######## design 1 ########
Figure 1. Cell sizes after repair (design 1).
The bar under the picture is 50 µm long.
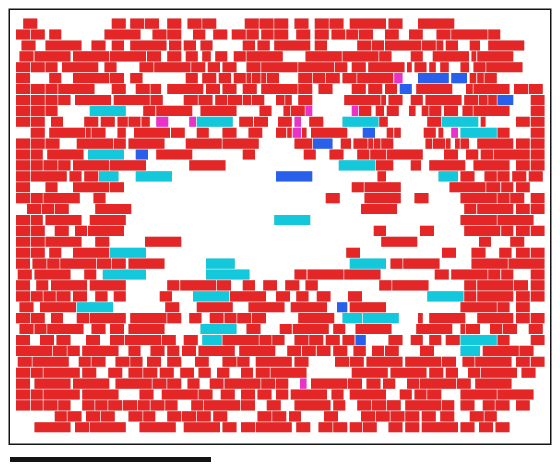

$ cat src/rtl/core_pkg.sv
// Shared definitions for the RV32I pipeline: control bundle layout, ALUOp codes,
// register index width and the action selected for the ID/EX register.
package core_pkg;

    localparam int REG_W   = 5;
    localparam int CTRL_W  = 8;
    localparam int FUNCT_W = 10;

    typedef enum logic [1:0] {
        ALUOP_ADD    = 2'b00,
        ALUOP_BRANCH = 2'b01,
        ALUOP_RTYPE  = 2'b10,
        ALUOP_ITYPE  = 2'b11
    } aluop_e;

    // Bit order matches ID_ctrl_i: {RegWrite, MemtoReg, MemRead, MemWrite, ALUSrc, Branch, ALUOp}
    typedef struct packed {
        logic   reg_write;
        logic   mem_to_reg;
        logic   mem_read;
        logic   mem_write;
        logic   alu_src;
        logic   branch;
        aluop_e alu_op;
    } ctrl_t;

    localparam logic [CTRL_W-1:0] CTRL_NOP = 8'h00;

    typedef enum logic [1:0] {
        ACT_ADVANCE = 2'b00,
        ACT_BUBBLE  = 2'b01,
        ACT_STALL   = 2'b10,
        ACT_HOLD    = 2'b11
    } idex_action_e;

endpackage

$ cat src/rtl/idex_hazard_stage_if.sv
// ID-side inputs and ID/EX-side outputs of the hazard stage, bundled as one bus.
interface idex_hazard_stage_if #(
    parameter int XLEN = 32
);
    import core_pkg::*;

    logic                ID_valid_i;
    logic [REG_W-1:0]    ID_rs1_i;
    logic [REG_W-1:0]    ID_rs2_i;
    logic [REG_W-1:0]    ID_rd_i;
    logic                ID_uses_rs1_i;
    logic                ID_uses_rs2_i;
    logic [CTRL_W-1:0]   ID_ctrl_i;
    logic [XLEN-1:0]     ID_rs1_data_i;
    logic [XLEN-1:0]     ID_rs2_data_i;
    logic [XLEN-1:0]     ID_imm_i;
    logic [FUNCT_W-1:0]  ID_funct_i;
    logic                flush_i;
    logic                mem_stall_i;

    logic                IDEX_valid_o;
    logic [REG_W-1:0]    IDEX_rs1_o;
    logic [REG_W-1:0]    IDEX_rs2_o;
    logic [REG_W-1:0]    IDEX_rd_o;
    logic [CTRL_W-1:0]   IDEX_ctrl_o;
    logic [XLEN-1:0]     IDEX_rs1_data_o;
    logic [XLEN-1:0]     IDEX_rs2_data_o;
    logic [XLEN-1:0]     IDEX_imm_o;
    logic [FUNCT_W-1:0]  IDEX_funct_o;
    logic                PC_write_o;
    logic                IFID_write_o;

    modport slave (
        input  ID_valid_i, ID_rs1_i, ID_rs2_i, ID_rd_i, ID_uses_rs1_i, ID_uses_rs2_i,
               ID_ctrl_i, ID_rs1_data_i, ID_rs2_data_i, ID_imm_i, ID_funct_i,
               flush_i, mem_stall_i,
        output IDEX_valid_o, IDEX_rs1_o, IDEX_rs2_o, IDEX_rd_o, IDEX_ctrl_o,
               IDEX_rs1_data_o, IDEX_rs2_data_o, IDEX_imm_o, IDEX_funct_o,
               PC_write_o, IFID_write_o
    );

    modport master (
        output ID_valid_i, ID_rs1_i, ID_rs2_i, ID_rd_i, ID_uses_rs1_i, ID_uses_rs2_i,
               ID_ctrl_i, ID_rs1_data_i, ID_rs2_data_i, ID_imm_i, ID_funct_i,
               flush_i, mem_stall_i,
        input  IDEX_valid_o, IDEX_rs1_o, IDEX_rs2_o, IDEX_rd_o, IDEX_ctrl_o,
               IDEX_rs1_data_o, IDEX_rs2_data_o, IDEX_imm_o, IDEX_funct_o,
               PC_write_o, IFID_write_o
    );

endinterface

$ cat src/rtl/idex_hazard_stage_hazard_detect.sv
// Combinational load-use detection and priority decode: hold > flush > load-use stall > advance.
module idex_hazard_detect
    import core_pkg::*;
(
    input  logic             rst_i,
    input  logic             id_valid_i,
    input  logic [REG_W-1:0] id_rs1_i,
    input  logic [REG_W-1:0] id_rs2_i,
    input  logic             id_uses_rs1_i,
    input  logic             id_uses_rs2_i,
    input  logic             idex_valid_i,
    input  logic             idex_mem_read_i,
    input  logic [REG_W-1:0] idex_rd_i,
    input  logic             flush_i,
    input  logic             mem_stall_i,
    output logic             load_use_o,
    output logic             pc_write_o,
    output logic             ifid_write_o,
    output idex_action_e     action_o
);

    logic rs1_hit;
    logic rs2_hit;

    always_comb begin
        rs1_hit    = id_uses_rs1_i && (id_rs1_i == idex_rd_i);
        rs2_hit    = id_uses_rs2_i && (id_rs2_i == idex_rd_i);
        load_use_o = idex_valid_i && idex_mem_read_i && (idex_rd_i != '0) &&
                     id_valid_i && (rs1_hit || rs2_hit);

        action_o     = ACT_ADVANCE;
        pc_write_o   = 1'b1;
        ifid_write_o = 1'b1;
        if (mem_stall_i) begin
            action_o     = ACT_HOLD;
            pc_write_o   = 1'b0;
            ifid_write_o = 1'b0;
        end else if (flush_i) begin
            // The branch redirect must reach the PC, so flush wins over a pending stall.
            action_o = ACT_BUBBLE;
        end else if (load_use_o) begin
            action_o     = ACT_STALL;
            pc_write_o   = 1'b0;
            ifid_write_o = 1'b0;
        end

        if (rst_i) begin
            pc_write_o   = 1'b1;
            ifid_write_o = 1'b1;
        end
    end

endmodule

$ cat src/rtl/idex_hazard_stage.sv
// ID/EX pipeline register with load-use bubble insertion, memory-stall hold,
// branch flush and a saturating stall counter.
module idex_hazard_stage
    import core_pkg::*;
#(
    parameter int XLEN  = 32,
    parameter int CNT_W = 16
) (
    input  logic                 clk_i,
    input  logic                 rst_i,
    idex_hazard_stage_if.slave   bus,
    output logic [CNT_W-1:0]     stall_cnt_o
);

    logic               valid_q,     valid_d;
    logic [REG_W-1:0]   rs1_q,       rs1_d;
    logic [REG_W-1:0]   rs2_q,       rs2_d;
    logic [REG_W-1:0]   rd_q,        rd_d;
    ctrl_t              ctrl_q,      ctrl_d;
    logic [XLEN-1:0]    rs1_data_q,  rs1_data_d;
    logic [XLEN-1:0]    rs2_data_q,  rs2_data_d;
    logic [XLEN-1:0]    imm_q,       imm_d;
    logic [FUNCT_W-1:0] funct_q,     funct_d;
    logic [CNT_W-1:0]   stall_cnt_q, stall_cnt_d;

    logic               load_use;
    idex_action_e       action;

    idex_hazard_detect u_detect (
        .rst_i           (rst_i),
        .id_valid_i      (bus.ID_valid_i),
        .id_rs1_i        (bus.ID_rs1_i),
        .id_rs2_i        (bus.ID_rs2_i),
        .id_uses_rs1_i   (bus.ID_uses_rs1_i),
        .id_uses_rs2_i   (bus.ID_uses_rs2_i),
        .idex_valid_i    (valid_q),
        .idex_mem_read_i (ctrl_q.mem_read),
        .idex_rd_i       (rd_q),
        .flush_i         (bus.flush_i),
        .mem_stall_i     (bus.mem_stall_i),
        .load_use_o      (load_use),
        .pc_write_o      (bus.PC_write_o),
        .ifid_write_o    (bus.IFID_write_o),
        .action_o        (action)
    );

    always_comb begin
        valid_d     = valid_q;
        rs1_d       = rs1_q;
        rs2_d       = rs2_q;
        rd_d        = rd_q;
        ctrl_d      = ctrl_q;
        rs1_data_d  = rs1_data_q;
        rs2_data_d  = rs2_data_q;
        imm_d       = imm_q;
        funct_d     = funct_q;
        stall_cnt_d = stall_cnt_q;

        case (action)
            ACT_HOLD: ;
            ACT_BUBBLE, ACT_STALL: begin
                // A bubble clears MemRead, so a load-use stall never outlasts one cycle.
                valid_d    = 1'b0;
                rs1_d      = '0;
                rs2_d      = '0;
                rd_d       = '0;
                ctrl_d     = ctrl_t'(CTRL_NOP);
                rs1_data_d = '0;
                rs2_data_d = '0;
                imm_d      = '0;
                funct_d    = '0;
                if (action == ACT_STALL && !(&stall_cnt_q)) begin
                    stall_cnt_d = stall_cnt_q + 1'b1;
                end
            end
            default: begin
                valid_d    = bus.ID_valid_i;
                rs1_d      = bus.ID_rs1_i;
                rs2_d      = bus.ID_rs2_i;
                rd_d       = bus.ID_valid_i ? bus.ID_rd_i : '0;
                ctrl_d     = bus.ID_valid_i ? ctrl_t'(bus.ID_ctrl_i) : ctrl_t'(CTRL_NOP);
                rs1_data_d = bus.ID_rs1_data_i;
                rs2_data_d = bus.ID_rs2_data_i;
                imm_d      = bus.ID_imm_i;
                funct_d    = bus.ID_funct_i;
            end
        endcase
    end

    always_ff @(posedge clk_i or posedge rst_i) begin
        if (rst_i) begin
            valid_q     <= 1'b0;
            rs1_q       <= '0;
            rs2_q       <= '0;
            rd_q        <= '0;
            ctrl_q      <= ctrl_t'(CTRL_NOP);
            rs1_data_q  <= '0;
            rs2_data_q  <= '0;
            imm_q       <= '0;
            funct_q     <= '0;
            stall_cnt_q <= '0;
        end else begin
            valid_q     <= valid_d;
            rs1_q       <= rs1_d;
            rs2_q       <= rs2_d;
            rd_q        <= rd_d;
            ctrl_q      <= ctrl_d;
            rs1_data_q  <= rs1_data_d;
            rs2_data_q  <= rs2_data_d;
            imm_q       <= imm_d;
            funct_q     <= funct_d;
            stall_cnt_q <= stall_cnt_d;
        end
    end

    assign bus.IDEX_valid_o    = valid_q;
    assign bus.IDEX_rs1_o      = rs1_q;
    assign bus.IDEX_rs2_o      = rs2_q;
    assign bus.IDEX_rd_o       = rd_q;
    assign bus.IDEX_ctrl_o     = ctrl_q;
    assign bus.IDEX_rs1_data_o = rs1_data_q;
    assign bus.IDEX_rs2_data_o = rs2_data_q;
    assign bus.IDEX_imm_o      = imm_q;
    assign bus.IDEX_funct_o    = funct_q;
    assign stall_cnt_o         = stall_cnt_q;

endmodule

$ cat src/flat_wrapper.sv
// flat-port wrapper written by rule: the top's interface ports become plain ports
module idex_hazard_stage_flat import core_pkg::*;
#(
    parameter int XLEN  = 32,
    parameter int CNT_W = 16
)
  (clk_i, rst_i, stall_cnt_o, bus_ID_valid_i, bus_ID_rs1_i, bus_ID_rs2_i, bus_ID_rd_i, bus_ID_uses_rs1_i, bus_ID_uses_rs2_i, bus_ID_ctrl_i, bus_ID_rs1_data_i, bus_ID_rs2_data_i, bus_ID_imm_i, bus_ID_funct_i, bus_flush_i, bus_mem_stall_i, bus_IDEX_valid_o, bus_IDEX_rs1_o, bus_IDEX_rs2_o, bus_IDEX_rd_o, bus_IDEX_ctrl_o, bus_IDEX_rs1_data_o, bus_IDEX_rs2_data_o, bus_IDEX_imm_o, bus_IDEX_funct_o, bus_PC_write_o, bus_IFID_write_o);
  idex_hazard_stage_if #(.XLEN(XLEN)) bus_i ();
  input  logic clk_i;
  input  logic rst_i;
  output logic [CNT_W-1:0] stall_cnt_o;
  input wire logic [$bits(bus_i.ID_valid_i)-1:0] bus_ID_valid_i;
  input wire logic [$bits(bus_i.ID_rs1_i)-1:0] bus_ID_rs1_i;
  input wire logic [$bits(bus_i.ID_rs2_i)-1:0] bus_ID_rs2_i;
  input wire logic [$bits(bus_i.ID_rd_i)-1:0] bus_ID_rd_i;
  input wire logic [$bits(bus_i.ID_uses_rs1_i)-1:0] bus_ID_uses_rs1_i;
  input wire logic [$bits(bus_i.ID_uses_rs2_i)-1:0] bus_ID_uses_rs2_i;
  input wire logic [$bits(bus_i.ID_ctrl_i)-1:0] bus_ID_ctrl_i;
  input wire logic [$bits(bus_i.ID_rs1_data_i)-1:0] bus_ID_rs1_data_i;
  input wire logic [$bits(bus_i.ID_rs2_data_i)-1:0] bus_ID_rs2_data_i;
  input wire logic [$bits(bus_i.ID_imm_i)-1:0] bus_ID_imm_i;
  input wire logic [$bits(bus_i.ID_funct_i)-1:0] bus_ID_funct_i;
  input wire logic [$bits(bus_i.flush_i)-1:0] bus_flush_i;
  input wire logic [$bits(bus_i.mem_stall_i)-1:0] bus_mem_stall_i;
  output wire logic [$bits(bus_i.IDEX_valid_o)-1:0] bus_IDEX_valid_o;
  output wire logic [$bits(bus_i.IDEX_rs1_o)-1:0] bus_IDEX_rs1_o;
  output wire logic [$bits(bus_i.IDEX_rs2_o)-1:0] bus_IDEX_rs2_o;
  output wire logic [$bits(bus_i.IDEX_rd_o)-1:0] bus_IDEX_rd_o;
  output wire logic [$bits(bus_i.IDEX_ctrl_o)-1:0] bus_IDEX_ctrl_o;
  output wire logic [$bits(bus_i.IDEX_rs1_data_o)-1:0] bus_IDEX_rs1_data_o;
  output wire logic [$bits(bus_i.IDEX_rs2_data_o)-1:0] bus_IDEX_rs2_data_o;
  output wire logic [$bits(bus_i.IDEX_imm_o)-1:0] bus_IDEX_imm_o;
  output wire logic [$bits(bus_i.IDEX_funct_o)-1:0] bus_IDEX_funct_o;
  output wire logic [$bits(bus_i.PC_write_o)-1:0] bus_PC_write_o;
  output wire logic [$bits(bus_i.IFID_write_o)-1:0] bus_IFID_write_o;
  assign bus_i.ID_valid_i = bus_ID_valid_i;
  assign bus_i.ID_rs1_i = bus_ID_rs1_i;
  assign bus_i.ID_rs2_i = bus_ID_rs2_i;
  assign bus_i.ID_rd_i = bus_ID_rd_i;
  assign bus_i.ID_uses_rs1_i = bus_ID_uses_rs1_i;
  assign bus_i.ID_uses_rs2_i = bus_ID_uses_rs2_i;
  assign bus_i.ID_ctrl_i = bus_ID_ctrl_i;
  assign bus_i.ID_rs1_data_i = bus_ID_rs1_data_i;
  assign bus_i.ID_rs2_data_i = bus_ID_rs2_data_i;
  assign bus_i.ID_imm_i = bus_ID_imm_i;
  assign bus_i.ID_funct_i = bus_ID_funct_i;
  assign bus_i.flush_i = bus_flush_i;
  assign bus_i.mem_stall_i = bus_mem_stall_i;
  assign bus_IDEX_valid_o = bus_i.IDEX_valid_o;
  assign bus_IDEX_rs1_o = bus_i.IDEX_rs1_o;
  assign bus_IDEX_rs2_o = bus_i.IDEX_rs2_o;
  assign bus_IDEX_rd_o = bus_i.IDEX_rd_o;
  assign bus_IDEX_ctrl_o = bus_i.IDEX_ctrl_o;
  assign bus_IDEX_rs1_data_o = bus_i.IDEX_rs1_data_o;
  assign bus_IDEX_rs2_data_o = bus_i.IDEX_rs2_data_o;
  assign bus_IDEX_imm_o = bus_i.IDEX_imm_o;
  assign bus_IDEX_funct_o = bus_i.IDEX_funct_o;
  assign bus_PC_write_o = bus_i.PC_write_o;
  assign bus_IFID_write_o = bus_i.IFID_write_o;
  idex_hazard_stage #(.XLEN(XLEN), .CNT_W(CNT_W)) u_core (.clk_i(clk_i), .rst_i(rst_i), .bus(bus_i), .stall_cnt_o(stall_cnt_o));
endmodule
$ cat config.mk
export PLATFORM = sky130hd
export DESIGN_NAME = idex_hazard_stage_flat
export DESIGN_NICKNAME = d
export VERILOG_FILES = /design/src/rtl/core_pkg.sv /design/src/rtl/idex_hazard_stage_if.sv /design/src/rtl/idex_hazard_stage_hazard_detect.sv /design/src/rtl/idex_hazard_stage.sv /design/src/flat_wrapper.sv
export SDC_FILE = /design/constraint.sdc
export NUM_CORES = 1
export LEC_CHECK = 0
export CORE_ASPECT_RATIO = 0.8
export CORE_UTILIZATION = 40
export CTS_CLUSTER_DIAMETER = 30
export DETAILED_ROUTE_END_ITERATION = 8
export PLACE_DENSITY = 0.85
export RECOVER_POWER = 100
export SLEW_MARGIN = 20
export SYNTH_ARGS = -nofsm -noshare
export SYNTH_HDL_FRONTEND = slang
export SYNTH_HIERARCHICAL = 1
export SYNTH_SLANG_ARGS = --single-unit
export TNS_END_PERCENT = 50
$ cat constraint.sdc
create_clock -name clk_i -period 6.1 [get_ports clk_i]
set_input_delay 1.22 -clock clk_i [delete_from_list [all_inputs] [get_ports clk_i]]
set_output_delay 1.22 -clock clk_i [all_outputs]
set_load 0.01 [all_outputs]
######## design 2 ########
**config.mk**
```make
export PLATFORM = sky130hd
export DESIGN_NAME = uart_receiver
export DESIGN_NICKNAME = d
export VERILOG_FILES = /design/src/rtl/uart_pkg.sv /design/src/rtl/sync_2ff.sv /design/src/rtl/uart_receiver.sv
export SDC_FILE = /design/constraint.sdc
export NUM_CORES = 1
export LEC_CHECK = 0
export CORE_ASPECT_RATIO = 1.25
export CORE_MARGIN = 2
export CORE_UTILIZATION = 35
export CTS_CLUSTER_SIZE = 14
export DETAILED_ROUTE_END_ITERATION = 6
export GPL_TIMING_DRIVEN = 0
export PLACE_DENSITY_LB_ADDON = 0.12
export SYNTH_ARGS = -nofsm -noshare
export SYNTH_HDL_FRONTEND = slang
export SYNTH_SLANG_ARGS = --single-unit
```
**constraint.sdc**
```tcl
create_clock -name clk -period 5.3 [get_ports clk]
set_input_delay 1.06 -clock clk [delete_from_list [all_inputs] [get_ports clk]]
set_output_delay 1.06 -clock clk [all_outputs]
set_load 0.01 [all_outputs]
```
**src/rtl/uart_pkg.sv**
```systemverilog
// Shared UART definitions: receiver FSM states, data width, and the baud
// timing helpers used by both the receiver and the transmitter.
package uart_pkg;

  localparam int UART_DATA_BITS = 8;

  typedef enum logic [2:0] {
    ST_IDLE      = 3'd0,
    ST_START     = 3'd1,
    ST_DATA      = 3'd2,
    ST_STOP      = 3'd3,
    ST_WAIT_IDLE = 3'd4
  } uart_state_t;

  // Clock cycles per serial symbol (integer truncation).
  function automatic int symbol_edge_time(input int clock_freq, input int baud_rate);
    return clock_freq / baud_rate;
  endfunction

  // Cycles from a start-bit edge to the middle of the start bit.
  function automatic int sample_time(input int clock_freq, input int baud_rate);
    return symbol_edge_time(clock_freq, baud_rate) / 2;
  endfunction

endpackage

```
**src/rtl/sync_2ff.sv**
```systemverilog
// Two-flop synchronizer for asynchronous single-bit inputs. Both flops
// reset to RESET_VAL so an idle-high line reads idle right after reset.
module sync_2ff #(
  parameter logic RESET_VAL = 1'b1
) (
  input  logic clk,
  input  logic rst,
  input  logic i_d,
  output logic o_q
);

  logic r_meta;
  logic r_sync;

  // Two-stage capture of the asynchronous input.
  always_ff @(posedge clk) begin
    if (rst) begin
      r_meta <= RESET_VAL;
      r_sync <= RESET_VAL;
    end else begin
      r_meta <= i_d;
      r_sync <= r_meta;
    end
  end

  assign o_q = r_sync;

endmodule

```
**src/rtl/uart_receiver.sv**
```systemverilog
// 8N1 UART receiver with a one-deep output register and valid/ready output.
// Optional build macro: UART_RX_MAJORITY_VOTE_EN (3-sample majority vote on
// every start/data/stop sample); undefined gives a single mid-bit sample.
//
// Handshake: data_out_valid stays high with data_out stable until a cycle
// where data_out_valid && data_out_ready; that cycle consumes the byte. The
// line is never back-pressured: a byte completing while the register is
// still full is dropped and overrun pulses for one cycle.
module uart_receiver
  import uart_pkg::*;
#(
  parameter int CLOCK_FREQ = 125_000_000,
  parameter int BAUD_RATE  = 115_200
) (
  input  logic       clk,
  input  logic       rst,
  input  logic       serial_in,
  output logic [7:0] data_out,
  output logic       data_out_valid,
  input  logic       data_out_ready,
  output logic       frame_error,
  output logic       overrun,
  output logic [2:0] o_dbg_state
);

  localparam int SYMBOL_EDGE_TIME = symbol_edge_time(CLOCK_FREQ, BAUD_RATE);
  localparam int SAMPLE_TIME      = sample_time(CLOCK_FREQ, BAUD_RATE);

`ifdef UART_RX_MAJORITY_VOTE_EN
  // The third vote lands one count past the nominal point, so the counter
  // must reach SYMBOL_EDGE_TIME and restarts at 1 to keep bit spacing exact.
  localparam int CNT_W = $clog2(SYMBOL_EDGE_TIME + 1);
  localparam logic [CNT_W-1:0] CNT_RESTART = CNT_W'(1);
`else
  localparam int CNT_W = $clog2(SYMBOL_EDGE_TIME);
  localparam logic [CNT_W-1:0] CNT_RESTART = '0;
`endif

  uart_state_t               r_state;
  uart_state_t               w_next_state;
  logic                      w_rx_sync;
  logic                      r_rx_prev;
  logic [1:0]                r_primed;
  logic [CNT_W-1:0]          r_cnt;
  logic [CNT_W-1:0]          w_n;
  logic [2:0]                r_bit_cnt;
  logic [UART_DATA_BITS-1:0] r_shift;
  logic                      w_fall;
  logic                      w_sample_pt;
  logic                      w_bit;
  logic                      w_cnt_clr;
  logic                      w_shift_en;
  logic                      w_deliver;
  logic                      w_frame_err;
  logic                      w_consume;

  sync_2ff #(.RESET_VAL(1'b1)) u_rx_sync (
    .clk (clk),
    .rst (rst),
    .i_d (serial_in),
    .o_q (w_rx_sync)
  );

  // Nominal sample count: mid start bit, then one full symbol per bit.
  assign w_n = (r_state == ST_START) ? CNT_W'(SAMPLE_TIME - 1) : CNT_W'(SYMBOL_EDGE_TIME - 1);

`ifdef UART_RX_MAJORITY_VOTE_EN
  logic [1:0] r_vote;

  // Capture the votes at N-1 and N; the third vote is live rx_sync at N+1.
  always_ff @(posedge clk) begin
    if (rst) begin
      r_vote <= 2'b11;
    end else if (r_cnt == w_n - CNT_W'(1)) begin
      r_vote[0] <= w_rx_sync;
    end else if (r_cnt == w_n) begin
      r_vote[1] <= w_rx_sync;
    end
  end

  assign w_sample_pt = (r_cnt == w_n + CNT_W'(1));
  assign w_bit = (r_vote[0] & r_vote[1]) | (r_vote[0] & w_rx_sync) | (r_vote[1] & w_rx_sync);
`else
  assign w_sample_pt = (r_cnt == w_n);
  assign w_bit       = w_rx_sync;
`endif

  // Edge history; held off until the synchronizer carries real line data so
  // a line that is low when reset releases is not mistaken for a start edge.
  always_ff @(posedge clk) begin
    if (rst) begin
      r_primed  <= 2'b00;
      r_rx_prev <= 1'b0;
    end else begin
      r_primed <= {r_primed[0], 1'b1};
      if (r_primed[1]) r_rx_prev <= w_rx_sync;
    end
  end

  assign w_fall = r_primed[1] & r_rx_prev & ~w_rx_sync;

  // FSM state register.
  always_ff @(posedge clk) begin
    if (rst) r_state <= ST_IDLE;
    else     r_state <= w_next_state;
  end

  // Next-state and per-cycle control decode.
  always_comb begin
    w_next_state = r_state;
    w_cnt_clr    = 1'b0;
    w_shift_en   = 1'b0;
    w_deliver    = 1'b0;
    w_frame_err  = 1'b0;
    case (r_state)
      ST_IDLE: begin
        if (w_fall) begin
          w_next_state = ST_START;
          w_cnt_clr    = 1'b1;
        end
      end
      ST_START: begin
        if (w_sample_pt) begin
          w_cnt_clr    = 1'b1;
          w_next_state = w_bit ? ST_IDLE : ST_DATA;
        end
      end
      ST_DATA: begin
        if (w_sample_pt) begin
          w_cnt_clr  = 1'b1;
          w_shift_en = 1'b1;
          if (r_bit_cnt == 3'(UART_DATA_BITS - 1)) w_next_state = ST_STOP;
        end
      end
      ST_STOP: begin
        if (w_sample_pt) begin
          w_cnt_clr = 1'b1;
          if (w_bit) begin
            w_deliver    = 1'b1;
            w_next_state = ST_IDLE;
          end else begin
            w_frame_err  = 1'b1;
            w_next_state = ST_WAIT_IDLE;
          end
        end
      end
      ST_WAIT_IDLE: begin
        if (w_rx_sync) w_next_state = ST_IDLE;
      end
      default: w_next_state = ST_IDLE;
    endcase
  end

  // Bit-timing counter; parked at zero while waiting for a frame.
  always_ff @(posedge clk) begin
    if (rst)                                              r_cnt <= '0;
    else if (r_state == ST_IDLE || r_state == ST_WAIT_IDLE) r_cnt <= '0;
    else if (w_cnt_clr)                                   r_cnt <= CNT_RESTART;
    else                                                  r_cnt <= r_cnt + CNT_W'(1);
  end

  // LSB-first shift register and data bit counter.
  always_ff @(posedge clk) begin
    if (rst) begin
      r_shift   <= '0;
      r_bit_cnt <= '0;
    end else if (r_state == ST_START) begin
      r_bit_cnt <= '0;
    end else if (w_shift_en) begin
      r_shift   <= {w_bit, r_shift[UART_DATA_BITS-1:1]};
      r_bit_cnt <= r_bit_cnt + 3'd1;
    end
  end

  assign w_consume = data_out_valid & data_out_ready;

  // Output register, valid/ready bookkeeping, and one-cycle error pulses.
  always_ff @(posedge clk) begin
    if (rst) begin
      data_out       <= '0;
      data_out_valid <= 1'b0;
      frame_error    <= 1'b0;
      overrun        <= 1'b0;
    end else begin
      frame_error <= w_frame_err;
      overrun     <= 1'b0;
      if (w_deliver) begin
        if (data_out_valid && !data_out_ready) begin
          overrun <= 1'b1;
        end else begin
          data_out       <= r_shift;
          data_out_valid <= 1'b1;
        end
      end else if (w_consume) begin
        data_out_valid <= 1'b0;
      end
    end
  end

  assign o_dbg_state = r_state;

endmodule

```
Figure 2. The clock network (design 1).
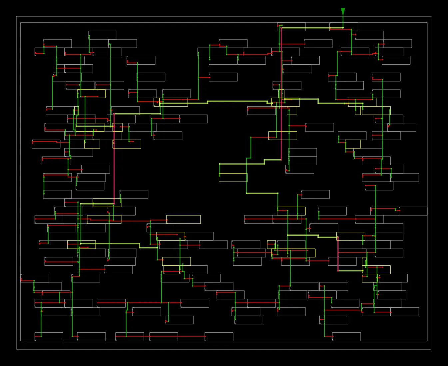
Clock buffer cells: 24
# clock sinks: 146
Clock group: 1.04 mW
TritonCTS buffer count: 17

About Figure 1:
- cyan: drive 6 and up (cells 25; most used clkbuf_16)
- blue: drive 3 to 4 (cells 10; most used clkinv_4)
- red: drive 1 or less (cells 638; most used dlygate4sd3_1)
- magenta: drive 2 (cells 9; most used clkinv_2)

==> impl_metrics.py, design 1 <==
# Synthesis and PnR figures
metrics = {
    "cells_and_area": {
        "nNonClkInverters": 4,
        "syn2layout_area_growth_pct": 62.27,
        "seq_area_um2": 3654,
    },
    "floorplanning": {
        "die_area_um2": 14560,
        "core-area_um2": 13650,
    },
    "routing": {
        "drtIter0Drc": 270,
        "drt-met1-wl_um": 6696,
    },
    "grt": {
        "grt.total_usage_pct": 23.25,
        "met1_usage_pct": 29.12,
        "use_met2_pct": 37.19,
        "grt_max_degree": 113,
    },
    "setup_path": {
        "required_ns": 6.43,
        "worstPathCellList": "dlygate4sd3_1 -> xnor2_1 -> nand4_1 -> o22ai_1 -> a21o_1 -> ha_4 -> nor2b_4 -> clkbuf_1 -> a22o_1",
        "critPathKind": "in -> reg",
    },
    "run_status": {
        "failed_checks": "max-capacitance violations, max-slew violations",
        "status": "complete, but fails checks",
    },
    "sta": {
        "finalClockSkew_ns": 0.01193,
        "drv_slew": 197,
    },
    "power_and_ir_drop": {
        "p_comb_share_pct": 18.6,
        "comb_cell_power_uw": 497,
        "total_power_mw": 2.675,
    },
    "flow_run": {
        "drv_cap": 3,
    },
    "place": {
        "gp_congestion": 0.8703,
    },
    "worst_hold_path": {
        "hold_start": "u_core/stall_cnt_o[15]$_DFFE_PP0P_",
    },
}
Figure 3. Cell sizes after repair (design 2).
The bar under the picture is 20 µm long.
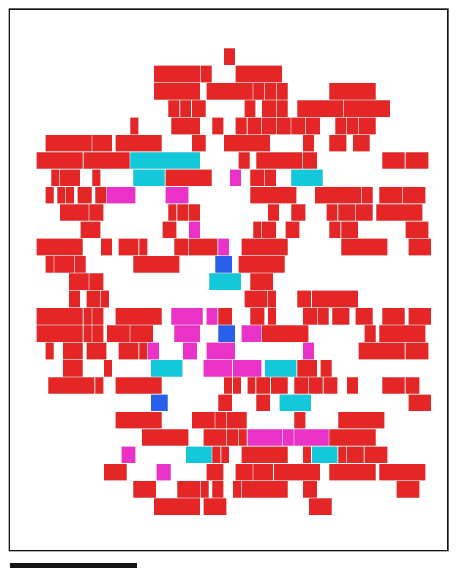
- blue: drive 3 to 4 (cells 3; most used buf_4)
- cyan: drive 6 and up (cells 9; most used clkbuf_8)
- magenta: drive 2 (cells 20; most used buf_2)
- red: drive 1 or less (cells 189; most used dfxtp_1)

==> impl_metrics.py, design 2 <==
# Synthesis and PnR figures
metrics = {
    "run_status": {
        "status": "complete, no violations",
    },
    "clock_tree": {
        "cts_tree": "done",
        "post_cts_buffers": 0,
        "clk_path_buf_depth": 2,
    },
    "cells_and_area": {
        "design_area_um2": 2198,
        "fillCellCount": 494,
        "logic_area_um2": 914.6,
        "comb_share_pct": 41.60,
    },
    "synthesis": {
        "synth_adder_area_share_pct": 2.051,
        "syn_inst": 196,
        "compound_area_share_pct": 15.04,
    },
    "power_and_ir_drop": {
        "powerDensity_nw_per_um2": 265.7,
        "comb_cell_power_uw": 12.1,
        "switching_share_pct": 19.87,
    },
    "sta": {
        "hold_viol_final": 0,
        "relSlewSlack_pct": 56.32,
    },
    "place": {
        "dp_cells": 275,
    },
    "floorplanning": {
        "fp_util_pct": 36.29,
    },
    "grt": {
        "overflow": 0,
    },
}

######## design 3 ########
### src/rtl/sipo_deser16.sv
// sipo_deser16: serial-in parallel-out deserializer with a valid/ready word handoff
// Define SIPO_DESER_PARITY_EN to append an even-parity bit to each frame and drive perr.
module sipo_deser16 #(
    parameter int WIDTH     = 16,
    parameter bit MSB_FIRST = 1'b1
) (
    input  logic             clk,
    input  logic             rst,
    input  logic             si,
    input  logic             si_valid,
    output logic             si_ready,
    output logic [WIDTH-1:0] o,
    output logic             o_valid,
    input  logic             o_ready
`ifdef SIPO_DESER_PARITY_EN
    ,
    output logic             perr
`endif
);

`ifdef SIPO_DESER_PARITY_EN
    localparam int F = WIDTH + 1;
`else
    localparam int F = WIDTH;
`endif
    localparam int CW = $clog2(F + 1);

    typedef enum logic [1:0] {IDLE, SHIFT, FULL} state_t;

    state_t           state, nxt;
    logic [WIDTH-1:0] sreg, shifted;
    logic [CW-1:0]    cnt;
    logic             acc, last;

    assign acc     = si_valid && si_ready;
    assign last    = acc && cnt == CW'(F - 1);
    assign shifted = MSB_FIRST ? {sreg[WIDTH-2:0], si} : {si, sreg[WIDTH-1:1]};

    // next state: FULL waits for the consumer, otherwise accepted bits drive the frame forward
    always_comb begin
        nxt = state;
        nxt = (state == FULL) ? (o_ready ? IDLE : FULL) :
              last            ? FULL :
              acc             ? SHIFT : state;
    end

    // state register; handshake flags are registered decodes of the next state
    always_ff @(posedge clk) begin
        if (rst) begin
            state    <= IDLE;
            si_ready <= 1'b1;
            o_valid  <= 1'b0;
        end else begin
            state    <= nxt;
            si_ready <= nxt != FULL;
            o_valid  <= nxt == FULL;
        end
    end

`ifdef SIPO_DESER_PARITY_EN
    // datapath: shift data bits, the trailing parity bit only feeds the check
    always_ff @(posedge clk) begin
        if (rst) begin
            sreg <= '0;
            cnt  <= '0;
            o    <= '0;
            perr <= 1'b0;
        end else begin
            if (acc) begin
                cnt <= last ? '0 : cnt + 1'b1;
                if (cnt < CW'(WIDTH))
                    sreg <= shifted;
            end
            if (last) begin
                o    <= sreg;
                perr <= ^sreg ^ si;
            end else if (state == FULL && o_ready) begin
                perr <= 1'b0;
            end
        end
    end
`else
    // datapath: shift every accepted bit, publish the word on the final one
    always_ff @(posedge clk) begin
        if (rst) begin
            sreg <= '0;
            cnt  <= '0;
            o    <= '0;
        end else if (acc) begin
            sreg <= shifted;
            cnt  <= last ? '0 : cnt + 1'b1;
            if (last)
                o <= shifted;
        end
    end
`endif

endmodule

### config.mk
export PLATFORM = sky130hd
export DESIGN_NAME = sipo_deser16
export DESIGN_NICKNAME = d
export VERILOG_FILES = /design/src/rtl/sipo_deser16.sv
export SDC_FILE = /design/constraint.sdc
export NUM_CORES = 1
export LEC_CHECK = 0
export ABC_AREA = 1
export CAP_MARGIN = 20
export CORE_MARGIN = 1.5
export CORE_UTILIZATION = 47
export CTS_CLUSTER_DIAMETER = 200
export DETAILED_ROUTE_END_ITERATION = 12
export PLACE_DENSITY = 0.74
export SYNTH_ARGS = -nofsm -noshare
export SYNTH_HDL_FRONTEND = slang
export SYNTH_SLANG_ARGS = --single-unit
### constraint.sdc
create_clock -name clk -period 1.1 [get_ports clk]
set_input_delay 0.275 -clock clk [delete_from_list [all_inputs] [get_ports clk]]
set_output_delay 0.275 -clock clk [all_outputs]
set_load 0.05 [all_outputs]
######## design 4 ########
## src/rtl/vid_pixfifo_pkg.sv

```systemverilog
// Shared video definitions: controller state encoding and pixel-word field layout.
package vid_pixfifo_pkg;

  typedef enum logic [1:0] {
    ST_OFF   = 2'd0,
    ST_RUN   = 2'd1,
    ST_FLUSH = 2'd2
  } vid_state_e;

  localparam int PIX_W    = 24;
  localparam int PIX_R_HI = 23;
  localparam int PIX_R_LO = 16;
  localparam int PIX_G_HI = 15;
  localparam int PIX_G_LO = 8;
  localparam int PIX_B_HI = 7;
  localparam int PIX_B_LO = 0;

  // Packs the colour fields of a bus word into an RGB pixel; the top byte is dropped.
  function automatic logic [PIX_W-1:0] pix_of_word(input logic [31:0] word);
    return {word[PIX_R_HI:PIX_R_LO], word[PIX_G_HI:PIX_G_LO], word[PIX_B_HI:PIX_B_LO]};
  endfunction

endpackage

```

## src/rtl/vid_fifo_mem.sv

```systemverilog
// Pixel storage: DEPTH x 24 array with one synchronous write port and one asynchronous read port.
module vid_fifo_mem
  import vid_pixfifo_pkg::*;
#(
  parameter int DEPTH = 16,
  parameter int AW    = $clog2(DEPTH)
) (
  input  logic             clk,
  input  logic             wr_en_i,
  input  logic [AW-1:0]    wr_addr_i,
  input  logic [PIX_W-1:0] wr_data_i,
  input  logic [AW-1:0]    rd_addr_i,
  output logic [PIX_W-1:0] rd_data_o
);

  logic [PIX_W-1:0] mem_q [DEPTH];

  // Storage write; contents are never reset, reads are gated by occupancy upstream.
  always_ff @(posedge clk) begin
    if (wr_en_i) begin
      mem_q[wr_addr_i] <= wr_data_i;
    end
  end

  assign rd_data_o = mem_q[rd_addr_i];

endmodule

```

## src/rtl/vid_pixfifo.sv

```systemverilog
// Video pixel FIFO: buffers bus read words and feeds the display one pixel per active pix_en.
module vid_pixfifo
  import vid_pixfifo_pkg::*;
#(
  parameter int DEPTH     = 16,
  parameter int LOW_WATER = 8
) (
  input  logic                   clk,
  input  logic                   reset,
  input  logic                   enable,
  input  logic                   wr_valid,
  input  logic [31:0]            wr_data,
  output logic                   wr_ready,
  input  logic                   pix_en,
  input  logic                   hblank,
  input  logic                   vblank,
  output logic                   fetch_req,
  output logic [$clog2(DEPTH):0] level,
  output logic                   underflow,
  output logic [7:0]             R,
  output logic [7:0]             G,
  output logic [7:0]             B
);

  localparam int AW = $clog2(DEPTH);
  localparam int LW = AW + 1;
  localparam logic [LW-1:0] FULL_LVL = LW'(DEPTH);
  localparam logic [LW-1:0] LOW_LVL  = LW'(LOW_WATER);

  vid_state_e       state_q, state_d;
  logic [AW-1:0]    wr_ptr_q, wr_ptr_d, rd_ptr_q, rd_ptr_d;
  logic [LW-1:0]    level_q, level_d;
  logic             vblank_q;
  logic             underflow_q, underflow_d;
  logic             fetch_q, fetch_d;
  logic [PIX_W-1:0] rgb_q, rgb_d;
  logic [PIX_W-1:0] rd_data;
  logic             run, push, pop, take;

  assign run      = (state_q == ST_RUN);
  assign wr_ready = run && (level_q != FULL_LVL);
  assign push     = wr_valid && wr_ready;
  assign pop      = run && pix_en && !hblank && !vblank;
  assign take     = pop && (level_q != {LW{1'b0}});

  vid_fifo_mem #(.DEPTH(DEPTH), .AW(AW)) u_mem (
    .clk       (clk),
    .wr_en_i   (push),
    .wr_addr_i (wr_ptr_q),
    .wr_data_i (pix_of_word(wr_data)),
    .rd_addr_i (rd_ptr_q),
    .rd_data_o (rd_data)
  );

  // Controller next state; dropping enable wins from any state.
  always_comb begin
    state_d = state_q;
    if (!enable) begin
      state_d = ST_OFF;
    end else begin
      case (state_q)
        ST_OFF:   state_d = ST_RUN;
        ST_RUN:   state_d = (vblank && !vblank_q) ? ST_FLUSH : ST_RUN;
        ST_FLUSH: state_d = ST_RUN;
        default:  state_d = ST_OFF;
      endcase
    end
  end

  // Pointers, occupancy, sticky underflow, fetch request and colour next values.
  always_comb begin
    wr_ptr_d    = wr_ptr_q;
    rd_ptr_d    = rd_ptr_q;
    level_d     = level_q;
    underflow_d = underflow_q;
    rgb_d       = rgb_q;
    if (state_d != ST_RUN) begin
      // Leaving RUN empties the FIFO so OFF/FLUSH already show level 0.
      wr_ptr_d    = {AW{1'b0}};
      rd_ptr_d    = {AW{1'b0}};
      level_d     = {LW{1'b0}};
      underflow_d = 1'b0;
    end else begin
      wr_ptr_d    = push ? wr_ptr_q + AW'(1'b1) : wr_ptr_q;
      rd_ptr_d    = take ? rd_ptr_q + AW'(1'b1) : rd_ptr_q;
      level_d     = level_q + LW'(push) - LW'(take);
      underflow_d = underflow_q || (pop && !take);
    end
    if (pix_en) begin
      rgb_d = take ? rd_data : {PIX_W{1'b0}};
    end else begin
      rgb_d = rgb_q;
    end
    fetch_d = run && (state_d == ST_RUN) && (level_q <= LOW_LVL) && !vblank;
  end

  // State and datapath registers with synchronous reset.
  always_ff @(posedge clk) begin
    if (reset) begin
      state_q     <= ST_OFF;
      wr_ptr_q    <= {AW{1'b0}};
      rd_ptr_q    <= {AW{1'b0}};
      level_q     <= {LW{1'b0}};
      vblank_q    <= 1'b0;
      underflow_q <= 1'b0;
      fetch_q     <= 1'b0;
      rgb_q       <= {PIX_W{1'b0}};
    end else begin
      state_q     <= state_d;
      wr_ptr_q    <= wr_ptr_d;
      rd_ptr_q    <= rd_ptr_d;
      level_q     <= level_d;
      vblank_q    <= vblank;
      underflow_q <= underflow_d;
      fetch_q     <= fetch_d;
      rgb_q       <= rgb_d;
    end
  end

  assign level     = level_q;
  assign underflow = underflow_q;
  assign fetch_req = fetch_q;
  assign R         = rgb_q[PIX_R_HI:PIX_R_LO];
  assign G         = rgb_q[PIX_G_HI:PIX_G_LO];
  assign B         = rgb_q[PIX_B_HI:PIX_B_LO];

endmodule

```

## config.mk

```make
export PLATFORM = sky130hd
export DESIGN_NAME = vid_pixfifo
export DESIGN_NICKNAME = d
export VERILOG_FILES = /design/src/rtl/vid_pixfifo_pkg.sv /design/src/rtl/vid_fifo_mem.sv /design/src/rtl/vid_pixfifo.sv
export SDC_FILE = /design/constraint.sdc
export NUM_CORES = 1
export LEC_CHECK = 0
export CAP_MARGIN = 10
export CORE_MARGIN = 5
export CORE_UTILIZATION = 43
export CTS_BUF_LIST = sky130_fd_sc_hd__clkbuf_4 sky130_fd_sc_hd__clkbuf_8
export DETAILED_ROUTE_END_ITERATION = 10
export DONT_BUFFER_PORTS = 1
export GPL_TIMING_DRIVEN = 0
export PLACE_DENSITY = 0.69
export SYNTH_ARGS = -nofsm -noshare
export SYNTH_HDL_FRONTEND = slang
export SYNTH_SLANG_ARGS = --single-unit
```

## constraint.sdc

```tcl
create_clock -name clk -period 5 [get_ports clk]
set_clock_uncertainty 0.2 [all_clocks]
set_input_delay 1 -clock clk [delete_from_list [all_inputs] [get_ports clk]]
set_output_delay 1 -clock clk [all_outputs]
set_load 0.005 [all_outputs]
```

Figure 4. Sequential cells grouped by signal name (design 4).
The bar under the picture is 50 µm long. Other sequential cells in the stronger grey, the rest of the logic in the fainter grey.
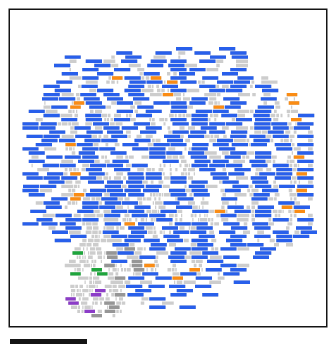
- orange: rgb_q (flops 24)
- blue: u_mem.mem_q (flops 384)
- purple: level (flops 5; where south-west)
- green: wr_ptr_q (flops 4; where south-west)
- not coloured: 13

Figure 5. Placed cells, one colour a class (design 4).
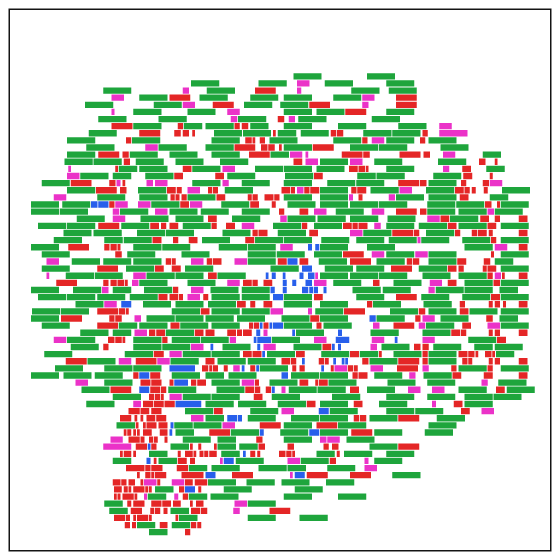
- magenta: clock drivers and dummy loads (cells 123)
- red: all other logic (cells 423)
- green: flip-flops (cells 430)
- blue: other buffers and delay cells (cells 66)

==> impl_metrics.py, design 4 <==
# Synthesis and PnR figures
metrics = {
    "grt": {
        "gr-max-usage-layer": "met2",
        "met1_usage_pct": 22.13,
    },
    "floorplanning": {
        "tapcell.inserted": 511,
    },
    "sta": {
        "fin_hold_ws_ns": 0.2880,
        "hold_viol_final": 0,
        "fin_crit_sh_pct": 64.31,
    },
    "place": {
        "port_buffers": 0,
        "dp_hpwl_um": 22110,
    },
    "synthesis": {
        "yosys.stat.seqShare_pct": 75.23,
        "ys_sh_xor_pct": 0.3175,
        "area_leaders": "edfxtp_1 70%, mux4_2 6.5%, mux2i_1 5.9%, dfxtp_1 5.6%, o22ai_1 1.8%",
        "synth_adder_area_share_pct": 1.104,
    },
    "clock_tree": {
        "root_buffer": "clkbuf_8",
        "cts_resized": 0,
        "h-tree-depth": 3,
        "clkLatencyLatePin_ns": 0.59,
    },
    "power_and_ir_drop": {
        "power.switching_mw": 1.359,
        "switching_share_pct": 19.56,
    },
    "cells_and_area": {
        "antenna_cells": 0,
        "design_area_um2": 18840,
        "syn2layout_area_growth_pct": 13.83,
        "drive_above_1_share_pct": 21.40,
    },
    "flow_run": {
        "drv_cap": 0,
    },
    "run_status": {
        "status": "complete, no violations",
    },
    "setup_path": {
        "cp-start-kind": "register",
        "crit_fanout": 6,
    },
    "routing": {
        "wl_met2_um": 17350,
    },
}
Figure 6. Clock wires, drivers and flops (design 3).
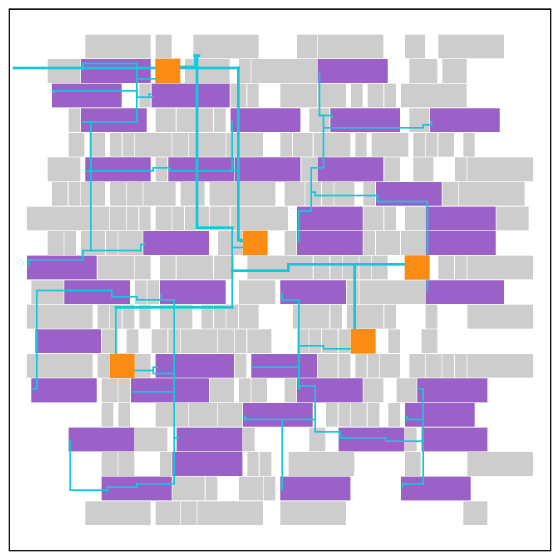
- orange: cells driving clock nets (count 5)
- cyan: clock wires (length 438 µm)
- purple: flip-flops (count 40)
- routed clock nets: 6

==> impl_metrics.py, design 3 <==
# Synthesis and PnR figures
metrics = {
    "synthesis": {
        "ys_warn_count": 0,
        "synth_area_um2": 1516,
        "ff_type": "dfxtp_1",
        "synth.avg_cell_area_um2": 7.582,
        "ys_top_logic_family": "simple AND/OR/NAND/NOR gates",
    },
    "setup_path": {
        "critPathCapture": "o_valid$_SDFF_PP0_",
        "rr_startpoint": "cnt[1]$_SDFFE_PP0N_",
        "regToRegSetupSlack_ns": -0.03,
        "cp_common_cell": "nand2_4",
        "rr_worst_depth": 8,
        "r2r_end": "o_valid$_SDFF_PP0_",
        "critPathKind": "in -> reg",
        "endpoint_kind": "register",
    },
    "clock_tree": {
        "post_cts_buffers": 4,
        "clkTransAtPathRegs_ns": 0.11,
        "clock-sinks": 40,
        "root_buffer": "clkbuf_4",
    },
    "cells_and_area": {
        "lay_top_count": "nand2_1",
        "syn2layout_area_growth_pct": 55.78,
        "logic_area_um2": 705.7,
        "antenna_cells": 0,
        "largest_register": "o",
        "seq_area_um2": 835.8,
        "drive_above_1_share_pct": 43.57,
        "nNonClkInverters": 23,
        "comb_share_pct": 29.87,
        "seq_cell_count": 40,
        "design_area_um2": 2362,
        "fin_util_pct": 77.38,
        "clock_buffers": 6,
        "dominant_cells": "sequential cells",
        "layout_top_cells": "29 x nand2_1, 25 x nor2_1, 21 x buf_12",
    },
    "sta": {
        "setup_viol": 38,
        "fmax_mhz": 866.1,
        "fin_crit_sh_pct": 105.0,
        "grt_setup_unrepaired": "true",
        "post-route-min-period_ns": 1.155,
        "tns_ns": -0.8205,
        "fin_ws_ns": -0.05463,
        "finalClockSkew_ns": 0.01144,
        "fin_hold_ws_ns": 0.4645,
        "worst_slew_pin_slew_ns": 0.3242,
        "hold_viol_final": 0,
    },
    "power_and_ir_drop": {
        "clock_power_share_pct": 27.7,
        "comb_cell_power_uw": 236,
        "seq_power_mw": 1.50,
        "p_leak_nw": 0.9669,
        "seqPwrFrac_pct": 62.5,
        "powerDensity_nw_per_um2": 1016,
    },
    "flow_run": {
        "warnings": 28,
        "drv_cap": 0,
    },
    "worst_hold_path": {
        "hold_path_depth": 2,
    },
    "place": {
        "dpl_worst_slack_ns": -0.4348,
        "dpl_cell_area_um2": 2087,
        "port_buffers": 22,
    },
    "grt": {
        "antenna_found_initial": 0,
        "overflow": 0,
        "grt.total_usage_pct": 20.63,
    },
    "floorplanning": {
        "die_area_um2": 3576,
        "fp_util_pct": 49.67,
    },
    "run_status": {
        "failed_checks": "negative setup slack",
        "status": "complete, but fails checks",
    },
    "routing": {
        "vias": 1390,
        "drt-met1-wl_um": 1445,
        "maxUsedRoutingLayer": "met4",
    },
}

==> notes/layouts.md <==
Pictures saved along the way, in no particular order.

Cell sizes after repair.
shot_01.png
The bar under the picture is 20 µm long.
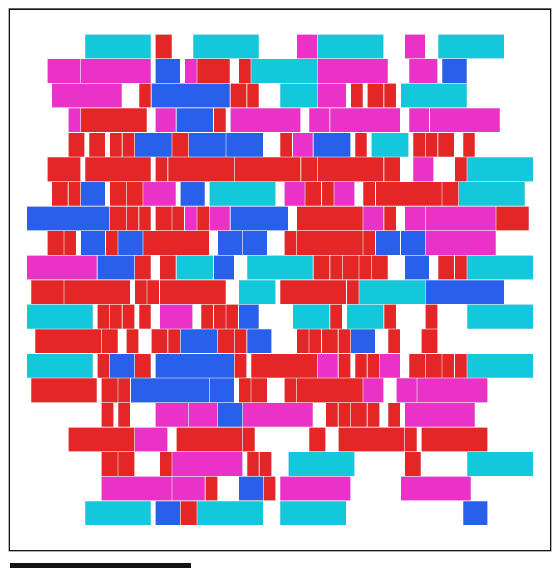
shot_02.png
The bar under the picture is 50 µm long.
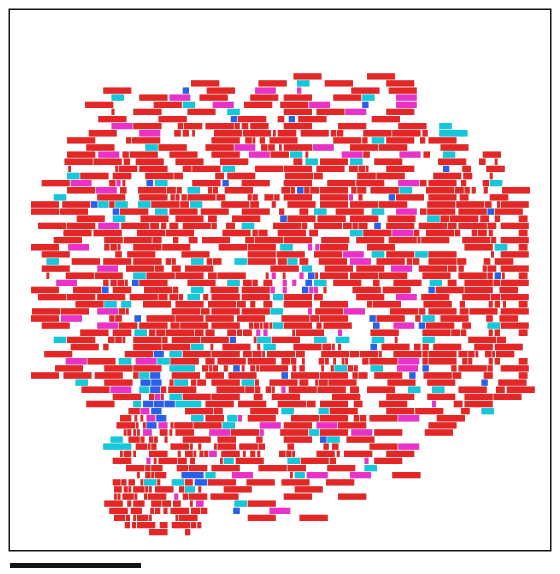
shot_02.png comes from design 4.
shot_01.png comes from design 3.
- largest die: shot_02.png


######## design 5 ########
Figure 7. Clock wires, drivers and flops (design 5).
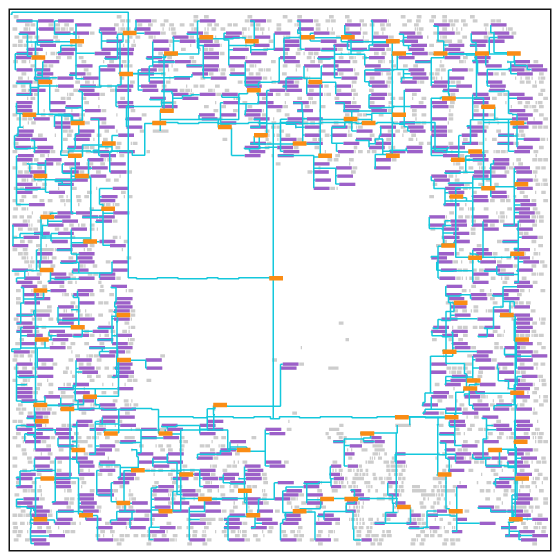

--- src/rtl/result_drain_ctrl.sv ---
// result_drain_ctrl
// Drains a programmed number of rows from the result SRAM and streams them
// to the host over a valid/ready interface with backpressure.
// Optional build macro: RESULT_DRAIN_RELU_EN (clamps negative lanes to zero).
//
// Handshake: a row transfers on every rising edge where m_valid && m_ready.
// Once m_valid rises it stays high, with m_data/m_last stable, until that
// transfer happens; m_valid never depends on m_ready.

module result_drain_ctrl #(
    parameter int ADDRESSSIZE    = 10,
    parameter int MATRIX_SIZE    = 16,
    parameter int PARTIAL_SUM_BW = 24,
    parameter int CNT_W          = 5
) (
    input  logic                                  clk,
    input  logic                                  rst,
    input  logic                                  start,
    input  logic [ADDRESSSIZE-1:0]                base_addr,
    input  logic [CNT_W-1:0]                      num_rows,
    output logic                                  sram_read_enable,
    output logic [ADDRESSSIZE-1:0]                sram_address,
    input  logic [PARTIAL_SUM_BW*MATRIX_SIZE-1:0] sram_data_in,
    output logic                                  m_valid,
    input  logic                                  m_ready,
    output logic [PARTIAL_SUM_BW*MATRIX_SIZE-1:0] m_data,
    output logic                                  m_last,
    output logic                                  busy,
    output logic                                  done,
    output logic [1:0]                            dbg_state
);

    localparam int ROW_W = PARTIAL_SUM_BW * MATRIX_SIZE;
    localparam logic [CNT_W-1:0] MAX_ROWS = CNT_W'(MATRIX_SIZE);

    typedef enum logic [1:0] {
        IDLE  = 2'd0,
        READ  = 2'd1,
        DRAIN = 2'd2
    } state_t;

    state_t state, state_nxt;

    logic [ADDRESSSIZE-1:0] addr_q;
    logic [CNT_W-1:0]       num_q;
    logic [CNT_W-1:0]       rd_cnt;
    logic [CNT_W-1:0]       hs_cnt;
    logic                   rd_pending;
    logic [ROW_W-1:0]       fifo_mem [2];
    logic                   wr_ptr;
    logic                   rd_ptr;
    logic [1:0]             fifo_cnt;
    logic [ROW_W-1:0]       head;

    logic             accept;
    logic             accept_go;
    logic [CNT_W-1:0] num_clamped;
    logic             handshake;
    logic [2:0]       in_use;
    logic             credit_ok;
    logic             rd_en;
    logic             last_issue;
    logic             last_hs;

    // start is only taken in IDLE, and never in the cycle done is pulsing
    assign accept      = start && (state == IDLE) && !done;
    assign num_clamped = (num_rows > MAX_ROWS) ? MAX_ROWS : num_rows;
    assign accept_go   = accept && (num_clamped != '0);
    assign handshake   = m_valid && m_ready;

    // rows buffered plus rows in flight, less the row leaving this cycle
    assign in_use     = {1'b0, fifo_cnt} + {2'b00, rd_pending};
    assign credit_ok  = (in_use - {2'b00, handshake}) < 3'd2;
    assign rd_en      = (state == READ) && (rd_cnt != num_q) && credit_ok;
    assign last_issue = rd_en && (rd_cnt == num_q - CNT_W'(1));
    assign last_hs    = handshake && m_last;

    // state register
    always_ff @(posedge clk) begin
        if (rst) state <= IDLE;
        else     state <= state_nxt;
    end

    // next-state logic
    always_comb begin
        state_nxt = state;
        case (state)
            IDLE:    if (accept_go)  state_nxt = READ;
            READ:    if (last_issue) state_nxt = DRAIN;
            DRAIN:   if (last_hs)    state_nxt = IDLE;
            default: state_nxt = IDLE;
        endcase
    end

    // FSM outputs
    always_comb begin
        sram_read_enable = rd_en;
        busy             = (state != IDLE);
        dbg_state        = state;
    end

    // transfer bookkeeping: latched request, read/handshake counters, done pulse
    always_ff @(posedge clk) begin
        if (rst) begin
            addr_q     <= '0;
            num_q      <= '0;
            rd_cnt     <= '0;
            hs_cnt     <= '0;
            rd_pending <= 1'b0;
            done       <= 1'b0;
        end else begin
            rd_pending <= rd_en;
            done       <= (accept && (num_clamped == '0)) || ((state == DRAIN) && last_hs);
            if (accept_go) begin
                addr_q <= base_addr;
                num_q  <= num_clamped;
                rd_cnt <= '0;
                hs_cnt <= '0;
            end else begin
                if (rd_en) begin
                    addr_q <= addr_q + ADDRESSSIZE'(1);
                    rd_cnt <= rd_cnt + CNT_W'(1);
                end
                if (handshake) hs_cnt <= hs_cnt + CNT_W'(1);
            end
        end
    end

    // two-entry FIFO pointers and occupancy
    always_ff @(posedge clk) begin
        if (rst) begin
            wr_ptr   <= 1'b0;
            rd_ptr   <= 1'b0;
            fifo_cnt <= 2'd0;
        end else begin
            if (rd_pending) wr_ptr <= ~wr_ptr;
            if (handshake)  rd_ptr <= ~rd_ptr;
            fifo_cnt <= fifo_cnt + {1'b0, rd_pending} - {1'b0, handshake};
        end
    end

    // FIFO storage captures the SRAM return one cycle after each strobe
    always_ff @(posedge clk) begin
        if (rd_pending) fifo_mem[wr_ptr] <= sram_data_in;
    end

    assign sram_address = addr_q;
    assign m_valid      = (fifo_cnt != 2'd0);
    assign head         = fifo_mem[rd_ptr];
    assign m_last       = m_valid && (hs_cnt == num_q - CNT_W'(1));

    // output row: FIFO head (optionally ReLU-clamped per lane), zero when empty
    always_comb begin
        logic [PARTIAL_SUM_BW-1:0] lane;
        m_data = '0;
        lane   = '0;
        if (m_valid) begin
            for (int i = 0; i < MATRIX_SIZE; i++) begin
                lane = head[i*PARTIAL_SUM_BW +: PARTIAL_SUM_BW];
`ifdef RESULT_DRAIN_RELU_EN
                if (lane[PARTIAL_SUM_BW-1]) lane = '0;
`else
                lane = lane;
`endif
                m_data[i*PARTIAL_SUM_BW +: PARTIAL_SUM_BW] = lane;
            end
        end
    end

endmodule

--- config.mk ---
export PLATFORM = sky130hd
export DESIGN_NAME = result_drain_ctrl
export DESIGN_NICKNAME = d
export VERILOG_FILES = /design/src/rtl/result_drain_ctrl.sv
export SDC_FILE = /design/constraint.sdc
export NUM_CORES = 1
export LEC_CHECK = 0
export ABC_AREA = 0
export ABC_CLOCK_PERIOD_IN_PS = 26500
export CORE_UTILIZATION = 24
export CTS_CLUSTER_SIZE = 40
export DETAILED_ROUTE_END_ITERATION = 10
export PLACE_DENSITY = 0.45
export SYNTH_ARGS = -nofsm -noshare
export SYNTH_HDL_FRONTEND = slang
export SYNTH_SLANG_ARGS = --single-unit
--- constraint.sdc ---
create_clock -name clk -period 26.5 [get_ports clk]
set_clock_uncertainty 0.15 [all_clocks]
set_input_delay 3.975 -clock clk [delete_from_list [all_inputs] [get_ports clk]]
set_output_delay 3.975 -clock clk [all_outputs]
set_load 0.02 [all_outputs]
######## design 6 ########
--- src/rtl/gbsha_fir_serializer.sv ---
// Buffers signed FIR output samples in a small FIFO and streams each one MSB-first
// on a single pin with a frame strobe; a sticky flag records dropped samples.
module gbsha_fir_serializer #(
    parameter int BW_sample = 3,
    parameter int DEPTH     = 4,
    parameter int GAP       = 1
) (
    input  logic                    clk,
    input  logic                    reset,
    input  logic                    s_valid,
    input  logic [BW_sample-1:0]    s_data,
    output logic                    s_ready,
    input  logic                    clr_ovf,
    output logic                    ser_out,
    output logic                    ser_frame,
    output logic                    busy,
    output logic                    overflow,
    output logic [$clog2(DEPTH):0]  level
);

    localparam int AW = $clog2(DEPTH);
    localparam int CW = (BW_sample > 1) ? $clog2(BW_sample) : 1;
    localparam int GW = (GAP > 1) ? $clog2(GAP) : 1;
    localparam logic [CW-1:0] CNT_TOP  = CW'(BW_sample - 1);
    localparam logic [GW-1:0] GAP_TOP  = GW'((GAP > 0) ? GAP - 1 : 0);
    localparam logic [AW:0]   LVL_FULL = (AW + 1)'(DEPTH);

    // IDLE: wait for a sample | SHIFT: send bits MSB-first | GAP: idle bit periods
    typedef enum logic [1:0] {ST_IDLE, ST_SHIFT, ST_GAP} state_t;

    state_t                 state_q, state_d;
    logic [BW_sample-1:0]   mem_q [DEPTH];
    logic [AW-1:0]          wr_ptr_q, rd_ptr_q;
    logic [AW:0]            level_q, level_d;
    logic [BW_sample-1:0]   shreg_q, shreg_d;
    logic [CW-1:0]          cnt_q, cnt_d;
    logic [GW-1:0]          gcnt_q, gcnt_d;
    logic                   ser_out_q, ser_frame_q, busy_q, overflow_q;
    logic                   empty, full, push, drop, pop;

    assign empty = (level_q == '0);
    assign full  = (level_q == LVL_FULL);
    assign push  = s_valid && !full;
    assign drop  = s_valid && full;

    always_comb begin
        state_d = state_q;
        shreg_d = shreg_q;
        cnt_d   = cnt_q;
        gcnt_d  = gcnt_q;
        pop     = 1'b0;
        case (state_q)
            ST_IDLE: begin
                if (!empty) pop = 1'b1;
            end
            ST_SHIFT: begin
                shreg_d = shreg_q << 1;
                if (cnt_q == '0) begin
                    if (GAP > 0) begin
                        state_d = ST_GAP;
                        gcnt_d  = GAP_TOP;
                    end else if (!empty) begin
                        pop = 1'b1;
                    end else begin
                        state_d = ST_IDLE;
                    end
                end else begin
                    cnt_d = cnt_q - CW'(1);
                end
            end
            ST_GAP: begin
                if (gcnt_q == '0) begin
                    if (!empty) pop = 1'b1;
                    else        state_d = ST_IDLE;
                end else begin
                    gcnt_d = gcnt_q - GW'(1);
                end
            end
            default: state_d = ST_IDLE;
        endcase
        if (pop) begin
            shreg_d = mem_q[rd_ptr_q];
            cnt_d   = CNT_TOP;
            state_d = ST_SHIFT;
        end
    end

    always_comb begin
        level_d = level_q;
        if (push && !pop)      level_d = level_q + (AW + 1)'(1);
        else if (!push && pop) level_d = level_q - (AW + 1)'(1);
    end

    always_ff @(posedge clk or posedge reset) begin
        if (reset) begin
            state_q     <= ST_IDLE;
            for (int i = 0; i < DEPTH; i++) mem_q[i] <= '0;
            wr_ptr_q    <= '0;
            rd_ptr_q    <= '0;
            level_q     <= '0;
            shreg_q     <= '0;
            cnt_q       <= '0;
            gcnt_q      <= '0;
            ser_out_q   <= 1'b0;
            ser_frame_q <= 1'b0;
            busy_q      <= 1'b0;
            overflow_q  <= 1'b0;
        end else begin
            state_q <= state_d;
            shreg_q <= shreg_d;
            cnt_q   <= cnt_d;
            gcnt_q  <= gcnt_d;
            level_q <= level_d;
            if (push) begin
                mem_q[wr_ptr_q] <= s_data;
                wr_ptr_q        <= wr_ptr_q + AW'(1);
            end
            if (pop) rd_ptr_q <= rd_ptr_q + AW'(1);
            // Serial outputs lag the FSM by one register stage
            ser_out_q   <= (state_q == ST_SHIFT) && shreg_q[BW_sample-1];
            ser_frame_q <= (state_q == ST_SHIFT) && (cnt_q == CNT_TOP);
            busy_q      <= (state_d != ST_IDLE);
            if (drop)         overflow_q <= 1'b1;
            else if (clr_ovf) overflow_q <= 1'b0;
        end
    end

    assign s_ready   = !full;
    assign ser_out   = ser_out_q;
    assign ser_frame = ser_frame_q;
    assign busy      = busy_q;
    assign overflow  = overflow_q;
    assign level     = level_q;

endmodule

--- config.mk ---
export PLATFORM = sky130hd
export DESIGN_NAME = gbsha_fir_serializer
export DESIGN_NICKNAME = d
export VERILOG_FILES = /design/src/rtl/gbsha_fir_serializer.sv
export SDC_FILE = /design/constraint.sdc
export NUM_CORES = 1
export LEC_CHECK = 0
export ABC_AREA = 0
export CAP_MARGIN = 0
export CORE_UTILIZATION = 54
export DETAILED_ROUTE_END_ITERATION = 10
export PLACE_DENSITY = 0.87
export SLEW_MARGIN = 40
export SYNTH_ARGS = -nofsm -noshare
export SYNTH_HDL_FRONTEND = slang
export SYNTH_SLANG_ARGS = --single-unit
--- constraint.sdc ---
create_clock -name clk -period 5.5 [get_ports clk]
set_input_delay 1.375 -clock clk [delete_from_list [all_inputs] [get_ports clk]]
set_output_delay 1.375 -clock clk [all_outputs]
set_load 0.05 [all_outputs]
Figure 8. The clock network (design 6).
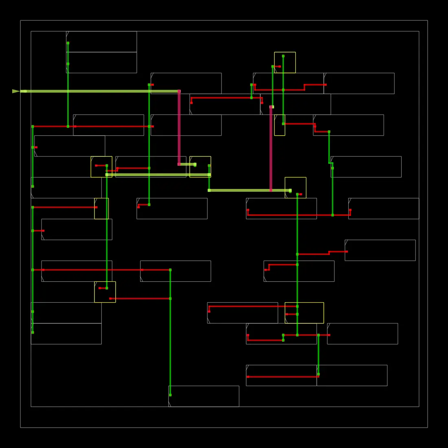
TritonCTS buffer count: 5
skew final: 0.008861 ns
# clock sinks: 30

==> impl_metrics.py, design 6 <==
# Synthesis and PnR figures
metrics = {
    "run_status": {
        "status": "complete, no violations",
    },
    "cells_and_area": {
        "nets": 137,
        "comb_share_pct": 36.93,
        "lay_top_count": "dfrtp_1",
        "logic_area_um2": 603.1,
        "drive_above_1_share_pct": 22.76,
        "fillCellCount": 191,
        "layout_top_cells": "30 x dfrtp_1, 14 x mux2_2, 14 x clkdlybuf4s50_1",
        "largest_reg_flops": 12,
        "nonClkBufAreaFrac_pct": 8.582,
        "nMultiInputCombCells": 60,
        "antenna_cells": 0,
    },
    "setup_path": {
        "crit_family": "buffers and inverters",
        "slowest_delay_ns": 0.76,
        "regToRegSetupSlack_ns": 2.98,
        "worstPathCellList": "or3b_1 -> clkdlybuf4s50_1",
        "cp-start-kind": "register",
        "critPathCapture": "s_ready",
        "rr_startpoint": "level[0]$_DFFE_PP0P_",
        "endpoint_kind": "primary output",
    },
    "place": {
        "dp_hpwl_um": 1681,
        "port_buffers": 14,
    },
    "grt": {
        "overflow": 0,
        "met1_usage_pct": 23.26,
    },
    "worst_hold_path": {
        "hold_path_depth": 1,
        "hold_start": "mem_q[3]$_DFFE_PP0P_",
    },
    "clock_tree": {
        "cts_tree": "done",
        "cts_resized": 0,
        "clk_path_buf_depth": 2,
        "ctsHoldBuffers": 0,
        "h-tree-depth": 2,
        "root_buffer": "clkbuf_4",
        "clkTransAtPathRegs_ns": 0.10,
    },
    "sta": {
        "drv_slew": 0,
        "worst_slew_pin_slew_ns": 0.6638,
        "relSlewSlack_pct": 55.40,
        "grt_setup_unrepaired": "false",
        "hold_viol_final": 0,
        "fin_crit_sh_pct": 63.17,
    },
    "flow_run": {
        "warnings": 30,
        "drv_cap": 0,
    },
    "power_and_ir_drop": {
        "ir_drop_uv": 411.8,
        "p_comb_share_pct": 48.1,
        "p_leak_nw": 0.7528,
        "seq_power_uw": 415,
        "seqPwrFrac_pct": 39.2,
    },
    "synthesis": {
        "synth_adder_area_share_pct": 7.631,
        "ys_sh_xor_pct": 3.727,
        "yosysTopAreaCellShare_pct": 53.24,
        "synth.most_common_cell": "dfrtp_1",
        "compound_area_share_pct": 6.211,
        "syn_nets": 118,
        "ff_type": "dfrtp_1",
        "area_leaders": "dfrtp_1 53%, mux2_2 11%, ha_1 6.2%, mux4_1 5.6%, inv_1 2.9%",
        "ys_area_um2": 1410,
    },
    "floorplanning": {
        "ios": 15,
        "die_area_um2": 2820,
        "fp_util_pct": 56.92,
    },
    "routing": {
        "drtIter0Drc": 4,
        "post-route-drc-count": 0,
        "maxUsedRoutingLayer": "met4",
        "drt-met1-wl_um": 1033,
    },
}
Figure 9. The clock network (design 5).
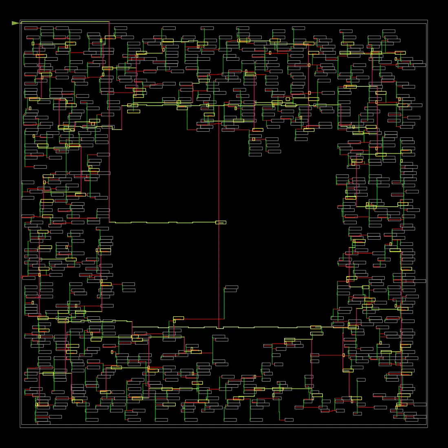
# clock sinks: 802
flop count: 802

Notes on Figure 7 above:
- purple: flip-flops (count 802)
- cyan: clock wires (length 11000 µm)
- orange: cells driving clock nets (count 93)
- routed clock nets: 94
- flops lie: spread over the die

==> impl_metrics.py, design 5 <==
# Synthesis and PnR figures
metrics = {
    "cells_and_area": {
        "drive_above_1_share_pct": 5.850,
        "syn2layout_area_growth_pct": 42.15,
        "clock_tree_area_fraction_pct": 6.806,
        "logic_area_um2": 6510,
        "nonClkBufAreaFrac_pct": 18.92,
        "lay_top_count": "clkdlybuf4s50_1",
        "seq_area_um2": 23750,
        "design_area_um2": 43590,
        "fin_util_pct": 34.53,
        "layout_top_cells": "803 x clkdlybuf4s50_1, 768 x edfxtp_1, 412 x nor2_1",
    },
    "setup_path": {
        "worstPathCellList": "clkdlybuf4s50_1 -> and2_1 -> ha_1 -> inv_1 -> ha_1 -> fa_1 -> or3_4 -> a21oi_4 -> clkdlybuf4s50_1",
        "cp.depth": 9,
        "cp-startpoint": "m_ready",
        "path_buffers": 3,
        "cp-start-kind": "input pin",
        "crit_family": "buffers and inverters",
        "critPathKind": "in -> out",
    },
    "grt": {
        "first_global_vias": 19620,
        "grt.total_usage_pct": 13.56,
        "grt_pass1_wl_um": 130000,
        "use_met3_pct": 7.675,
        "overflow": 0,
    },
    "power_and_ir_drop": {
        "power.switching_mw": 1.369,
        "total_power_mw": 4.161,
        "p_leak_nw": 13.56,
    },
    "synthesis": {
        "yosysTopAreaCell": "edfxtp_1",
        "syn_nets": 2246,
        "ys_warn_count": 0,
        "synthTopCellsByCount": "768 x edfxtp_1, 413 x nor2_1, 387 x mux2i_1, 54 x clkbuf_1",
        "ys_area_um2": 30660,
        "area_leaders": "edfxtp_1 75%, mux2i_1 13%, nor2_1 5.1%, dfxtp_1 2.2%, clkbuf_1 0.66%",
        "synth_flops": 802,
    },
    "clock_tree": {
        "ctsHoldBuffers": 0,
        "cts_tree": "done",
        "root_buffer": "clkbuf_16",
    },
    "flow_run": {
        "drv_cap": 0,
    },
    "place": {
        "dpl_worst_slack_ns": 15.06,
        "dp_cells": 4212,
        "dpl_cell_area_um2": 40600,
    },
    "sta": {
        "relSlewSlack_pct": 26.12,
        "fin_hold_ws_ns": 0.3605,
        "drv_slew": 0,
        "hold_viol_final": 0,
        "post-route-min-period_ns": 11.38,
        "fin_crit_sh_pct": 42.95,
    },
    "run_status": {
        "status": "complete, no violations",
    },
    "floorplanning": {
        "core-area_um2": 126200,
        "die_area_um2": 129200,
    },
    "routing": {
        "detail-route-antenna-nets": 0,
        "drtIter0Drc": 1024,
        "routed_wirelength_um": 89920,
        "wl_per_cell_um": 20.47,
        "vias": 18240,
    },
    "worst_hold_path": {
        "hold_start": "rd_ptr$_SDFFE_PP0P_",
        "hold_path_depth": 2,
    },
}

######## design 7 ########
Figure 10. The clock network (design 7).
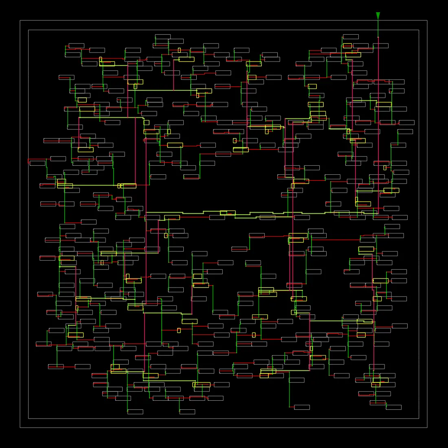

--- config.mk ---
export PLATFORM = sky130hd
export DESIGN_NAME = pipelined_cla_adder
export DESIGN_NICKNAME = d
export VERILOG_FILES = /design/src/rtl/pipelined_cla_adder.sv
export SDC_FILE = /design/constraint.sdc
export NUM_CORES = 1
export LEC_CHECK = 0
export CELL_PAD_IN_SITES_DETAIL_PLACEMENT = 0
export CELL_PAD_IN_SITES_GLOBAL_PLACEMENT = 1
export CORE_MARGIN = 5
export CORE_UTILIZATION = 30
export CTS_CLUSTER_DIAMETER = 150
export DETAILED_ROUTE_END_ITERATION = 10
export PLACE_DENSITY = 0.56
export SYNTH_ARGS = -nofsm -noshare
export SYNTH_HDL_FRONTEND = slang
export SYNTH_SLANG_ARGS = --single-unit
--- constraint.sdc ---
create_clock -name clk -period 7.55 [get_ports clk]
set_clock_uncertainty 0.1 [all_clocks]
set_input_delay 1.1325 -clock clk [delete_from_list [all_inputs] [get_ports clk]]
set_output_delay 1.1325 -clock clk [all_outputs]
set_load 0.005 [all_outputs]
--- src/rtl/pipelined_cla_adder.sv ---
// pipelined_cla_adder: WIDTH-bit add/subtract split into STAGES slices.
// Each slice is a two-level carry-lookahead adder (GROUP-bit groups, then a
// lookahead across groups). The carry between slices is registered, so slice k
// is added in pipeline stage k. Unconsumed operand bits are skewed forward and
// finished sum slices accumulate, so the last stage holds the aligned result.
// A single advance enable stalls the whole pipe under back-pressure.
module pipelined_cla_adder #(
  parameter int WIDTH  = 64,
  parameter int STAGES = 4,
  parameter int GROUP  = 4
) (
  input  logic             clk,
  input  logic             rst_n,
  input  logic             in_valid,
  output logic             in_ready,
  input  logic [WIDTH-1:0] a,
  input  logic [WIDTH-1:0] b,
  input  logic             c_in,
  input  logic             sub,
  output logic             out_valid,
  input  logic             out_ready,
  output logic [WIDTH-1:0] sum,
  output logic             c_out,
  output logic             overflow
);

  localparam int W_S = WIDTH / STAGES;
  localparam int NG  = W_S / GROUP;

  if ((STAGES < 1) || (STAGES > WIDTH) || (WIDTH % STAGES != 0) || (W_S % GROUP != 0)) begin : g_param_chk
    $error("pipelined_cla_adder: WIDTH must split into STAGES slices of whole GROUPs");
  end

  // Two-level lookahead slice adder: returns {carry_out, sum}.
  function automatic logic [W_S:0] cla_slice(input logic [W_S-1:0] x,
                                             input logic [W_S-1:0] y,
                                             input logic           cin);
    logic [W_S-1:0] g, p, c;
    logic [NG-1:0]  gg, gp;
    logic [NG:0]    gc;
    logic           term, acc;
    g = x & y;
    p = x ^ y;
    // Group generate/propagate
    for (int j = 0; j < NG; j++) begin
      acc = 1'b0;
      for (int u = 0; u < GROUP; u++) begin
        term = g[j*GROUP+u];
        for (int v = u + 1; v < GROUP; v++) term = term & p[j*GROUP+v];
        acc = acc | term;
      end
      gg[j] = acc;
      gp[j] = &p[j*GROUP +: GROUP];
    end
    // Group carries, each expanded directly from cin (no chaining)
    gc[0] = cin;
    for (int j = 0; j < NG; j++) begin
      acc = 1'b0;
      for (int m = 0; m <= j; m++) begin
        term = gg[m];
        for (int n = m + 1; n <= j; n++) term = term & gp[n];
        acc = acc | term;
      end
      term = cin;
      for (int n = 0; n <= j; n++) term = term & gp[n];
      gc[j+1] = acc | term;
    end
    // Bit carries inside each group, expanded from the group carry-in
    for (int j = 0; j < NG; j++) begin
      for (int t = 0; t < GROUP; t++) begin
        acc = gc[j];
        for (int v = 0; v < t; v++) acc = acc & p[j*GROUP+v];
        for (int u = 0; u < t; u++) begin
          term = g[j*GROUP+u];
          for (int v = u + 1; v < t; v++) term = term & p[j*GROUP+v];
          acc = acc | term;
        end
        c[j*GROUP+t] = acc;
      end
    end
    return {gc[NG], p ^ c};
  endfunction

  logic             adv;
  logic [WIDTH-1:0] b_eff;
  logic             cin_eff;
  logic             ovf_d, ovf_q;

  assign adv      = ~out_valid | out_ready;
  assign in_ready = adv;
  assign b_eff    = sub ? ~b : b;
  assign cin_eff  = sub | c_in;

  for (genvar k = 0; k < STAGES; k++) begin : g_stg
    localparam int REM = WIDTH - k * W_S;   // operand bits not yet consumed
    localparam int LO  = (k + 1) * W_S;     // sum bits finished after this stage

    logic [REM-1:0] a_in, b_in;
    logic           c_in_w, v_in;
    logic [W_S:0]   res;
    logic [LO-1:0]  s_d, s_q;
    logic           c_q, v_q;

    if (k == 0) begin : g_src
      assign a_in   = a;
      assign b_in   = b_eff;
      assign c_in_w = cin_eff;
      assign v_in   = in_valid;
      assign s_d    = res[W_S-1:0];
    end else begin : g_src
      assign a_in   = g_stg[k-1].g_fwd.a_q;
      assign b_in   = g_stg[k-1].g_fwd.b_q;
      assign c_in_w = g_stg[k-1].c_q;
      assign v_in   = g_stg[k-1].v_q;
      assign s_d    = {res[W_S-1:0], g_stg[k-1].s_q};
    end

    assign res = cla_slice(a_in[W_S-1:0], b_in[W_S-1:0], c_in_w);

    // Stage k register: accumulated sum, slice carry and slot valid
    always_ff @(posedge clk or negedge rst_n) begin
      if (!rst_n) begin
        s_q <= '0;
        c_q <= 1'b0;
        v_q <= 1'b0;
      end else if (adv) begin
        s_q <= s_d;
        c_q <= res[W_S];
        v_q <= v_in;
      end
    end

    if (k < STAGES - 1) begin : g_fwd
      logic [REM-W_S-1:0] a_q, b_q;
      // Skew the still-unused upper operand bits to the next stage
      always_ff @(posedge clk or negedge rst_n) begin
        if (!rst_n) begin
          a_q <= '0;
          b_q <= '0;
        end else if (adv) begin
          a_q <= a_in[REM-1:W_S];
          b_q <= b_in[REM-1:W_S];
        end
      end
    end
  end

  // Carry into the MSB is recovered as a^b^sum at that bit
  assign ovf_d = g_stg[STAGES-1].a_in[W_S-1] ^ g_stg[STAGES-1].b_in[W_S-1] ^
                 g_stg[STAGES-1].res[W_S-1]  ^ g_stg[STAGES-1].res[W_S];

  // Overflow flag registered alongside the final stage
  always_ff @(posedge clk or negedge rst_n) begin
    if (!rst_n) ovf_q <= 1'b0;
    else if (adv) ovf_q <= ovf_d;
  end

  assign out_valid = g_stg[STAGES-1].v_q;
  assign sum       = g_stg[STAGES-1].s_q;
  assign c_out     = g_stg[STAGES-1].c_q;
  assign overflow  = ovf_q;

endmodule

######## design 8 ########
===== config.mk =====
export PLATFORM = sky130hd
export DESIGN_NAME = merge_pair_scheduler
export DESIGN_NICKNAME = d
export VERILOG_FILES = /design/src/rtl/merge_pair_scheduler_pkg.sv /design/src/rtl/merge_pair_scheduler_rr_pick.sv /design/src/rtl/merge_pair_scheduler.sv
export SDC_FILE = /design/constraint.sdc
export NUM_CORES = 1
export LEC_CHECK = 0
export ABC_AREA = 1
export CAP_MARGIN = 20
export CORE_MARGIN = 4
export CORE_UTILIZATION = 40
export DETAILED_ROUTE_END_ITERATION = 10
export GPL_TIMING_DRIVEN = 0
export HOLD_SLACK_MARGIN = 0.15
export PLACE_DENSITY = 0.73
export SETUP_SLACK_MARGIN = 0.5
export SYNTH_ARGS = -nofsm -noshare
export SYNTH_HDL_FRONTEND = slang
export SYNTH_SLANG_ARGS = --single-unit

===== constraint.sdc =====
create_clock -name i_clk -period 2.3 [get_ports i_clk]
set_clock_uncertainty 0.2 [all_clocks]
set_input_delay 0.46 -clock i_clk [delete_from_list [all_inputs] [get_ports i_clk]]
set_output_delay 0.46 -clock i_clk [all_outputs]
set_load 0.02 [all_outputs]

===== src/rtl/merge_pair_scheduler_pkg.sv =====
// Shared types and defaults for the merge pair scheduler and its round-robin picker.
package merge_sched_pkg;

  typedef enum logic [2:0] {
    IDLE     = 3'd0,
    SELECT   = 3'd1,
    START    = 3'd2,
    MERGE    = 3'd3,
    DRAIN    = 3'd4,
    FINISHED = 3'd5
  } state_t;

  localparam int DEF_NUM_PAIRS   = 4;
  localparam int DEF_IDX_W       = 2;
  localparam int DEF_CNT_W       = 16;
  localparam int DEF_RUN_TIMEOUT = 1024;

endpackage


===== src/rtl/merge_pair_scheduler_rr_pick.sv =====
// Rotate-priority picker: first set request at or above ptr, wrapping at N.
module rr_pick #(
  parameter int N     = 4,
  parameter int IDX_W = 2
) (
  input  logic [N-1:0]     req,
  input  logic [IDX_W-1:0] ptr,
  output logic [IDX_W-1:0] idx,
  output logic             found
);

  logic [IDX_W-1:0] sel;

  // Walk offsets from farthest to nearest so the nearest hit is written last.
  always_comb begin
    idx   = '0;
    found = 1'b0;
    sel   = '0;
    for (int k = N - 1; k >= 0; k--) begin
      sel = IDX_W'((int'(ptr) + k) % N);
      if (req[sel]) begin
        idx   = sel;
        found = 1'b1;
      end
    end
  end

endmodule


===== src/rtl/merge_pair_scheduler.sv =====
// Time-shares one merger among NUM_PAIRS FIFO pairs: round-robin grant, one run per
// grant, release once the merger drains.
module merge_pair_scheduler
  import merge_sched_pkg::*;
#(
  parameter int NUM_PAIRS   = DEF_NUM_PAIRS,
  parameter int IDX_W       = DEF_IDX_W,
  parameter int CNT_W       = DEF_CNT_W,
  parameter int RUN_TIMEOUT = DEF_RUN_TIMEOUT
) (
  input  logic                 i_clk,
  input  logic                 i_rst_n,
  input  logic [NUM_PAIRS-1:0] i_pair_ready,
  input  logic [NUM_PAIRS-1:0] i_pair_done,
  input  logic                 i_fifo_out_full,
  input  logic                 i_merge_advance,
  input  logic                 i_merge_run_end,
  input  logic                 i_merge_idle,
  output logic                 o_grant_valid,
  output logic [IDX_W-1:0]     o_grant_idx,
  output logic                 o_merge_start,
  output logic                 o_flush,
  output logic                 o_timeout,
  output logic                 o_all_done,
  output logic [CNT_W-1:0]     o_runs_merged,
  output state_t               o_dbg_state
);

  localparam int TO_W = $clog2(RUN_TIMEOUT + 1);
  localparam logic [TO_W-1:0] TO_LAST = TO_W'(RUN_TIMEOUT - 1);
  localparam logic [IDX_W-1:0] IDX_LAST = IDX_W'(NUM_PAIRS - 1);

  state_t                 state;
  logic [IDX_W-1:0]       rr_ptr;
  logic [TO_W-1:0]        to_cnt;
  logic [TO_W-1:0]        to_next;
  logic [NUM_PAIRS-1:0]   eligible;
  logic [IDX_W-1:0]       pick_idx;
  logic                   pick_found;
  logic                   stall;
  logic                   timeout_hit;

  assign eligible = i_pair_ready & ~i_pair_done;
  assign stall    = ~i_merge_advance & ~i_fifo_out_full;

  rr_pick #(
    .N     (NUM_PAIRS),
    .IDX_W (IDX_W)
  ) u_pick (
    .req   (eligible),
    .ptr   (rr_ptr),
    .idx   (pick_idx),
    .found (pick_found)
  );

  // Output backpressure is not a stall, so a full output FIFO freezes the count.
  always_comb begin
    to_next = to_cnt;
    if (i_merge_advance) begin
      to_next = '0;
    end else if (!i_fifo_out_full) begin
      to_next = to_cnt + 1'b1;
    end
  end

  // Abort on the stall that brings the count to RUN_TIMEOUT-1; flush lands one cycle later.
  assign timeout_hit = stall && (to_next == TO_LAST);

  // o_grant_valid is a plain valid with no ready: while high, o_grant_idx is stable and
  // the input mux must route that pair to the merger; there is no back-handshake.
  always_ff @(posedge i_clk or negedge i_rst_n) begin
    if (!i_rst_n) begin
      state         <= IDLE;
      rr_ptr        <= '0;
      to_cnt        <= '0;
      o_grant_valid <= 1'b0;
      o_grant_idx   <= '0;
      o_merge_start <= 1'b0;
      o_flush       <= 1'b0;
      o_timeout     <= 1'b0;
      o_all_done    <= 1'b0;
      o_runs_merged <= '0;
    end else begin
      o_merge_start <= 1'b0;
      o_flush       <= 1'b0;
      case (state)
        IDLE: begin
          if (&i_pair_done) begin
            state      <= FINISHED;
            o_all_done <= 1'b1;
          end else if (|eligible) begin
            state <= SELECT;
          end
        end
        SELECT: begin
          if (pick_found) begin
            o_grant_idx   <= pick_idx;
            o_grant_valid <= 1'b1;
            o_merge_start <= 1'b1;
            state         <= START;
          end else begin
            state <= IDLE;
          end
        end
        START: begin
          to_cnt <= '0;
          state  <= MERGE;
        end
        MERGE: begin
          if (i_merge_run_end) begin
            if (o_runs_merged != '1) begin
              o_runs_merged <= o_runs_merged + 1'b1;
            end
            state <= DRAIN;
          end else if (timeout_hit) begin
            o_timeout <= 1'b1;
            o_flush   <= 1'b1;
            state     <= DRAIN;
          end else begin
            to_cnt <= to_next;
          end
        end
        DRAIN: begin
          if (i_merge_idle) begin
            rr_ptr        <= (o_grant_idx == IDX_LAST) ? '0 : o_grant_idx + 1'b1;
            o_grant_valid <= 1'b0;
            state         <= IDLE;
          end
        end
        FINISHED: begin
          state <= FINISHED;
        end
        default: begin
          state <= IDLE;
        end
      endcase
    end
  end

  assign o_dbg_state = state;

endmodule

######## design 9 ########
## src/rtl/serial_add_ctrl.sv

```systemverilog
// serial_add_ctrl: bit-serial add/subtract sequencer.
// One full-adder slice is evaluated per clock from LSB to MSB. The running
// carry is held in a flip-flop, so a WIDTH-bit operation takes WIDTH cycles.
// The start/busy/done handshake and the sum/cout/ovf results are all registered.
module serial_add_ctrl #(
  parameter int WIDTH = 8
) (
  input  logic             clk,
  input  logic             rst,
  input  logic             start,
  input  logic             sub,
  input  logic [WIDTH-1:0] a,
  input  logic [WIDTH-1:0] b,
  input  logic             cin,
  output logic             busy,
  output logic             done,
  output logic [WIDTH-1:0] sum,
  output logic             cout,
  output logic             ovf
);

  // Bit counter only has to reach WIDTH-1.
  localparam int CW = (WIDTH > 1) ? $clog2(WIDTH) : 1;
  localparam logic [CW-1:0] LAST = CW'(WIDTH - 1);

  typedef enum logic [1:0] {
    IDLE = 2'd0,
    RUN  = 2'd1,
    DONE = 2'd2
  } state_t;

  state_t           state;
  logic [WIDTH-1:0] a_sr;
  logic [WIDTH-1:0] b_sr;
  logic [WIDTH-1:0] psum;
  logic             carry;
  logic [CW-1:0]    count;

  logic             slice_s;
  logic             slice_co;

  // The shared full-adder slice always works on the current LSBs.
  assign slice_s  = a_sr[0] ^ b_sr[0] ^ carry;
  assign slice_co = (a_sr[0] & b_sr[0]) | (a_sr[0] & carry) | (b_sr[0] & carry);

  // Sequencer: the state, the datapath shift registers and the registered
  // outputs are all updated together.
  // NOTE: non-blocking assignments, so every register here sees the values
  // from before the edge. For example, ovf reads the old carry, which is the
  // carry into the MSB, and not the carry being written on the same edge.
  always_ff @(posedge clk or posedge rst) begin
    if (rst) begin
      state <= IDLE;
      busy  <= 1'b0;
      done  <= 1'b0;
      sum   <= '0;
      cout  <= 1'b0;
      ovf   <= 1'b0;
      a_sr  <= '0;
      b_sr  <= '0;
      psum  <= '0;
      carry <= 1'b0;
      count <= '0;
    end else begin
      case (state)
        IDLE: begin
          if (start) begin
            state <= RUN;
            busy  <= 1'b1;
            a_sr  <= a;
            // Subtract is computed as a + ~b + 1, so the add path is reused.
            b_sr  <= sub ? ~b : b;
            carry <= sub ? 1'b1 : cin;
            count <= '0;
            psum  <= '0;
          end
        end
        RUN: begin
          a_sr  <= a_sr >> 1;
          b_sr  <= b_sr >> 1;
          psum  <= {slice_s, psum[WIDTH-1:1]};
          carry <= slice_co;
          count <= count + 1'b1;
          if (count == LAST) begin
            state <= DONE;
            done  <= 1'b1;
            sum   <= {slice_s, psum[WIDTH-1:1]};
            cout  <= slice_co;
            // Overflow occurs when the carry into the MSB differs from the carry out of it.
            ovf   <= carry ^ slice_co;
          end
        end
        DONE: begin
          state <= IDLE;
          busy  <= 1'b0;
          done  <= 1'b0;
        end
        default: begin
          state <= IDLE;
          busy  <= 1'b0;
          done  <= 1'b0;
        end
      endcase
    end
  end

endmodule
```

## config.mk

```make
export PLATFORM = sky130hd
export DESIGN_NAME = serial_add_ctrl
export DESIGN_NICKNAME = d
export VERILOG_FILES = /design/src/rtl/serial_add_ctrl.sv
export SDC_FILE = /design/constraint.sdc
export NUM_CORES = 1
export LEC_CHECK = 0
export CORE_UTILIZATION = 35
export CTS_CLUSTER_SIZE = 40
export DETAILED_ROUTE_END_ITERATION = 16
export SYNTH_ARGS = -nofsm -noshare
export SYNTH_HDL_FRONTEND = slang
export SYNTH_SLANG_ARGS = --single-unit
```

## constraint.sdc

```tcl
create_clock -name clk -period 2.5 [get_ports clk]
set_input_delay 0.5 -clock clk [delete_from_list [all_inputs] [get_ports clk]]
set_output_delay 0.5 -clock clk [all_outputs]
set_load 0.05 [all_outputs]
```

Figure 11. The clock network (design 9).
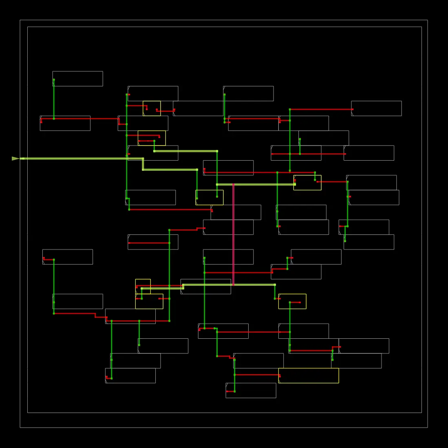
skew final: 0.005971 ns
# clock sinks: 41
TritonCTS buffer count: 5
flop count: 41

Figure 12. Sequential cells grouped by signal name (design 9).
The bar under the picture is 20 µm long. Other sequential cells in the stronger grey, the rest of the logic in the fainter grey.
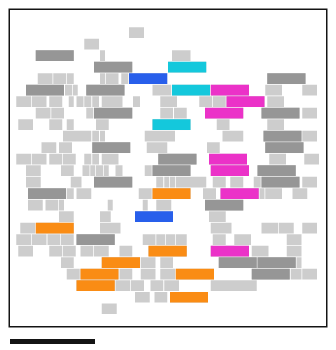
- cyan: count (flops 3)
- magenta: psum (flops 7)
- blue: state (flops 2)
- orange: b_sr (flops 8)

==> impl_metrics.py, design 9 <==
# Synthesis and PnR figures
metrics = {
    "run_status": {
        "status": "complete, no violations",
    },
    "synthesis": {
        "yosys.stat.seqShare_pct": 55.48,
        "syn_nets": 168,
        "ff_type": "dfrtp_1",
        "ys_warn_count": 0,
        "yosysTopAreaCellShare_pct": 55.48,
        "synth.avg_cell_area_um2": 12.84,
        "synth.most_common_cell": "dfrtp_1",
        "synth_flops": 41,
        "synth_area_um2": 1849,
        "ys_sh_xor_pct": 4.263,
        "synth_adder_area_share_pct": 2.436,
        "mux_share_pct": 6.089,
        "area_leaders": "dfrtp_1 55%, and3b_1 6.2%, mux2_2 6.1%, a22o_1 5.2%, a221o_1 3.8%",
        "ys_top_logic_family": "AND-OR/OR-AND gates",
    },
    "clock_tree": {
        "clkTransAtPathRegs_ns": 0.08,
        "cts_resized": 0,
        "root_buffer": "clkbuf_8",
        "post_cts_buffers": 0,
        "h-tree-depth": 2,
    },
    "setup_path": {
        "required_ns": 2.00,
        "worstPathCellList": "clkdlybuf4s50_1",
        "path_buffers": 1,
        "regToRegSetupSlack_ns": 0.68,
        "rr_startpoint": "state[0]$_DFFE_PP0P_",
        "crit_arrival_ns": 1.47,
        "cp.depth": 1,
    },
    "power_and_ir_drop": {
        "p_comb_share_pct": 40.1,
        "total_power_mw": 2.792,
        "seq_power_mw": 1.13,
        "ir_drop_uv": 510.2,
        "pg_clk_uw": 541,
        "switching_share_pct": 37.83,
    },
    "worst_hold_path": {
        "hold_path_depth": 2,
        "hp-class": "reg -> reg",
    },
    "grt": {
        "use_met3_pct": 4.819,
        "gr-max-usage-layer": "met2",
        "antenna_found_initial": 0,
        "grt_max_degree": 42,
        "overflow": 0,
    },
    "sta": {
        "grt_setup_unrepaired": "false",
        "fin_crit_sh_pct": 78.86,
        "post-route-min-period_ns": 1.971,
        "tns_ns": 0,
    },
    "place": {
        "gp_congestion": 0.7270,
        "dp_hpwl_um": 2319,
        "port_buffers": 32,
        "dp_cells": 239,
    },
    "floorplanning": {
        "tapcell.inserted": 70,
        "die_area_um2": 5579,
        "fp.dieH_um": 74.69,
        "core-area_um2": 5107,
    },
    "cells_and_area": {
        "lay_top_count": "dfrtp_1",
        "clock_buffers": 5,
        "nNonClkInverters": 3,
        "seq_area_share_pct": 44.30,
        "design_area_um2": 2316,
        "nMultiInputCombCells": 90,
        "comb_share_pct": 31.66,
    },
    "routing": {
        "wl_per_cell_um": 13.82,
        "drtIter0Drc": 52,
        "via_per_inst": 5.004,
        "wl_met2_um": 1529,
        "post-route-drc-count": 0,
        "vias": 1236,
        "maxUsedRoutingLayer": "met4",
        "routed_wirelength_um": 3413,
    },
    "flow_run": {
        "warnings": 26,
    },
}
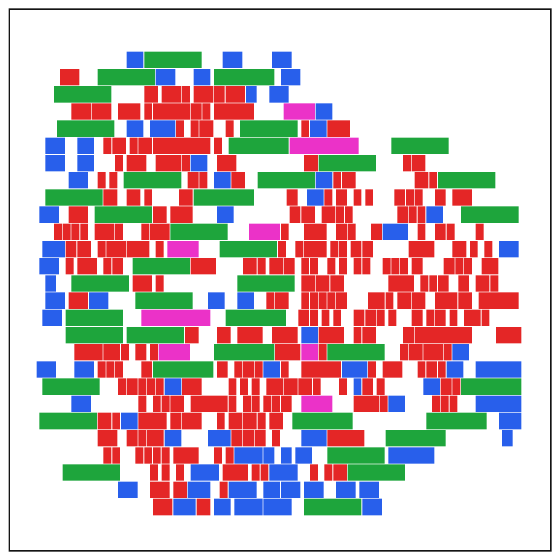
Figure 13: design 8, placed cells, one colour a class.
- red: all other logic (cells 279)
- blue: other buffers and delay cells (cells 74)
- magenta: clock drivers and dummy loads (cells 8)
- green: flip-flops (cells 39)

==> impl_metrics.py, design 8 <==
# Synthesis and PnR figures
metrics = {
    "run_status": {
        "status": "complete, no violations",
    },
    "power_and_ir_drop": {
        "total_power_mw": 2.975,
        "top_power_group": "combinational logic",
        "powerDensity_nw_per_um2": 852.3,
    },
    "routing": {
        "post-route-drc-count": 0,
        "detail-route-antenna-nets": 0,
        "wl_per_cell_um": 12.54,
        "drtIter0Drc": 104,
    },
    "setup_path": {
        "cp-start-kind": "register",
        "r2r_end": "to_cnt[8]$_DFFE_PN0P_",
        "endpoint_kind": "register",
        "required_ns": 2.29,
        "rr_worst_depth": 15,
        "worstPathCellList": "ha_4 -> nand3_4 -> nor2_4 -> nand3_2 -> nand2_2 -> nor2_2 -> nand2_1 -> nor2_2 -> nand2_2 -> nand2_2 -> nand2_4 -> nand2_4 -> buf_12 -> nand2_2 -> nand2_1",
        "cp.depth": 15,
        "critPathCapture": "to_cnt[8]$_DFFE_PN0P_",
        "critPathKind": "reg -> reg",
        "cp-startpoint": "to_cnt[0]$_DFFE_PN0P_",
    },
    "synthesis": {
        "ys_warn_count": 0,
        "compound_area_share_pct": 3.862,
        "yosysTopAreaCell": "dfrtp_1",
        "ys_types": 33,
        "ys_top_logic_family": "simple AND/OR/NAND/NOR gates",
        "synthTopCellsByCount": "90 x nand2_1, 39 x dfrtp_1, 39 x inv_1, 33 x nand3_1, 33 x nor2_1",
        "edf_count": 0,
    },
    "sta": {
        "post-route-min-period_ns": 2.069,
        "fmax_mhz": 483.4,
        "fin_crit_sh_pct": 89.94,
    },
    "grt": {
        "gr-max-usage-layer": "met2",
        "first_global_vias": 2257,
        "antenna_found_initial": 0,
    },
    "worst_hold_path": {
        "hold_path_depth": 2,
    },
    "cells_and_area": {
        "seq_cell_count": 39,
        "layout_top_cells": "73 x nand2_1, 36 x inv_1, 29 x dfrtp_1",
        "final_cells": 472,
        "dominant_cells": "combinational gates",
        "clock_buffers": 5,
        "seq_area_um2": 988.4,
    },
    "place": {
        "dpl_cell_area_um2": 2953,
        "dp_hpwl_um": 3892,
    },
    "floorplanning": {
        "row_count": 27,
        "core-area_um2": 5642,
    },
    "flow_run": {
        "drv_cap": 0,
    },
    "clock_tree": {
        "post_cts_buffers": 17,
    },
}
Figure 14. Placed cells, one colour a class (design 7).
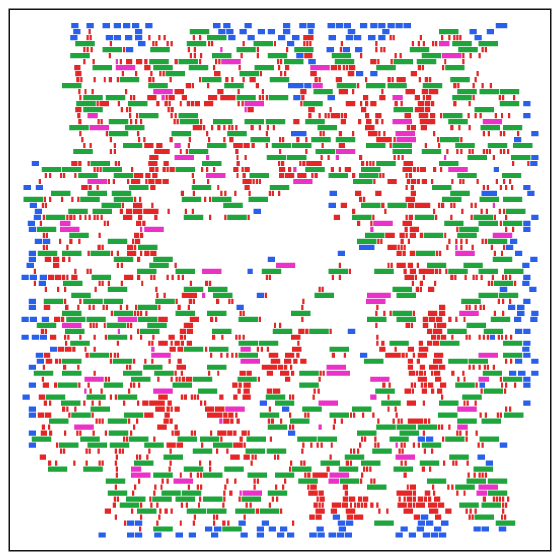
- blue: other buffers and delay cells (cells 209)
- green: flip-flops (cells 361)
- red: all other logic (cells 1365)
- magenta: clock drivers and dummy loads (cells 80)

## Picture notes: Figure 10
Clock buffer cells: 67
clk latency of the worst-skew pair: 0.56 ns
Clock group: 2.10 mW

==> impl_metrics.py, design 7 <==
# Synthesis and PnR figures
metrics = {
    "run_status": {
        "status": "complete, no violations",
    },
    "setup_path": {
        "critPathKind": "in -> reg",
        "crit_fanout": 36,
    },
    "power_and_ir_drop": {
        "p_int_mw": 5.462,
        "switching_share_pct": 35.55,
        "comb_cell_power_mw": 3.08,
    },
    "clock_tree": {
        "cts_tree": "done",
        "h-tree-depth": 2,
    },
    "synthesis": {
        "synth-async-reset-ratio_pct": 100.0,
    },
    "cells_and_area": {
        "fin_util_pct": 37.67,
        "logic_area_um2": 7083,
        "clock_tree_area_fraction_pct": 6.959,
        "drive_above_1_share_pct": 4.417,
        "top_regs": "g_stg.g_fwd.a_q x96, g_stg.g_fwd.b_q x96, g_stg.s_q x96",
    },
    "routing": {
        "drtIter0Drc": 589,
        "vias": 11970,
    },
    "worst_hold_path": {
        "hold_start": "g_stg[2].v_q$_DFFE_PN0P_",
    },
    "sta": {
        "fin_ws_ns": 3.402,
    },
}

## Gallery

Clock wires, drivers and flops.
(a)
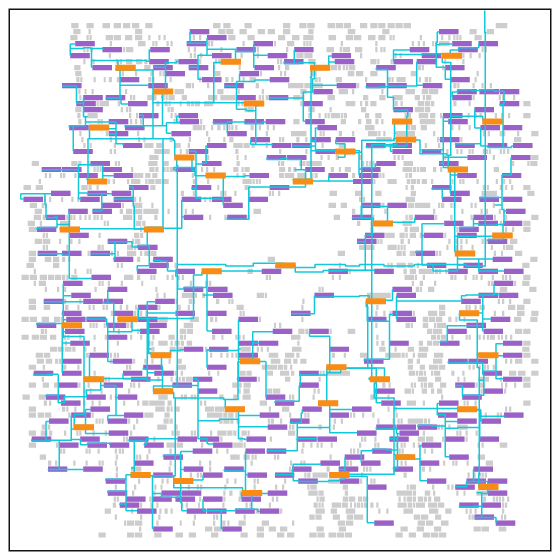
(b)
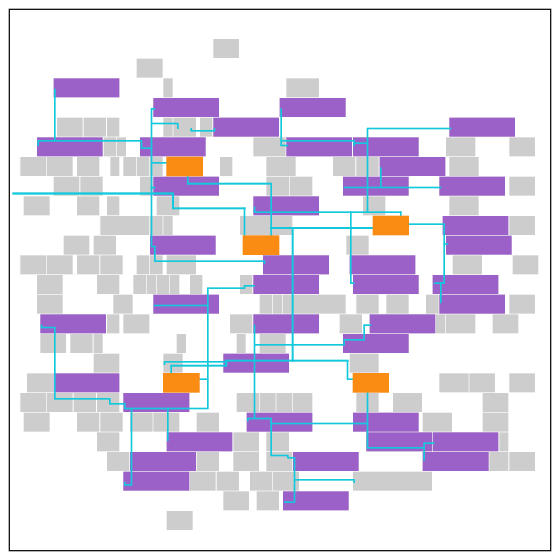
(c)
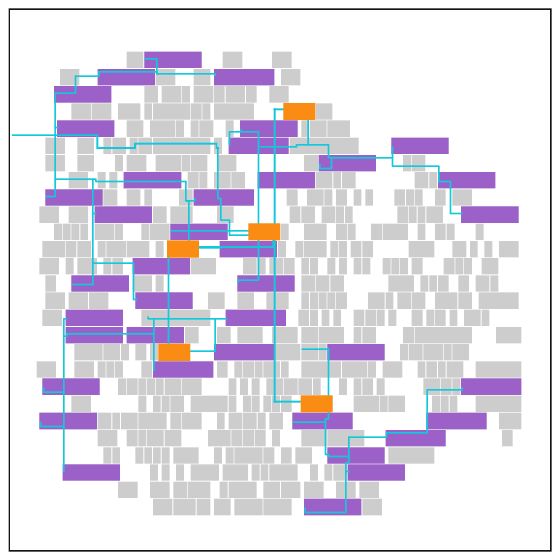
For design 8, see (c).
For design 9, see (b).
For design 7, see (a).

Key to (c):
- orange: cells driving clock nets (count 5)
- cyan: clock wires (length 528 µm)
- purple: flip-flops (count 39)
- routed clock nets: 6


######## design 10 ########
Figure 15. The clock network (design 10).
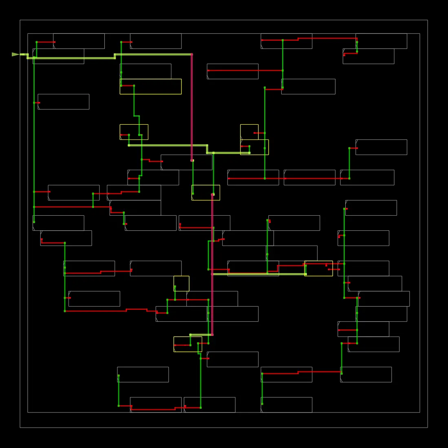

==> src/rtl/sc_frog_game_fsm.sv <==
// rtl/sc_frog_game_fsm.sv - Frogger game sequencer: frog position, lives, level and game phases.
module sc_frog_game_fsm #(
    parameter int ROWS       = 8,
    parameter int DATAWIDTH  = 8,
    parameter int START_COL  = 4,
    parameter int LIVES_INIT = 3,
    parameter int DEATH_WAIT = 25000000
) (
    input  logic                 SC_FROGFSM_CLOCK_50,
    input  logic                 SC_FROGFSM_RESET_InLow,
    input  logic                 SC_FROGFSM_start_InLow,
    input  logic                 SC_FROGFSM_up_InLow,
    input  logic                 SC_FROGFSM_down_InLow,
    input  logic                 SC_FROGFSM_left_InLow,
    input  logic                 SC_FROGFSM_right_InLow,
    input  logic                 SC_FROGFSM_bottomside_In,
    input  logic                 SC_FROGFSM_collision_In,
    output logic [2:0]           SC_FROGFSM_frogrow_Out,
    output logic [DATAWIDTH-1:0] SC_FROGFSM_frogcol_Out,
    output logic                 SC_FROGFSM_frogvisible_Out,
    output logic [1:0]           SC_FROGFSM_lives_Out,
    output logic [3:0]           SC_FROGFSM_level_Out,
    output logic                 SC_FROGFSM_clearboard_OutLow,
    output logic                 SC_FROGFSM_gameover_Out,
    output logic [2:0]           SC_FROGFSM_state_Out
);

    localparam int CNT_W = (DEATH_WAIT > 1) ? $clog2(DEATH_WAIT) : 1;
    localparam logic [DATAWIDTH-1:0] COL_START = {{(DATAWIDTH-1){1'b0}}, 1'b1} << START_COL;
    localparam logic [2:0]       ROW_GOAL   = 3'(ROWS - 1);
    localparam logic [1:0]       LIVES_LOAD = 2'(LIVES_INIT);
    localparam logic [CNT_W-1:0] CNT_LAST   = CNT_W'(DEATH_WAIT - 1);

    typedef enum logic [2:0] {
        S_IDLE      = 3'd0,
        S_WAITCLEAR = 3'd1,
        S_SPAWN     = 3'd2,
        S_PLAY      = 3'd3,
        S_DEATH     = 3'd4,
        S_WIN       = 3'd5,
        S_GAMEOVER  = 3'd6
    } state_e;

    state_e               state_q, state_d;
    logic [2:0]           row_q, row_d;
    logic [DATAWIDTH-1:0] col_q, col_d;
    logic                 visible_q, visible_d;
    logic [1:0]           lives_q, lives_d;
    logic [3:0]           level_q, level_d;
    logic                 clear_n_q, clear_n_d;
    logic                 gameover_q, gameover_d;
    logic [CNT_W-1:0]     cnt_q, cnt_d;

    logic start, mv_up, mv_down, mv_left, mv_right;

    assign start    = ~SC_FROGFSM_start_InLow;
    assign mv_up    = ~SC_FROGFSM_up_InLow;
    assign mv_down  = ~SC_FROGFSM_down_InLow;
    assign mv_left  = ~SC_FROGFSM_left_InLow;
    assign mv_right = ~SC_FROGFSM_right_InLow;

    always_comb begin
        state_d    = state_q;
        row_d      = row_q;
        col_d      = col_q;
        visible_d  = visible_q;
        lives_d    = lives_q;
        level_d    = level_q;
        clear_n_d  = 1'b1;
        gameover_d = gameover_q;
        cnt_d      = cnt_q;

        case (state_q)
            S_IDLE, S_GAMEOVER: begin
                // A new game reloads the score and clears the board on the first WAITCLEAR cycle.
                if (start) begin
                    state_d    = S_WAITCLEAR;
                    lives_d    = LIVES_LOAD;
                    level_d    = 4'd0;
                    clear_n_d  = 1'b0;
                    gameover_d = 1'b0;
                end
            end
            S_WAITCLEAR: begin
                if (SC_FROGFSM_bottomside_In) begin
                    state_d = S_SPAWN;
                end
            end
            S_SPAWN: begin
                state_d   = S_PLAY;
                row_d     = 3'd0;
                col_d     = COL_START;
                visible_d = 1'b1;
            end
            S_PLAY: begin
                if (SC_FROGFSM_collision_In) begin
                    state_d   = S_DEATH;
                    lives_d   = (lives_q != 2'd0) ? lives_q - 2'd1 : 2'd0;
                    visible_d = 1'b0;
                    cnt_d     = '0;
                end else if (mv_up) begin
                    row_d = row_q + 3'd1;
                    if (row_q + 3'd1 == ROW_GOAL) begin
                        state_d = S_WIN;
                    end
                end else if (mv_down) begin
                    if (row_q != 3'd0) begin
                        row_d = row_q - 3'd1;
                    end
                end else if (mv_left) begin
                    if (!col_q[DATAWIDTH-1]) begin
                        col_d = col_q << 1;
                    end
                end else if (mv_right) begin
                    if (!col_q[0]) begin
                        col_d = col_q >> 1;
                    end
                end
            end
            S_DEATH: begin
                if (cnt_q == CNT_LAST) begin
                    if (lives_q == 2'd0) begin
                        state_d    = S_GAMEOVER;
                        gameover_d = 1'b1;
                    end else begin
                        state_d = S_WAITCLEAR;
                    end
                end else begin
                    cnt_d = cnt_q + CNT_W'(1);
                end
            end
            S_WIN: begin
                state_d   = S_WAITCLEAR;
                level_d   = (level_q != 4'hF) ? level_q + 4'd1 : level_q;
                visible_d = 1'b0;
                clear_n_d = 1'b0;
            end
            default: begin
                state_d = S_IDLE;
            end
        endcase
    end

    always_ff @(posedge SC_FROGFSM_CLOCK_50 or negedge SC_FROGFSM_RESET_InLow) begin
        if (!SC_FROGFSM_RESET_InLow) begin
            state_q    <= S_IDLE;
            row_q      <= 3'd0;
            col_q      <= COL_START;
            visible_q  <= 1'b0;
            lives_q    <= LIVES_LOAD;
            level_q    <= 4'd0;
            clear_n_q  <= 1'b1;
            gameover_q <= 1'b0;
            cnt_q      <= '0;
        end else begin
            state_q    <= state_d;
            row_q      <= row_d;
            col_q      <= col_d;
            visible_q  <= visible_d;
            lives_q    <= lives_d;
            level_q    <= level_d;
            clear_n_q  <= clear_n_d;
            gameover_q <= gameover_d;
            cnt_q      <= cnt_d;
        end
    end

    assign SC_FROGFSM_frogrow_Out       = row_q;
    assign SC_FROGFSM_frogcol_Out       = col_q;
    assign SC_FROGFSM_frogvisible_Out   = visible_q;
    assign SC_FROGFSM_lives_Out         = lives_q;
    assign SC_FROGFSM_level_Out         = level_q;
    assign SC_FROGFSM_clearboard_OutLow = clear_n_q;
    assign SC_FROGFSM_gameover_Out      = gameover_q;
    assign SC_FROGFSM_state_Out         = state_q;

endmodule

==> config.mk <==
export PLATFORM = sky130hd
export DESIGN_NAME = sc_frog_game_fsm
export DESIGN_NICKNAME = d
export VERILOG_FILES = /design/src/rtl/sc_frog_game_fsm.sv
export SDC_FILE = /design/constraint.sdc
export NUM_CORES = 1
export LEC_CHECK = 0
export ABC_CLOCK_PERIOD_IN_PS = 2600
export CORE_UTILIZATION = 56
export DETAILED_ROUTE_END_ITERATION = 8
export PLACE_DENSITY = 0.86
export SLEW_MARGIN = 15
export SYNTH_ARGS = -nofsm -noshare
export SYNTH_HDL_FRONTEND = slang
export SYNTH_SLANG_ARGS = --single-unit
==> constraint.sdc <==
create_clock -name SC_FROGFSM_CLOCK_50 -period 2.6 [get_ports SC_FROGFSM_CLOCK_50]
set_input_delay 0.39 -clock SC_FROGFSM_CLOCK_50 [delete_from_list [all_inputs] [get_ports SC_FROGFSM_CLOCK_50]]
set_output_delay 0.39 -clock SC_FROGFSM_CLOCK_50 [all_outputs]
set_load 0.05 [all_outputs]
######## design 11 ########
## config.mk

```make
export PLATFORM = sky130hd
export DESIGN_NAME = branch_resolve_unit_flat
export DESIGN_NICKNAME = d
export VERILOG_FILES = /design/src/rtl/branch_resolve_if.sv /design/src/rtl/branch_resolve_unit.sv /design/src/flat_wrapper.sv
export SDC_FILE = /design/constraint.sdc
export NUM_CORES = 1
export LEC_CHECK = 0
export CAP_MARGIN = 25
export CORE_MARGIN = 3
export CORE_UTILIZATION = 40
export DETAILED_ROUTE_END_ITERATION = 7
export PLACE_DENSITY = 0.6
export SYNTH_ARGS = -nofsm -noshare
export SYNTH_HDL_FRONTEND = slang
export SYNTH_SLANG_ARGS = --single-unit
```

## constraint.sdc

```tcl
create_clock -name clk -period 6.1 [get_ports clk]
set_input_delay 1.22 -clock clk [delete_from_list [all_inputs] [get_ports clk]]
set_output_delay 1.22 -clock clk [all_outputs]
set_load 0.01 [all_outputs]
```

## src/rtl/branch_resolve_if.sv

```systemverilog
// Signal bundle between the pipeline control and the branch resolve unit.
// The master side drives decode/resolve inputs; the slave side returns recovery and counters.
interface branch_resolve_if #(
  parameter int CNT_WIDTH = 32
);
  logic                 stall;
  logic                 branch_decode_sig;
  logic                 prediction;
  logic [31:0]          decode_pc;
  logic [31:0]          branch_addr;
  logic                 branch_mem_sig;
  logic                 actual_branch_decision;
  logic                 mispredict;
  logic [31:0]          recover_pc;
  logic [CNT_WIDTH-1:0] branch_count;
  logic [CNT_WIDTH-1:0] mispredict_count;
  logic                 orphan_err;

  modport master (
    output stall, branch_decode_sig, prediction, decode_pc, branch_addr,
           branch_mem_sig, actual_branch_decision,
    input  mispredict, recover_pc, branch_count, mispredict_count, orphan_err
  );

  modport slave (
    input  stall, branch_decode_sig, prediction, decode_pc, branch_addr,
           branch_mem_sig, actual_branch_decision,
    output mispredict, recover_pc, branch_count, mispredict_count, orphan_err
  );
endinterface

```

## src/rtl/branch_resolve_unit.sv

```systemverilog
// Carries branch records decode -> ex -> mem, resolves them against the actual outcome,
// drives fetch recovery on a mispredict and keeps saturating performance counters.
module branch_resolve_unit #(
  parameter int CNT_WIDTH = 32
) (
  input  logic             clk,
  input  logic             reset,
  branch_resolve_if.slave  bus
);

  typedef struct packed {
    logic        valid;
    logic        pred;
    logic [31:0] fallthrough;
    logic [31:0] target;
  } rec_t;

  rec_t                 ex_rec_q, ex_rec_d;
  rec_t                 mem_rec_q, mem_rec_d;
  logic [CNT_WIDTH-1:0] branch_count_q, branch_count_d;
  logic [CNT_WIDTH-1:0] mispredict_count_q, mispredict_count_d;
  logic                 orphan_err_q, orphan_err_d;

  logic                 resolve_active;
  logic                 mispredict;
  logic [31:0]          recover_pc;

  always_comb begin
    resolve_active = bus.branch_mem_sig & mem_rec_q.valid & ~bus.stall;
    mispredict     = resolve_active & (mem_rec_q.pred ^ bus.actual_branch_decision);
    recover_pc     = 32'h0;
    if (mispredict) begin
      recover_pc = bus.actual_branch_decision ? mem_rec_q.target : mem_rec_q.fallthrough;
    end
  end

  always_comb begin
    ex_rec_d           = ex_rec_q;
    mem_rec_d          = mem_rec_q;
    branch_count_d     = branch_count_q;
    mispredict_count_d = mispredict_count_q;
    orphan_err_d       = orphan_err_q;

    if (!bus.stall) begin
      // A mispredict flushes both the resolving record and the younger one,
      // and wins over a branch arriving in decode the same cycle.
      if (mispredict) begin
        ex_rec_d  = '0;
        mem_rec_d = '0;
      end else begin
        mem_rec_d = ex_rec_q;
        ex_rec_d  = '{valid:       bus.branch_decode_sig,
                      pred:        bus.prediction,
                      fallthrough: bus.decode_pc + 32'd4,
                      target:      bus.branch_addr};
      end

      if (resolve_active && branch_count_q != '1) begin
        branch_count_d = branch_count_q + CNT_WIDTH'(1);
      end
      if (mispredict && mispredict_count_q != '1) begin
        mispredict_count_d = mispredict_count_q + CNT_WIDTH'(1);
      end
      if (bus.branch_mem_sig && !mem_rec_q.valid) begin
        orphan_err_d = 1'b1;
      end
    end
  end

  always_ff @(posedge clk) begin
    if (reset) begin
      ex_rec_q           <= '0;
      mem_rec_q          <= '0;
      branch_count_q     <= '0;
      mispredict_count_q <= '0;
      orphan_err_q       <= 1'b0;
    end else begin
      ex_rec_q           <= ex_rec_d;
      mem_rec_q          <= mem_rec_d;
      branch_count_q     <= branch_count_d;
      mispredict_count_q <= mispredict_count_d;
      orphan_err_q       <= orphan_err_d;
    end
  end

  assign bus.mispredict       = mispredict;
  assign bus.recover_pc       = recover_pc;
  assign bus.branch_count     = branch_count_q;
  assign bus.mispredict_count = mispredict_count_q;
  assign bus.orphan_err       = orphan_err_q;

endmodule

```

## src/flat_wrapper.sv

```systemverilog
// flat-port wrapper written by rule: the top's interface ports become plain ports
module branch_resolve_unit_flat 
#(
  parameter int CNT_WIDTH = 32
)
  (clk, reset, bus_stall, bus_branch_decode_sig, bus_prediction, bus_decode_pc, bus_branch_addr, bus_branch_mem_sig, bus_actual_branch_decision, bus_mispredict, bus_recover_pc, bus_branch_count, bus_mispredict_count, bus_orphan_err);
  branch_resolve_if #(.CNT_WIDTH(CNT_WIDTH)) bus_i ();
  input  logic clk;
  input  logic reset;
  input wire logic [$bits(bus_i.stall)-1:0] bus_stall;
  input wire logic [$bits(bus_i.branch_decode_sig)-1:0] bus_branch_decode_sig;
  input wire logic [$bits(bus_i.prediction)-1:0] bus_prediction;
  input wire logic [$bits(bus_i.decode_pc)-1:0] bus_decode_pc;
  input wire logic [$bits(bus_i.branch_addr)-1:0] bus_branch_addr;
  input wire logic [$bits(bus_i.branch_mem_sig)-1:0] bus_branch_mem_sig;
  input wire logic [$bits(bus_i.actual_branch_decision)-1:0] bus_actual_branch_decision;
  output wire logic [$bits(bus_i.mispredict)-1:0] bus_mispredict;
  output wire logic [$bits(bus_i.recover_pc)-1:0] bus_recover_pc;
  output wire logic [$bits(bus_i.branch_count)-1:0] bus_branch_count;
  output wire logic [$bits(bus_i.mispredict_count)-1:0] bus_mispredict_count;
  output wire logic [$bits(bus_i.orphan_err)-1:0] bus_orphan_err;
  assign bus_i.stall = bus_stall;
  assign bus_i.branch_decode_sig = bus_branch_decode_sig;
  assign bus_i.prediction = bus_prediction;
  assign bus_i.decode_pc = bus_decode_pc;
  assign bus_i.branch_addr = bus_branch_addr;
  assign bus_i.branch_mem_sig = bus_branch_mem_sig;
  assign bus_i.actual_branch_decision = bus_actual_branch_decision;
  assign bus_mispredict = bus_i.mispredict;
  assign bus_recover_pc = bus_i.recover_pc;
  assign bus_branch_count = bus_i.branch_count;
  assign bus_mispredict_count = bus_i.mispredict_count;
  assign bus_orphan_err = bus_i.orphan_err;
  branch_resolve_unit #(.CNT_WIDTH(CNT_WIDTH)) u_core (.clk(clk), .reset(reset), .bus(bus_i));
endmodule
```

Figure 16. Placed cells, one colour a class (design 10).
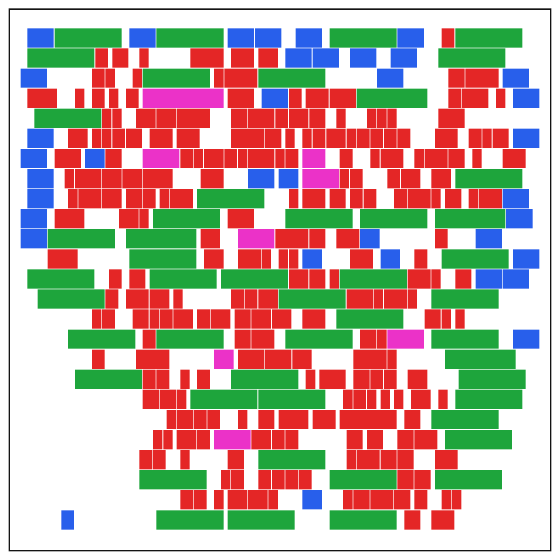
- green: flip-flops (cells 48)
- red: all other logic (cells 246)
- blue: other buffers and delay cells (cells 37)
- magenta: clock drivers and dummy loads (cells 8)

Figure 17. Sequential cells grouped by signal name (design 10).
The bar under the picture is 20 µm long. Other sequential cells in the stronger grey, the rest of the logic in the fainter grey.
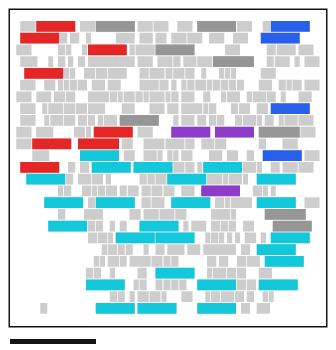
- blue: SC_FROGFSM_level_Out (flops 4; where north-east)
- red: SC_FROGFSM_frogcol_Out (flops 8)
- purple: SC_FROGFSM_state_Out (flops 3)
- cyan: cnt_q (flops 25)

## Picture notes: Figure 15
Clock group: 558 µW
flop count: 48
skew final: 0.007543 ns
clk latency of the worst-skew pair: 0.31 ns
# clock sinks: 48

==> impl_metrics.py, design 10 <==
# Synthesis and PnR figures
metrics = {
    "floorplanning": {
        "die_x_um": 73.16,
    },
    "routing": {
        "vias": 2459,
    },
    "power_and_ir_drop": {
        "comb_cell_power_mw": 1.53,
        "power.switching_mw": 1.505,
        "p_int_mw": 1.838,
    },
    "grt": {
        "grt.total_usage_pct": 24.37,
        "gr-max-usage-layer": "met2",
    },
    "cells_and_area": {
        "antenna_cells": 0,
        "logic_area_um2": 1511,
    },
    "setup_path": {
        "regToRegSetupSlack_ns": 0.37,
        "endpoint_kind": "register",
        "rr_worst_depth": 5,
    },
    "clock_tree": {
        "post_cts_buffers": 0,
        "clk_path_buf_depth": 2,
        "h-tree-depth": 2,
    },
    "synthesis": {
        "ys_cells": 309,
        "ys_warn_count": 0,
        "compound_area_share_pct": 17.92,
    },
    "place": {
        "dp_hpwl_um": 4450,
        "dp_cells": 398,
        "gp_congestion": 0.8364,
    },
    "run_status": {
        "status": "complete, no violations",
    },
}
Figure 18. Cell sizes after repair (design 11).
The bar under the picture is 50 µm long.
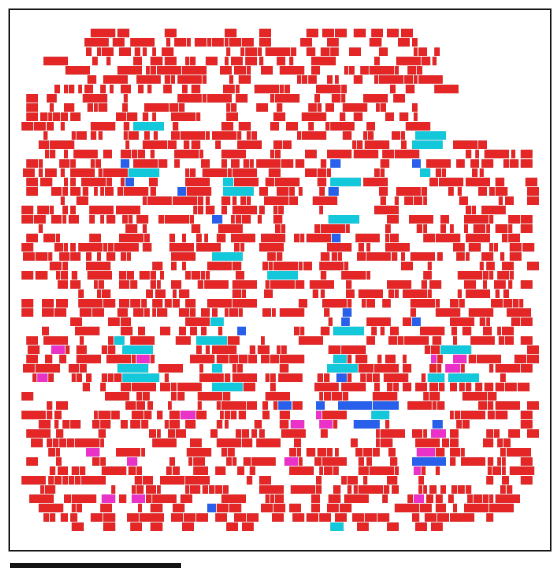
- magenta: drive 2 (cells 19; most used mux2_2)
- blue: drive 3 to 4 (cells 21; most used buf_4)
- cyan: drive 6 and up (cells 27; most used clkbuf_16)
- red: drive 1 or less (cells 1171; most used dfxtp_1)

==> impl_metrics.py, design 11 <==
# Synthesis and PnR figures
metrics = {
    "setup_path": {
        "crit_arrival_ns": 3.42,
        "cp.depth": 5,
        "slowest_delay_ns": 0.59,
        "required_ns": 4.88,
        "endpoint_kind": "primary output",
        "rr_worst_depth": 5,
        "cp-startpoint": "bus_branch_mem_sig",
        "cp-start-kind": "input pin",
        "critPathKind": "in -> out",
    },
    "cells_and_area": {
        "drive_above_1_share_pct": 5.412,
        "seq_cell_count": 197,
        "design_area_um2": 11580,
        "comb_share_pct": 42.50,
        "clock_buffers": 18,
        "signal_buffers": 177,
        "nets": 1299,
        "logic_area_um2": 4922,
        "top_regs": "u_core.ex_rec_q x66, u_core.mem_rec_q x66",
        "nNonClkInverters": 9,
        "nonClkBufAreaFrac_pct": 15.11,
    },
    "synthesis": {
        "ys_types": 50,
        "syn_nets": 1182,
        "ys_cells": 1108,
        "synth-async-reset-ratio_pct": 0,
        "ff_type": "dfxtp_1",
        "synth_adder_area_share_pct": 0.4079,
        "edf_count": 0,
        "mux_share_pct": 4.908,
        "yosys.stat.seqShare_pct": 42.86,
        "area_leaders": "dfxtp_1 43%, nand3b_1 8.6%, a21oi_1 7.6%, nand2_1 6.4%, mux2i_1 3.8%",
    },
    "routing": {
        "post-route-drc-count": 0,
        "wl_met2_um": 10680,
        "dr.pass1.iters": 5,
        "detail-route-antenna-nets": 0,
        "wl_per_cell_um": 15.93,
    },
    "power_and_ir_drop": {
        "clock_power_share_pct": 42.0,
        "top_power_group": "sequential cells",
        "p_leak_nw": 3.832,
        "total_power_mw": 2.661,
        "switching_share_pct": 24.54,
        "p_comb_share_pct": 7.3,
        "seq_power_mw": 1.35,
        "p_int_mw": 2.008,
        "comb_cell_power_uw": 195,
    },
    "sta": {
        "fin_ws_ns": 1.462,
        "fin_crit_sh_pct": 76.03,
        "finalClockSkew_ns": 0.01590,
        "grt_setup_unrepaired": "false",
        "hold_viol_final": 0,
        "fin_hold_ws_ns": 0.4557,
    },
    "clock_tree": {
        "ctsHoldBuffers": 0,
        "post_cts_buffers": 0,
        "cts_buffers": 17,
        "cts_resized": 0,
        "clkLatencyLatePin_ns": 0.44,
        "h-tree-depth": 4,
        "clock-sinks": 197,
    },
    "place": {
        "dpl_cell_area_um2": 11000,
        "port_buffers": 168,
    },
    "run_status": {
        "status": "complete, no violations",
    },
    "grt": {
        "overflow": 0,
        "met1_usage_pct": 28.71,
        "grt.total_usage_pct": 19.39,
    },
    "worst_hold_path": {
        "hp-class": "reg -> reg",
        "holdPathEnd": "u_core.ex_rec_q[53]$_SDFFE_PP0N_",
        "hold_start": "u_core.ex_rec_q[53]$_SDFFE_PP0N_",
    },
    "flow_run": {
        "warnings": 28,
    },
    "floorplanning": {
        "die_area_um2": 24860,
        "fp.dieH_um": 157.7,
        "core-area_um2": 22230,
    },
}


==> layout pictures side by side <==
The clock network.
picture 1
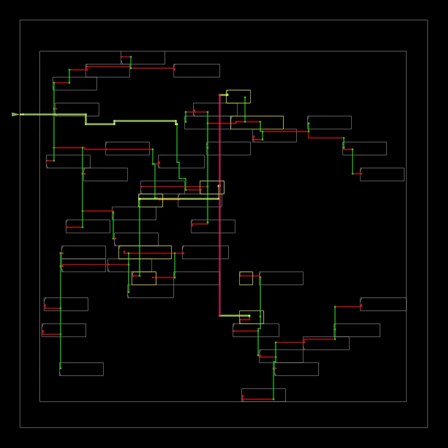
picture 2
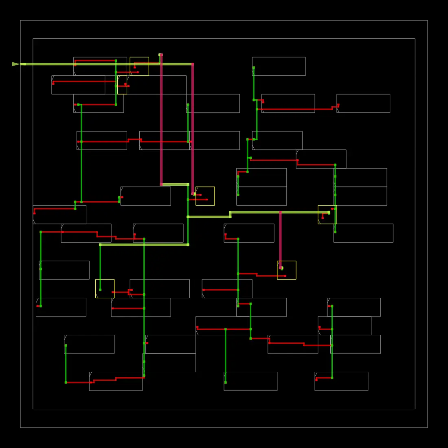
picture 3
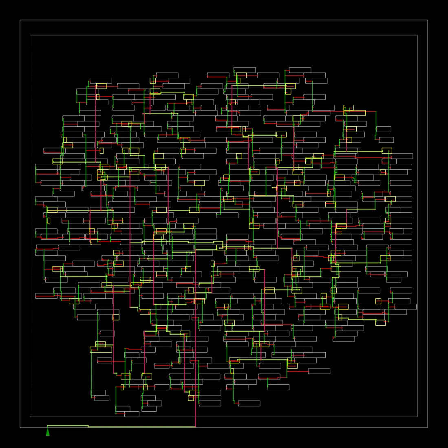
picture 4
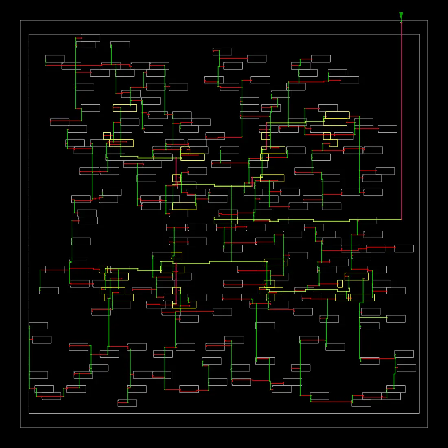
For design 11, see picture 4.
For design 3, see picture 2.
For design 8, see picture 1.
For design 4, see picture 3.


==> layout pictures side by side <==
Cell sizes after repair.
Plate I
The bar under the picture is 20 µm long.
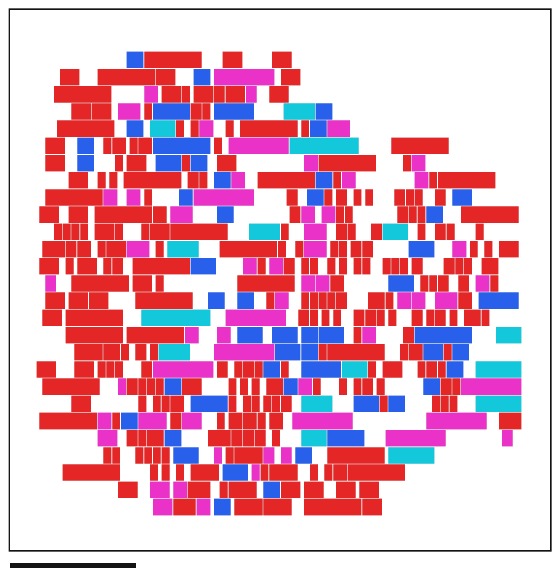
Plate II
The bar under the picture is 20 µm long.
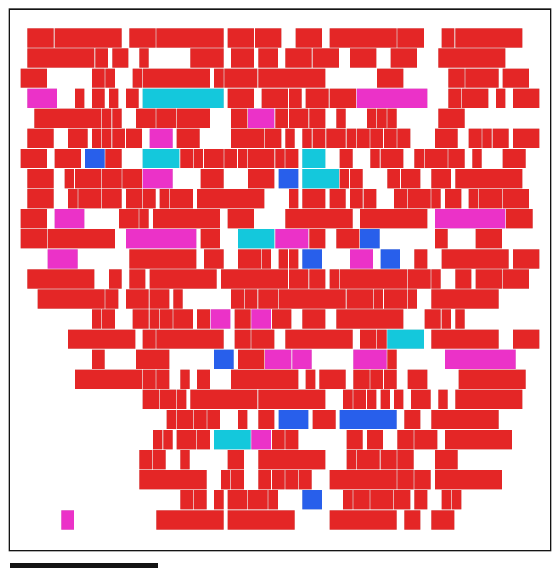
Plate III
The bar under the picture is 20 µm long.
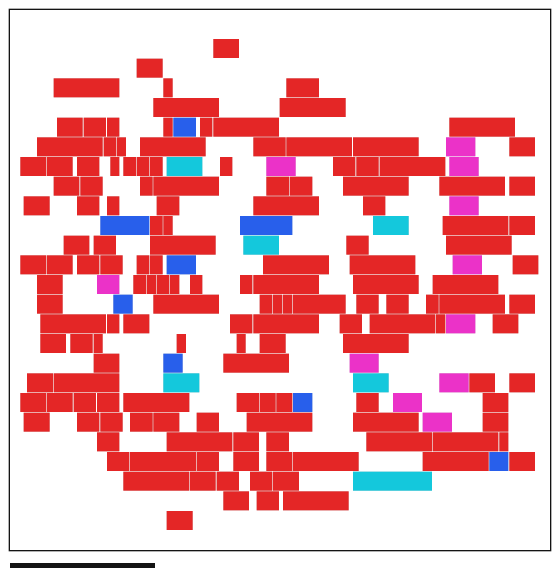
Plate IV
The bar under the picture is 20 µm long.
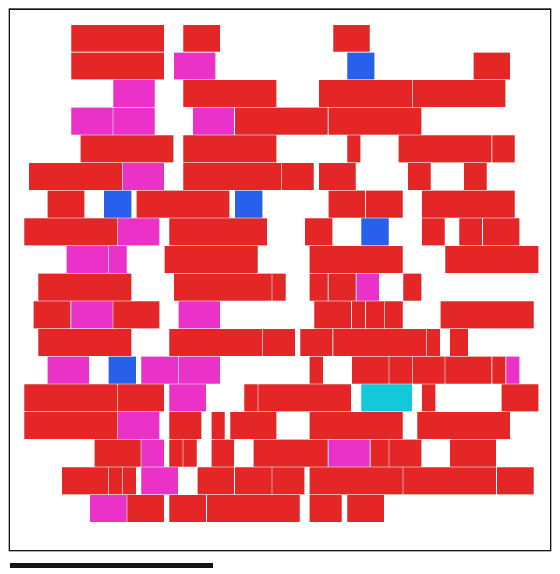
Plate V
The bar under the picture is 100 µm long.
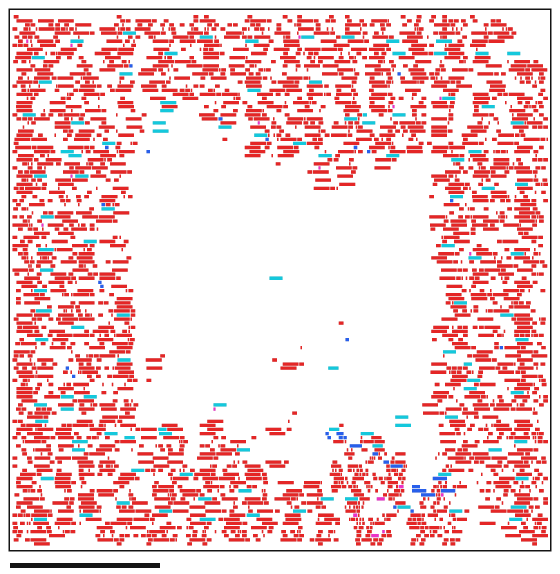
Plate VI
The bar under the picture is 50 µm long.
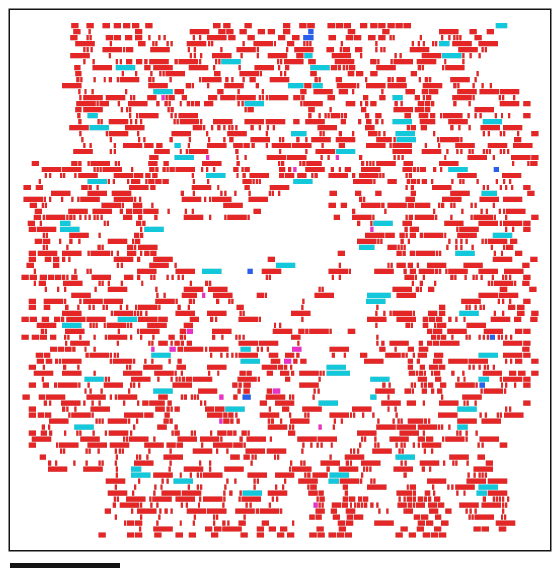
design 7: Plate VI
design 9: Plate III
design 5: Plate V
design 10: Plate II
design 8: Plate I
design 6: Plate IV

Key to Plate III:
- blue: drive 3 to 4 (cells 8; most used buf_4)
- magenta: drive 2 (cells 11; most used mux2_2)
- cyan: drive 6 and up (cells 6; most used clkbuf_8)
- red: drive 1 or less (cells 152; most used dfrtp_1)

Power figures rest on the tool's default switching activity, not on a simulated workload.
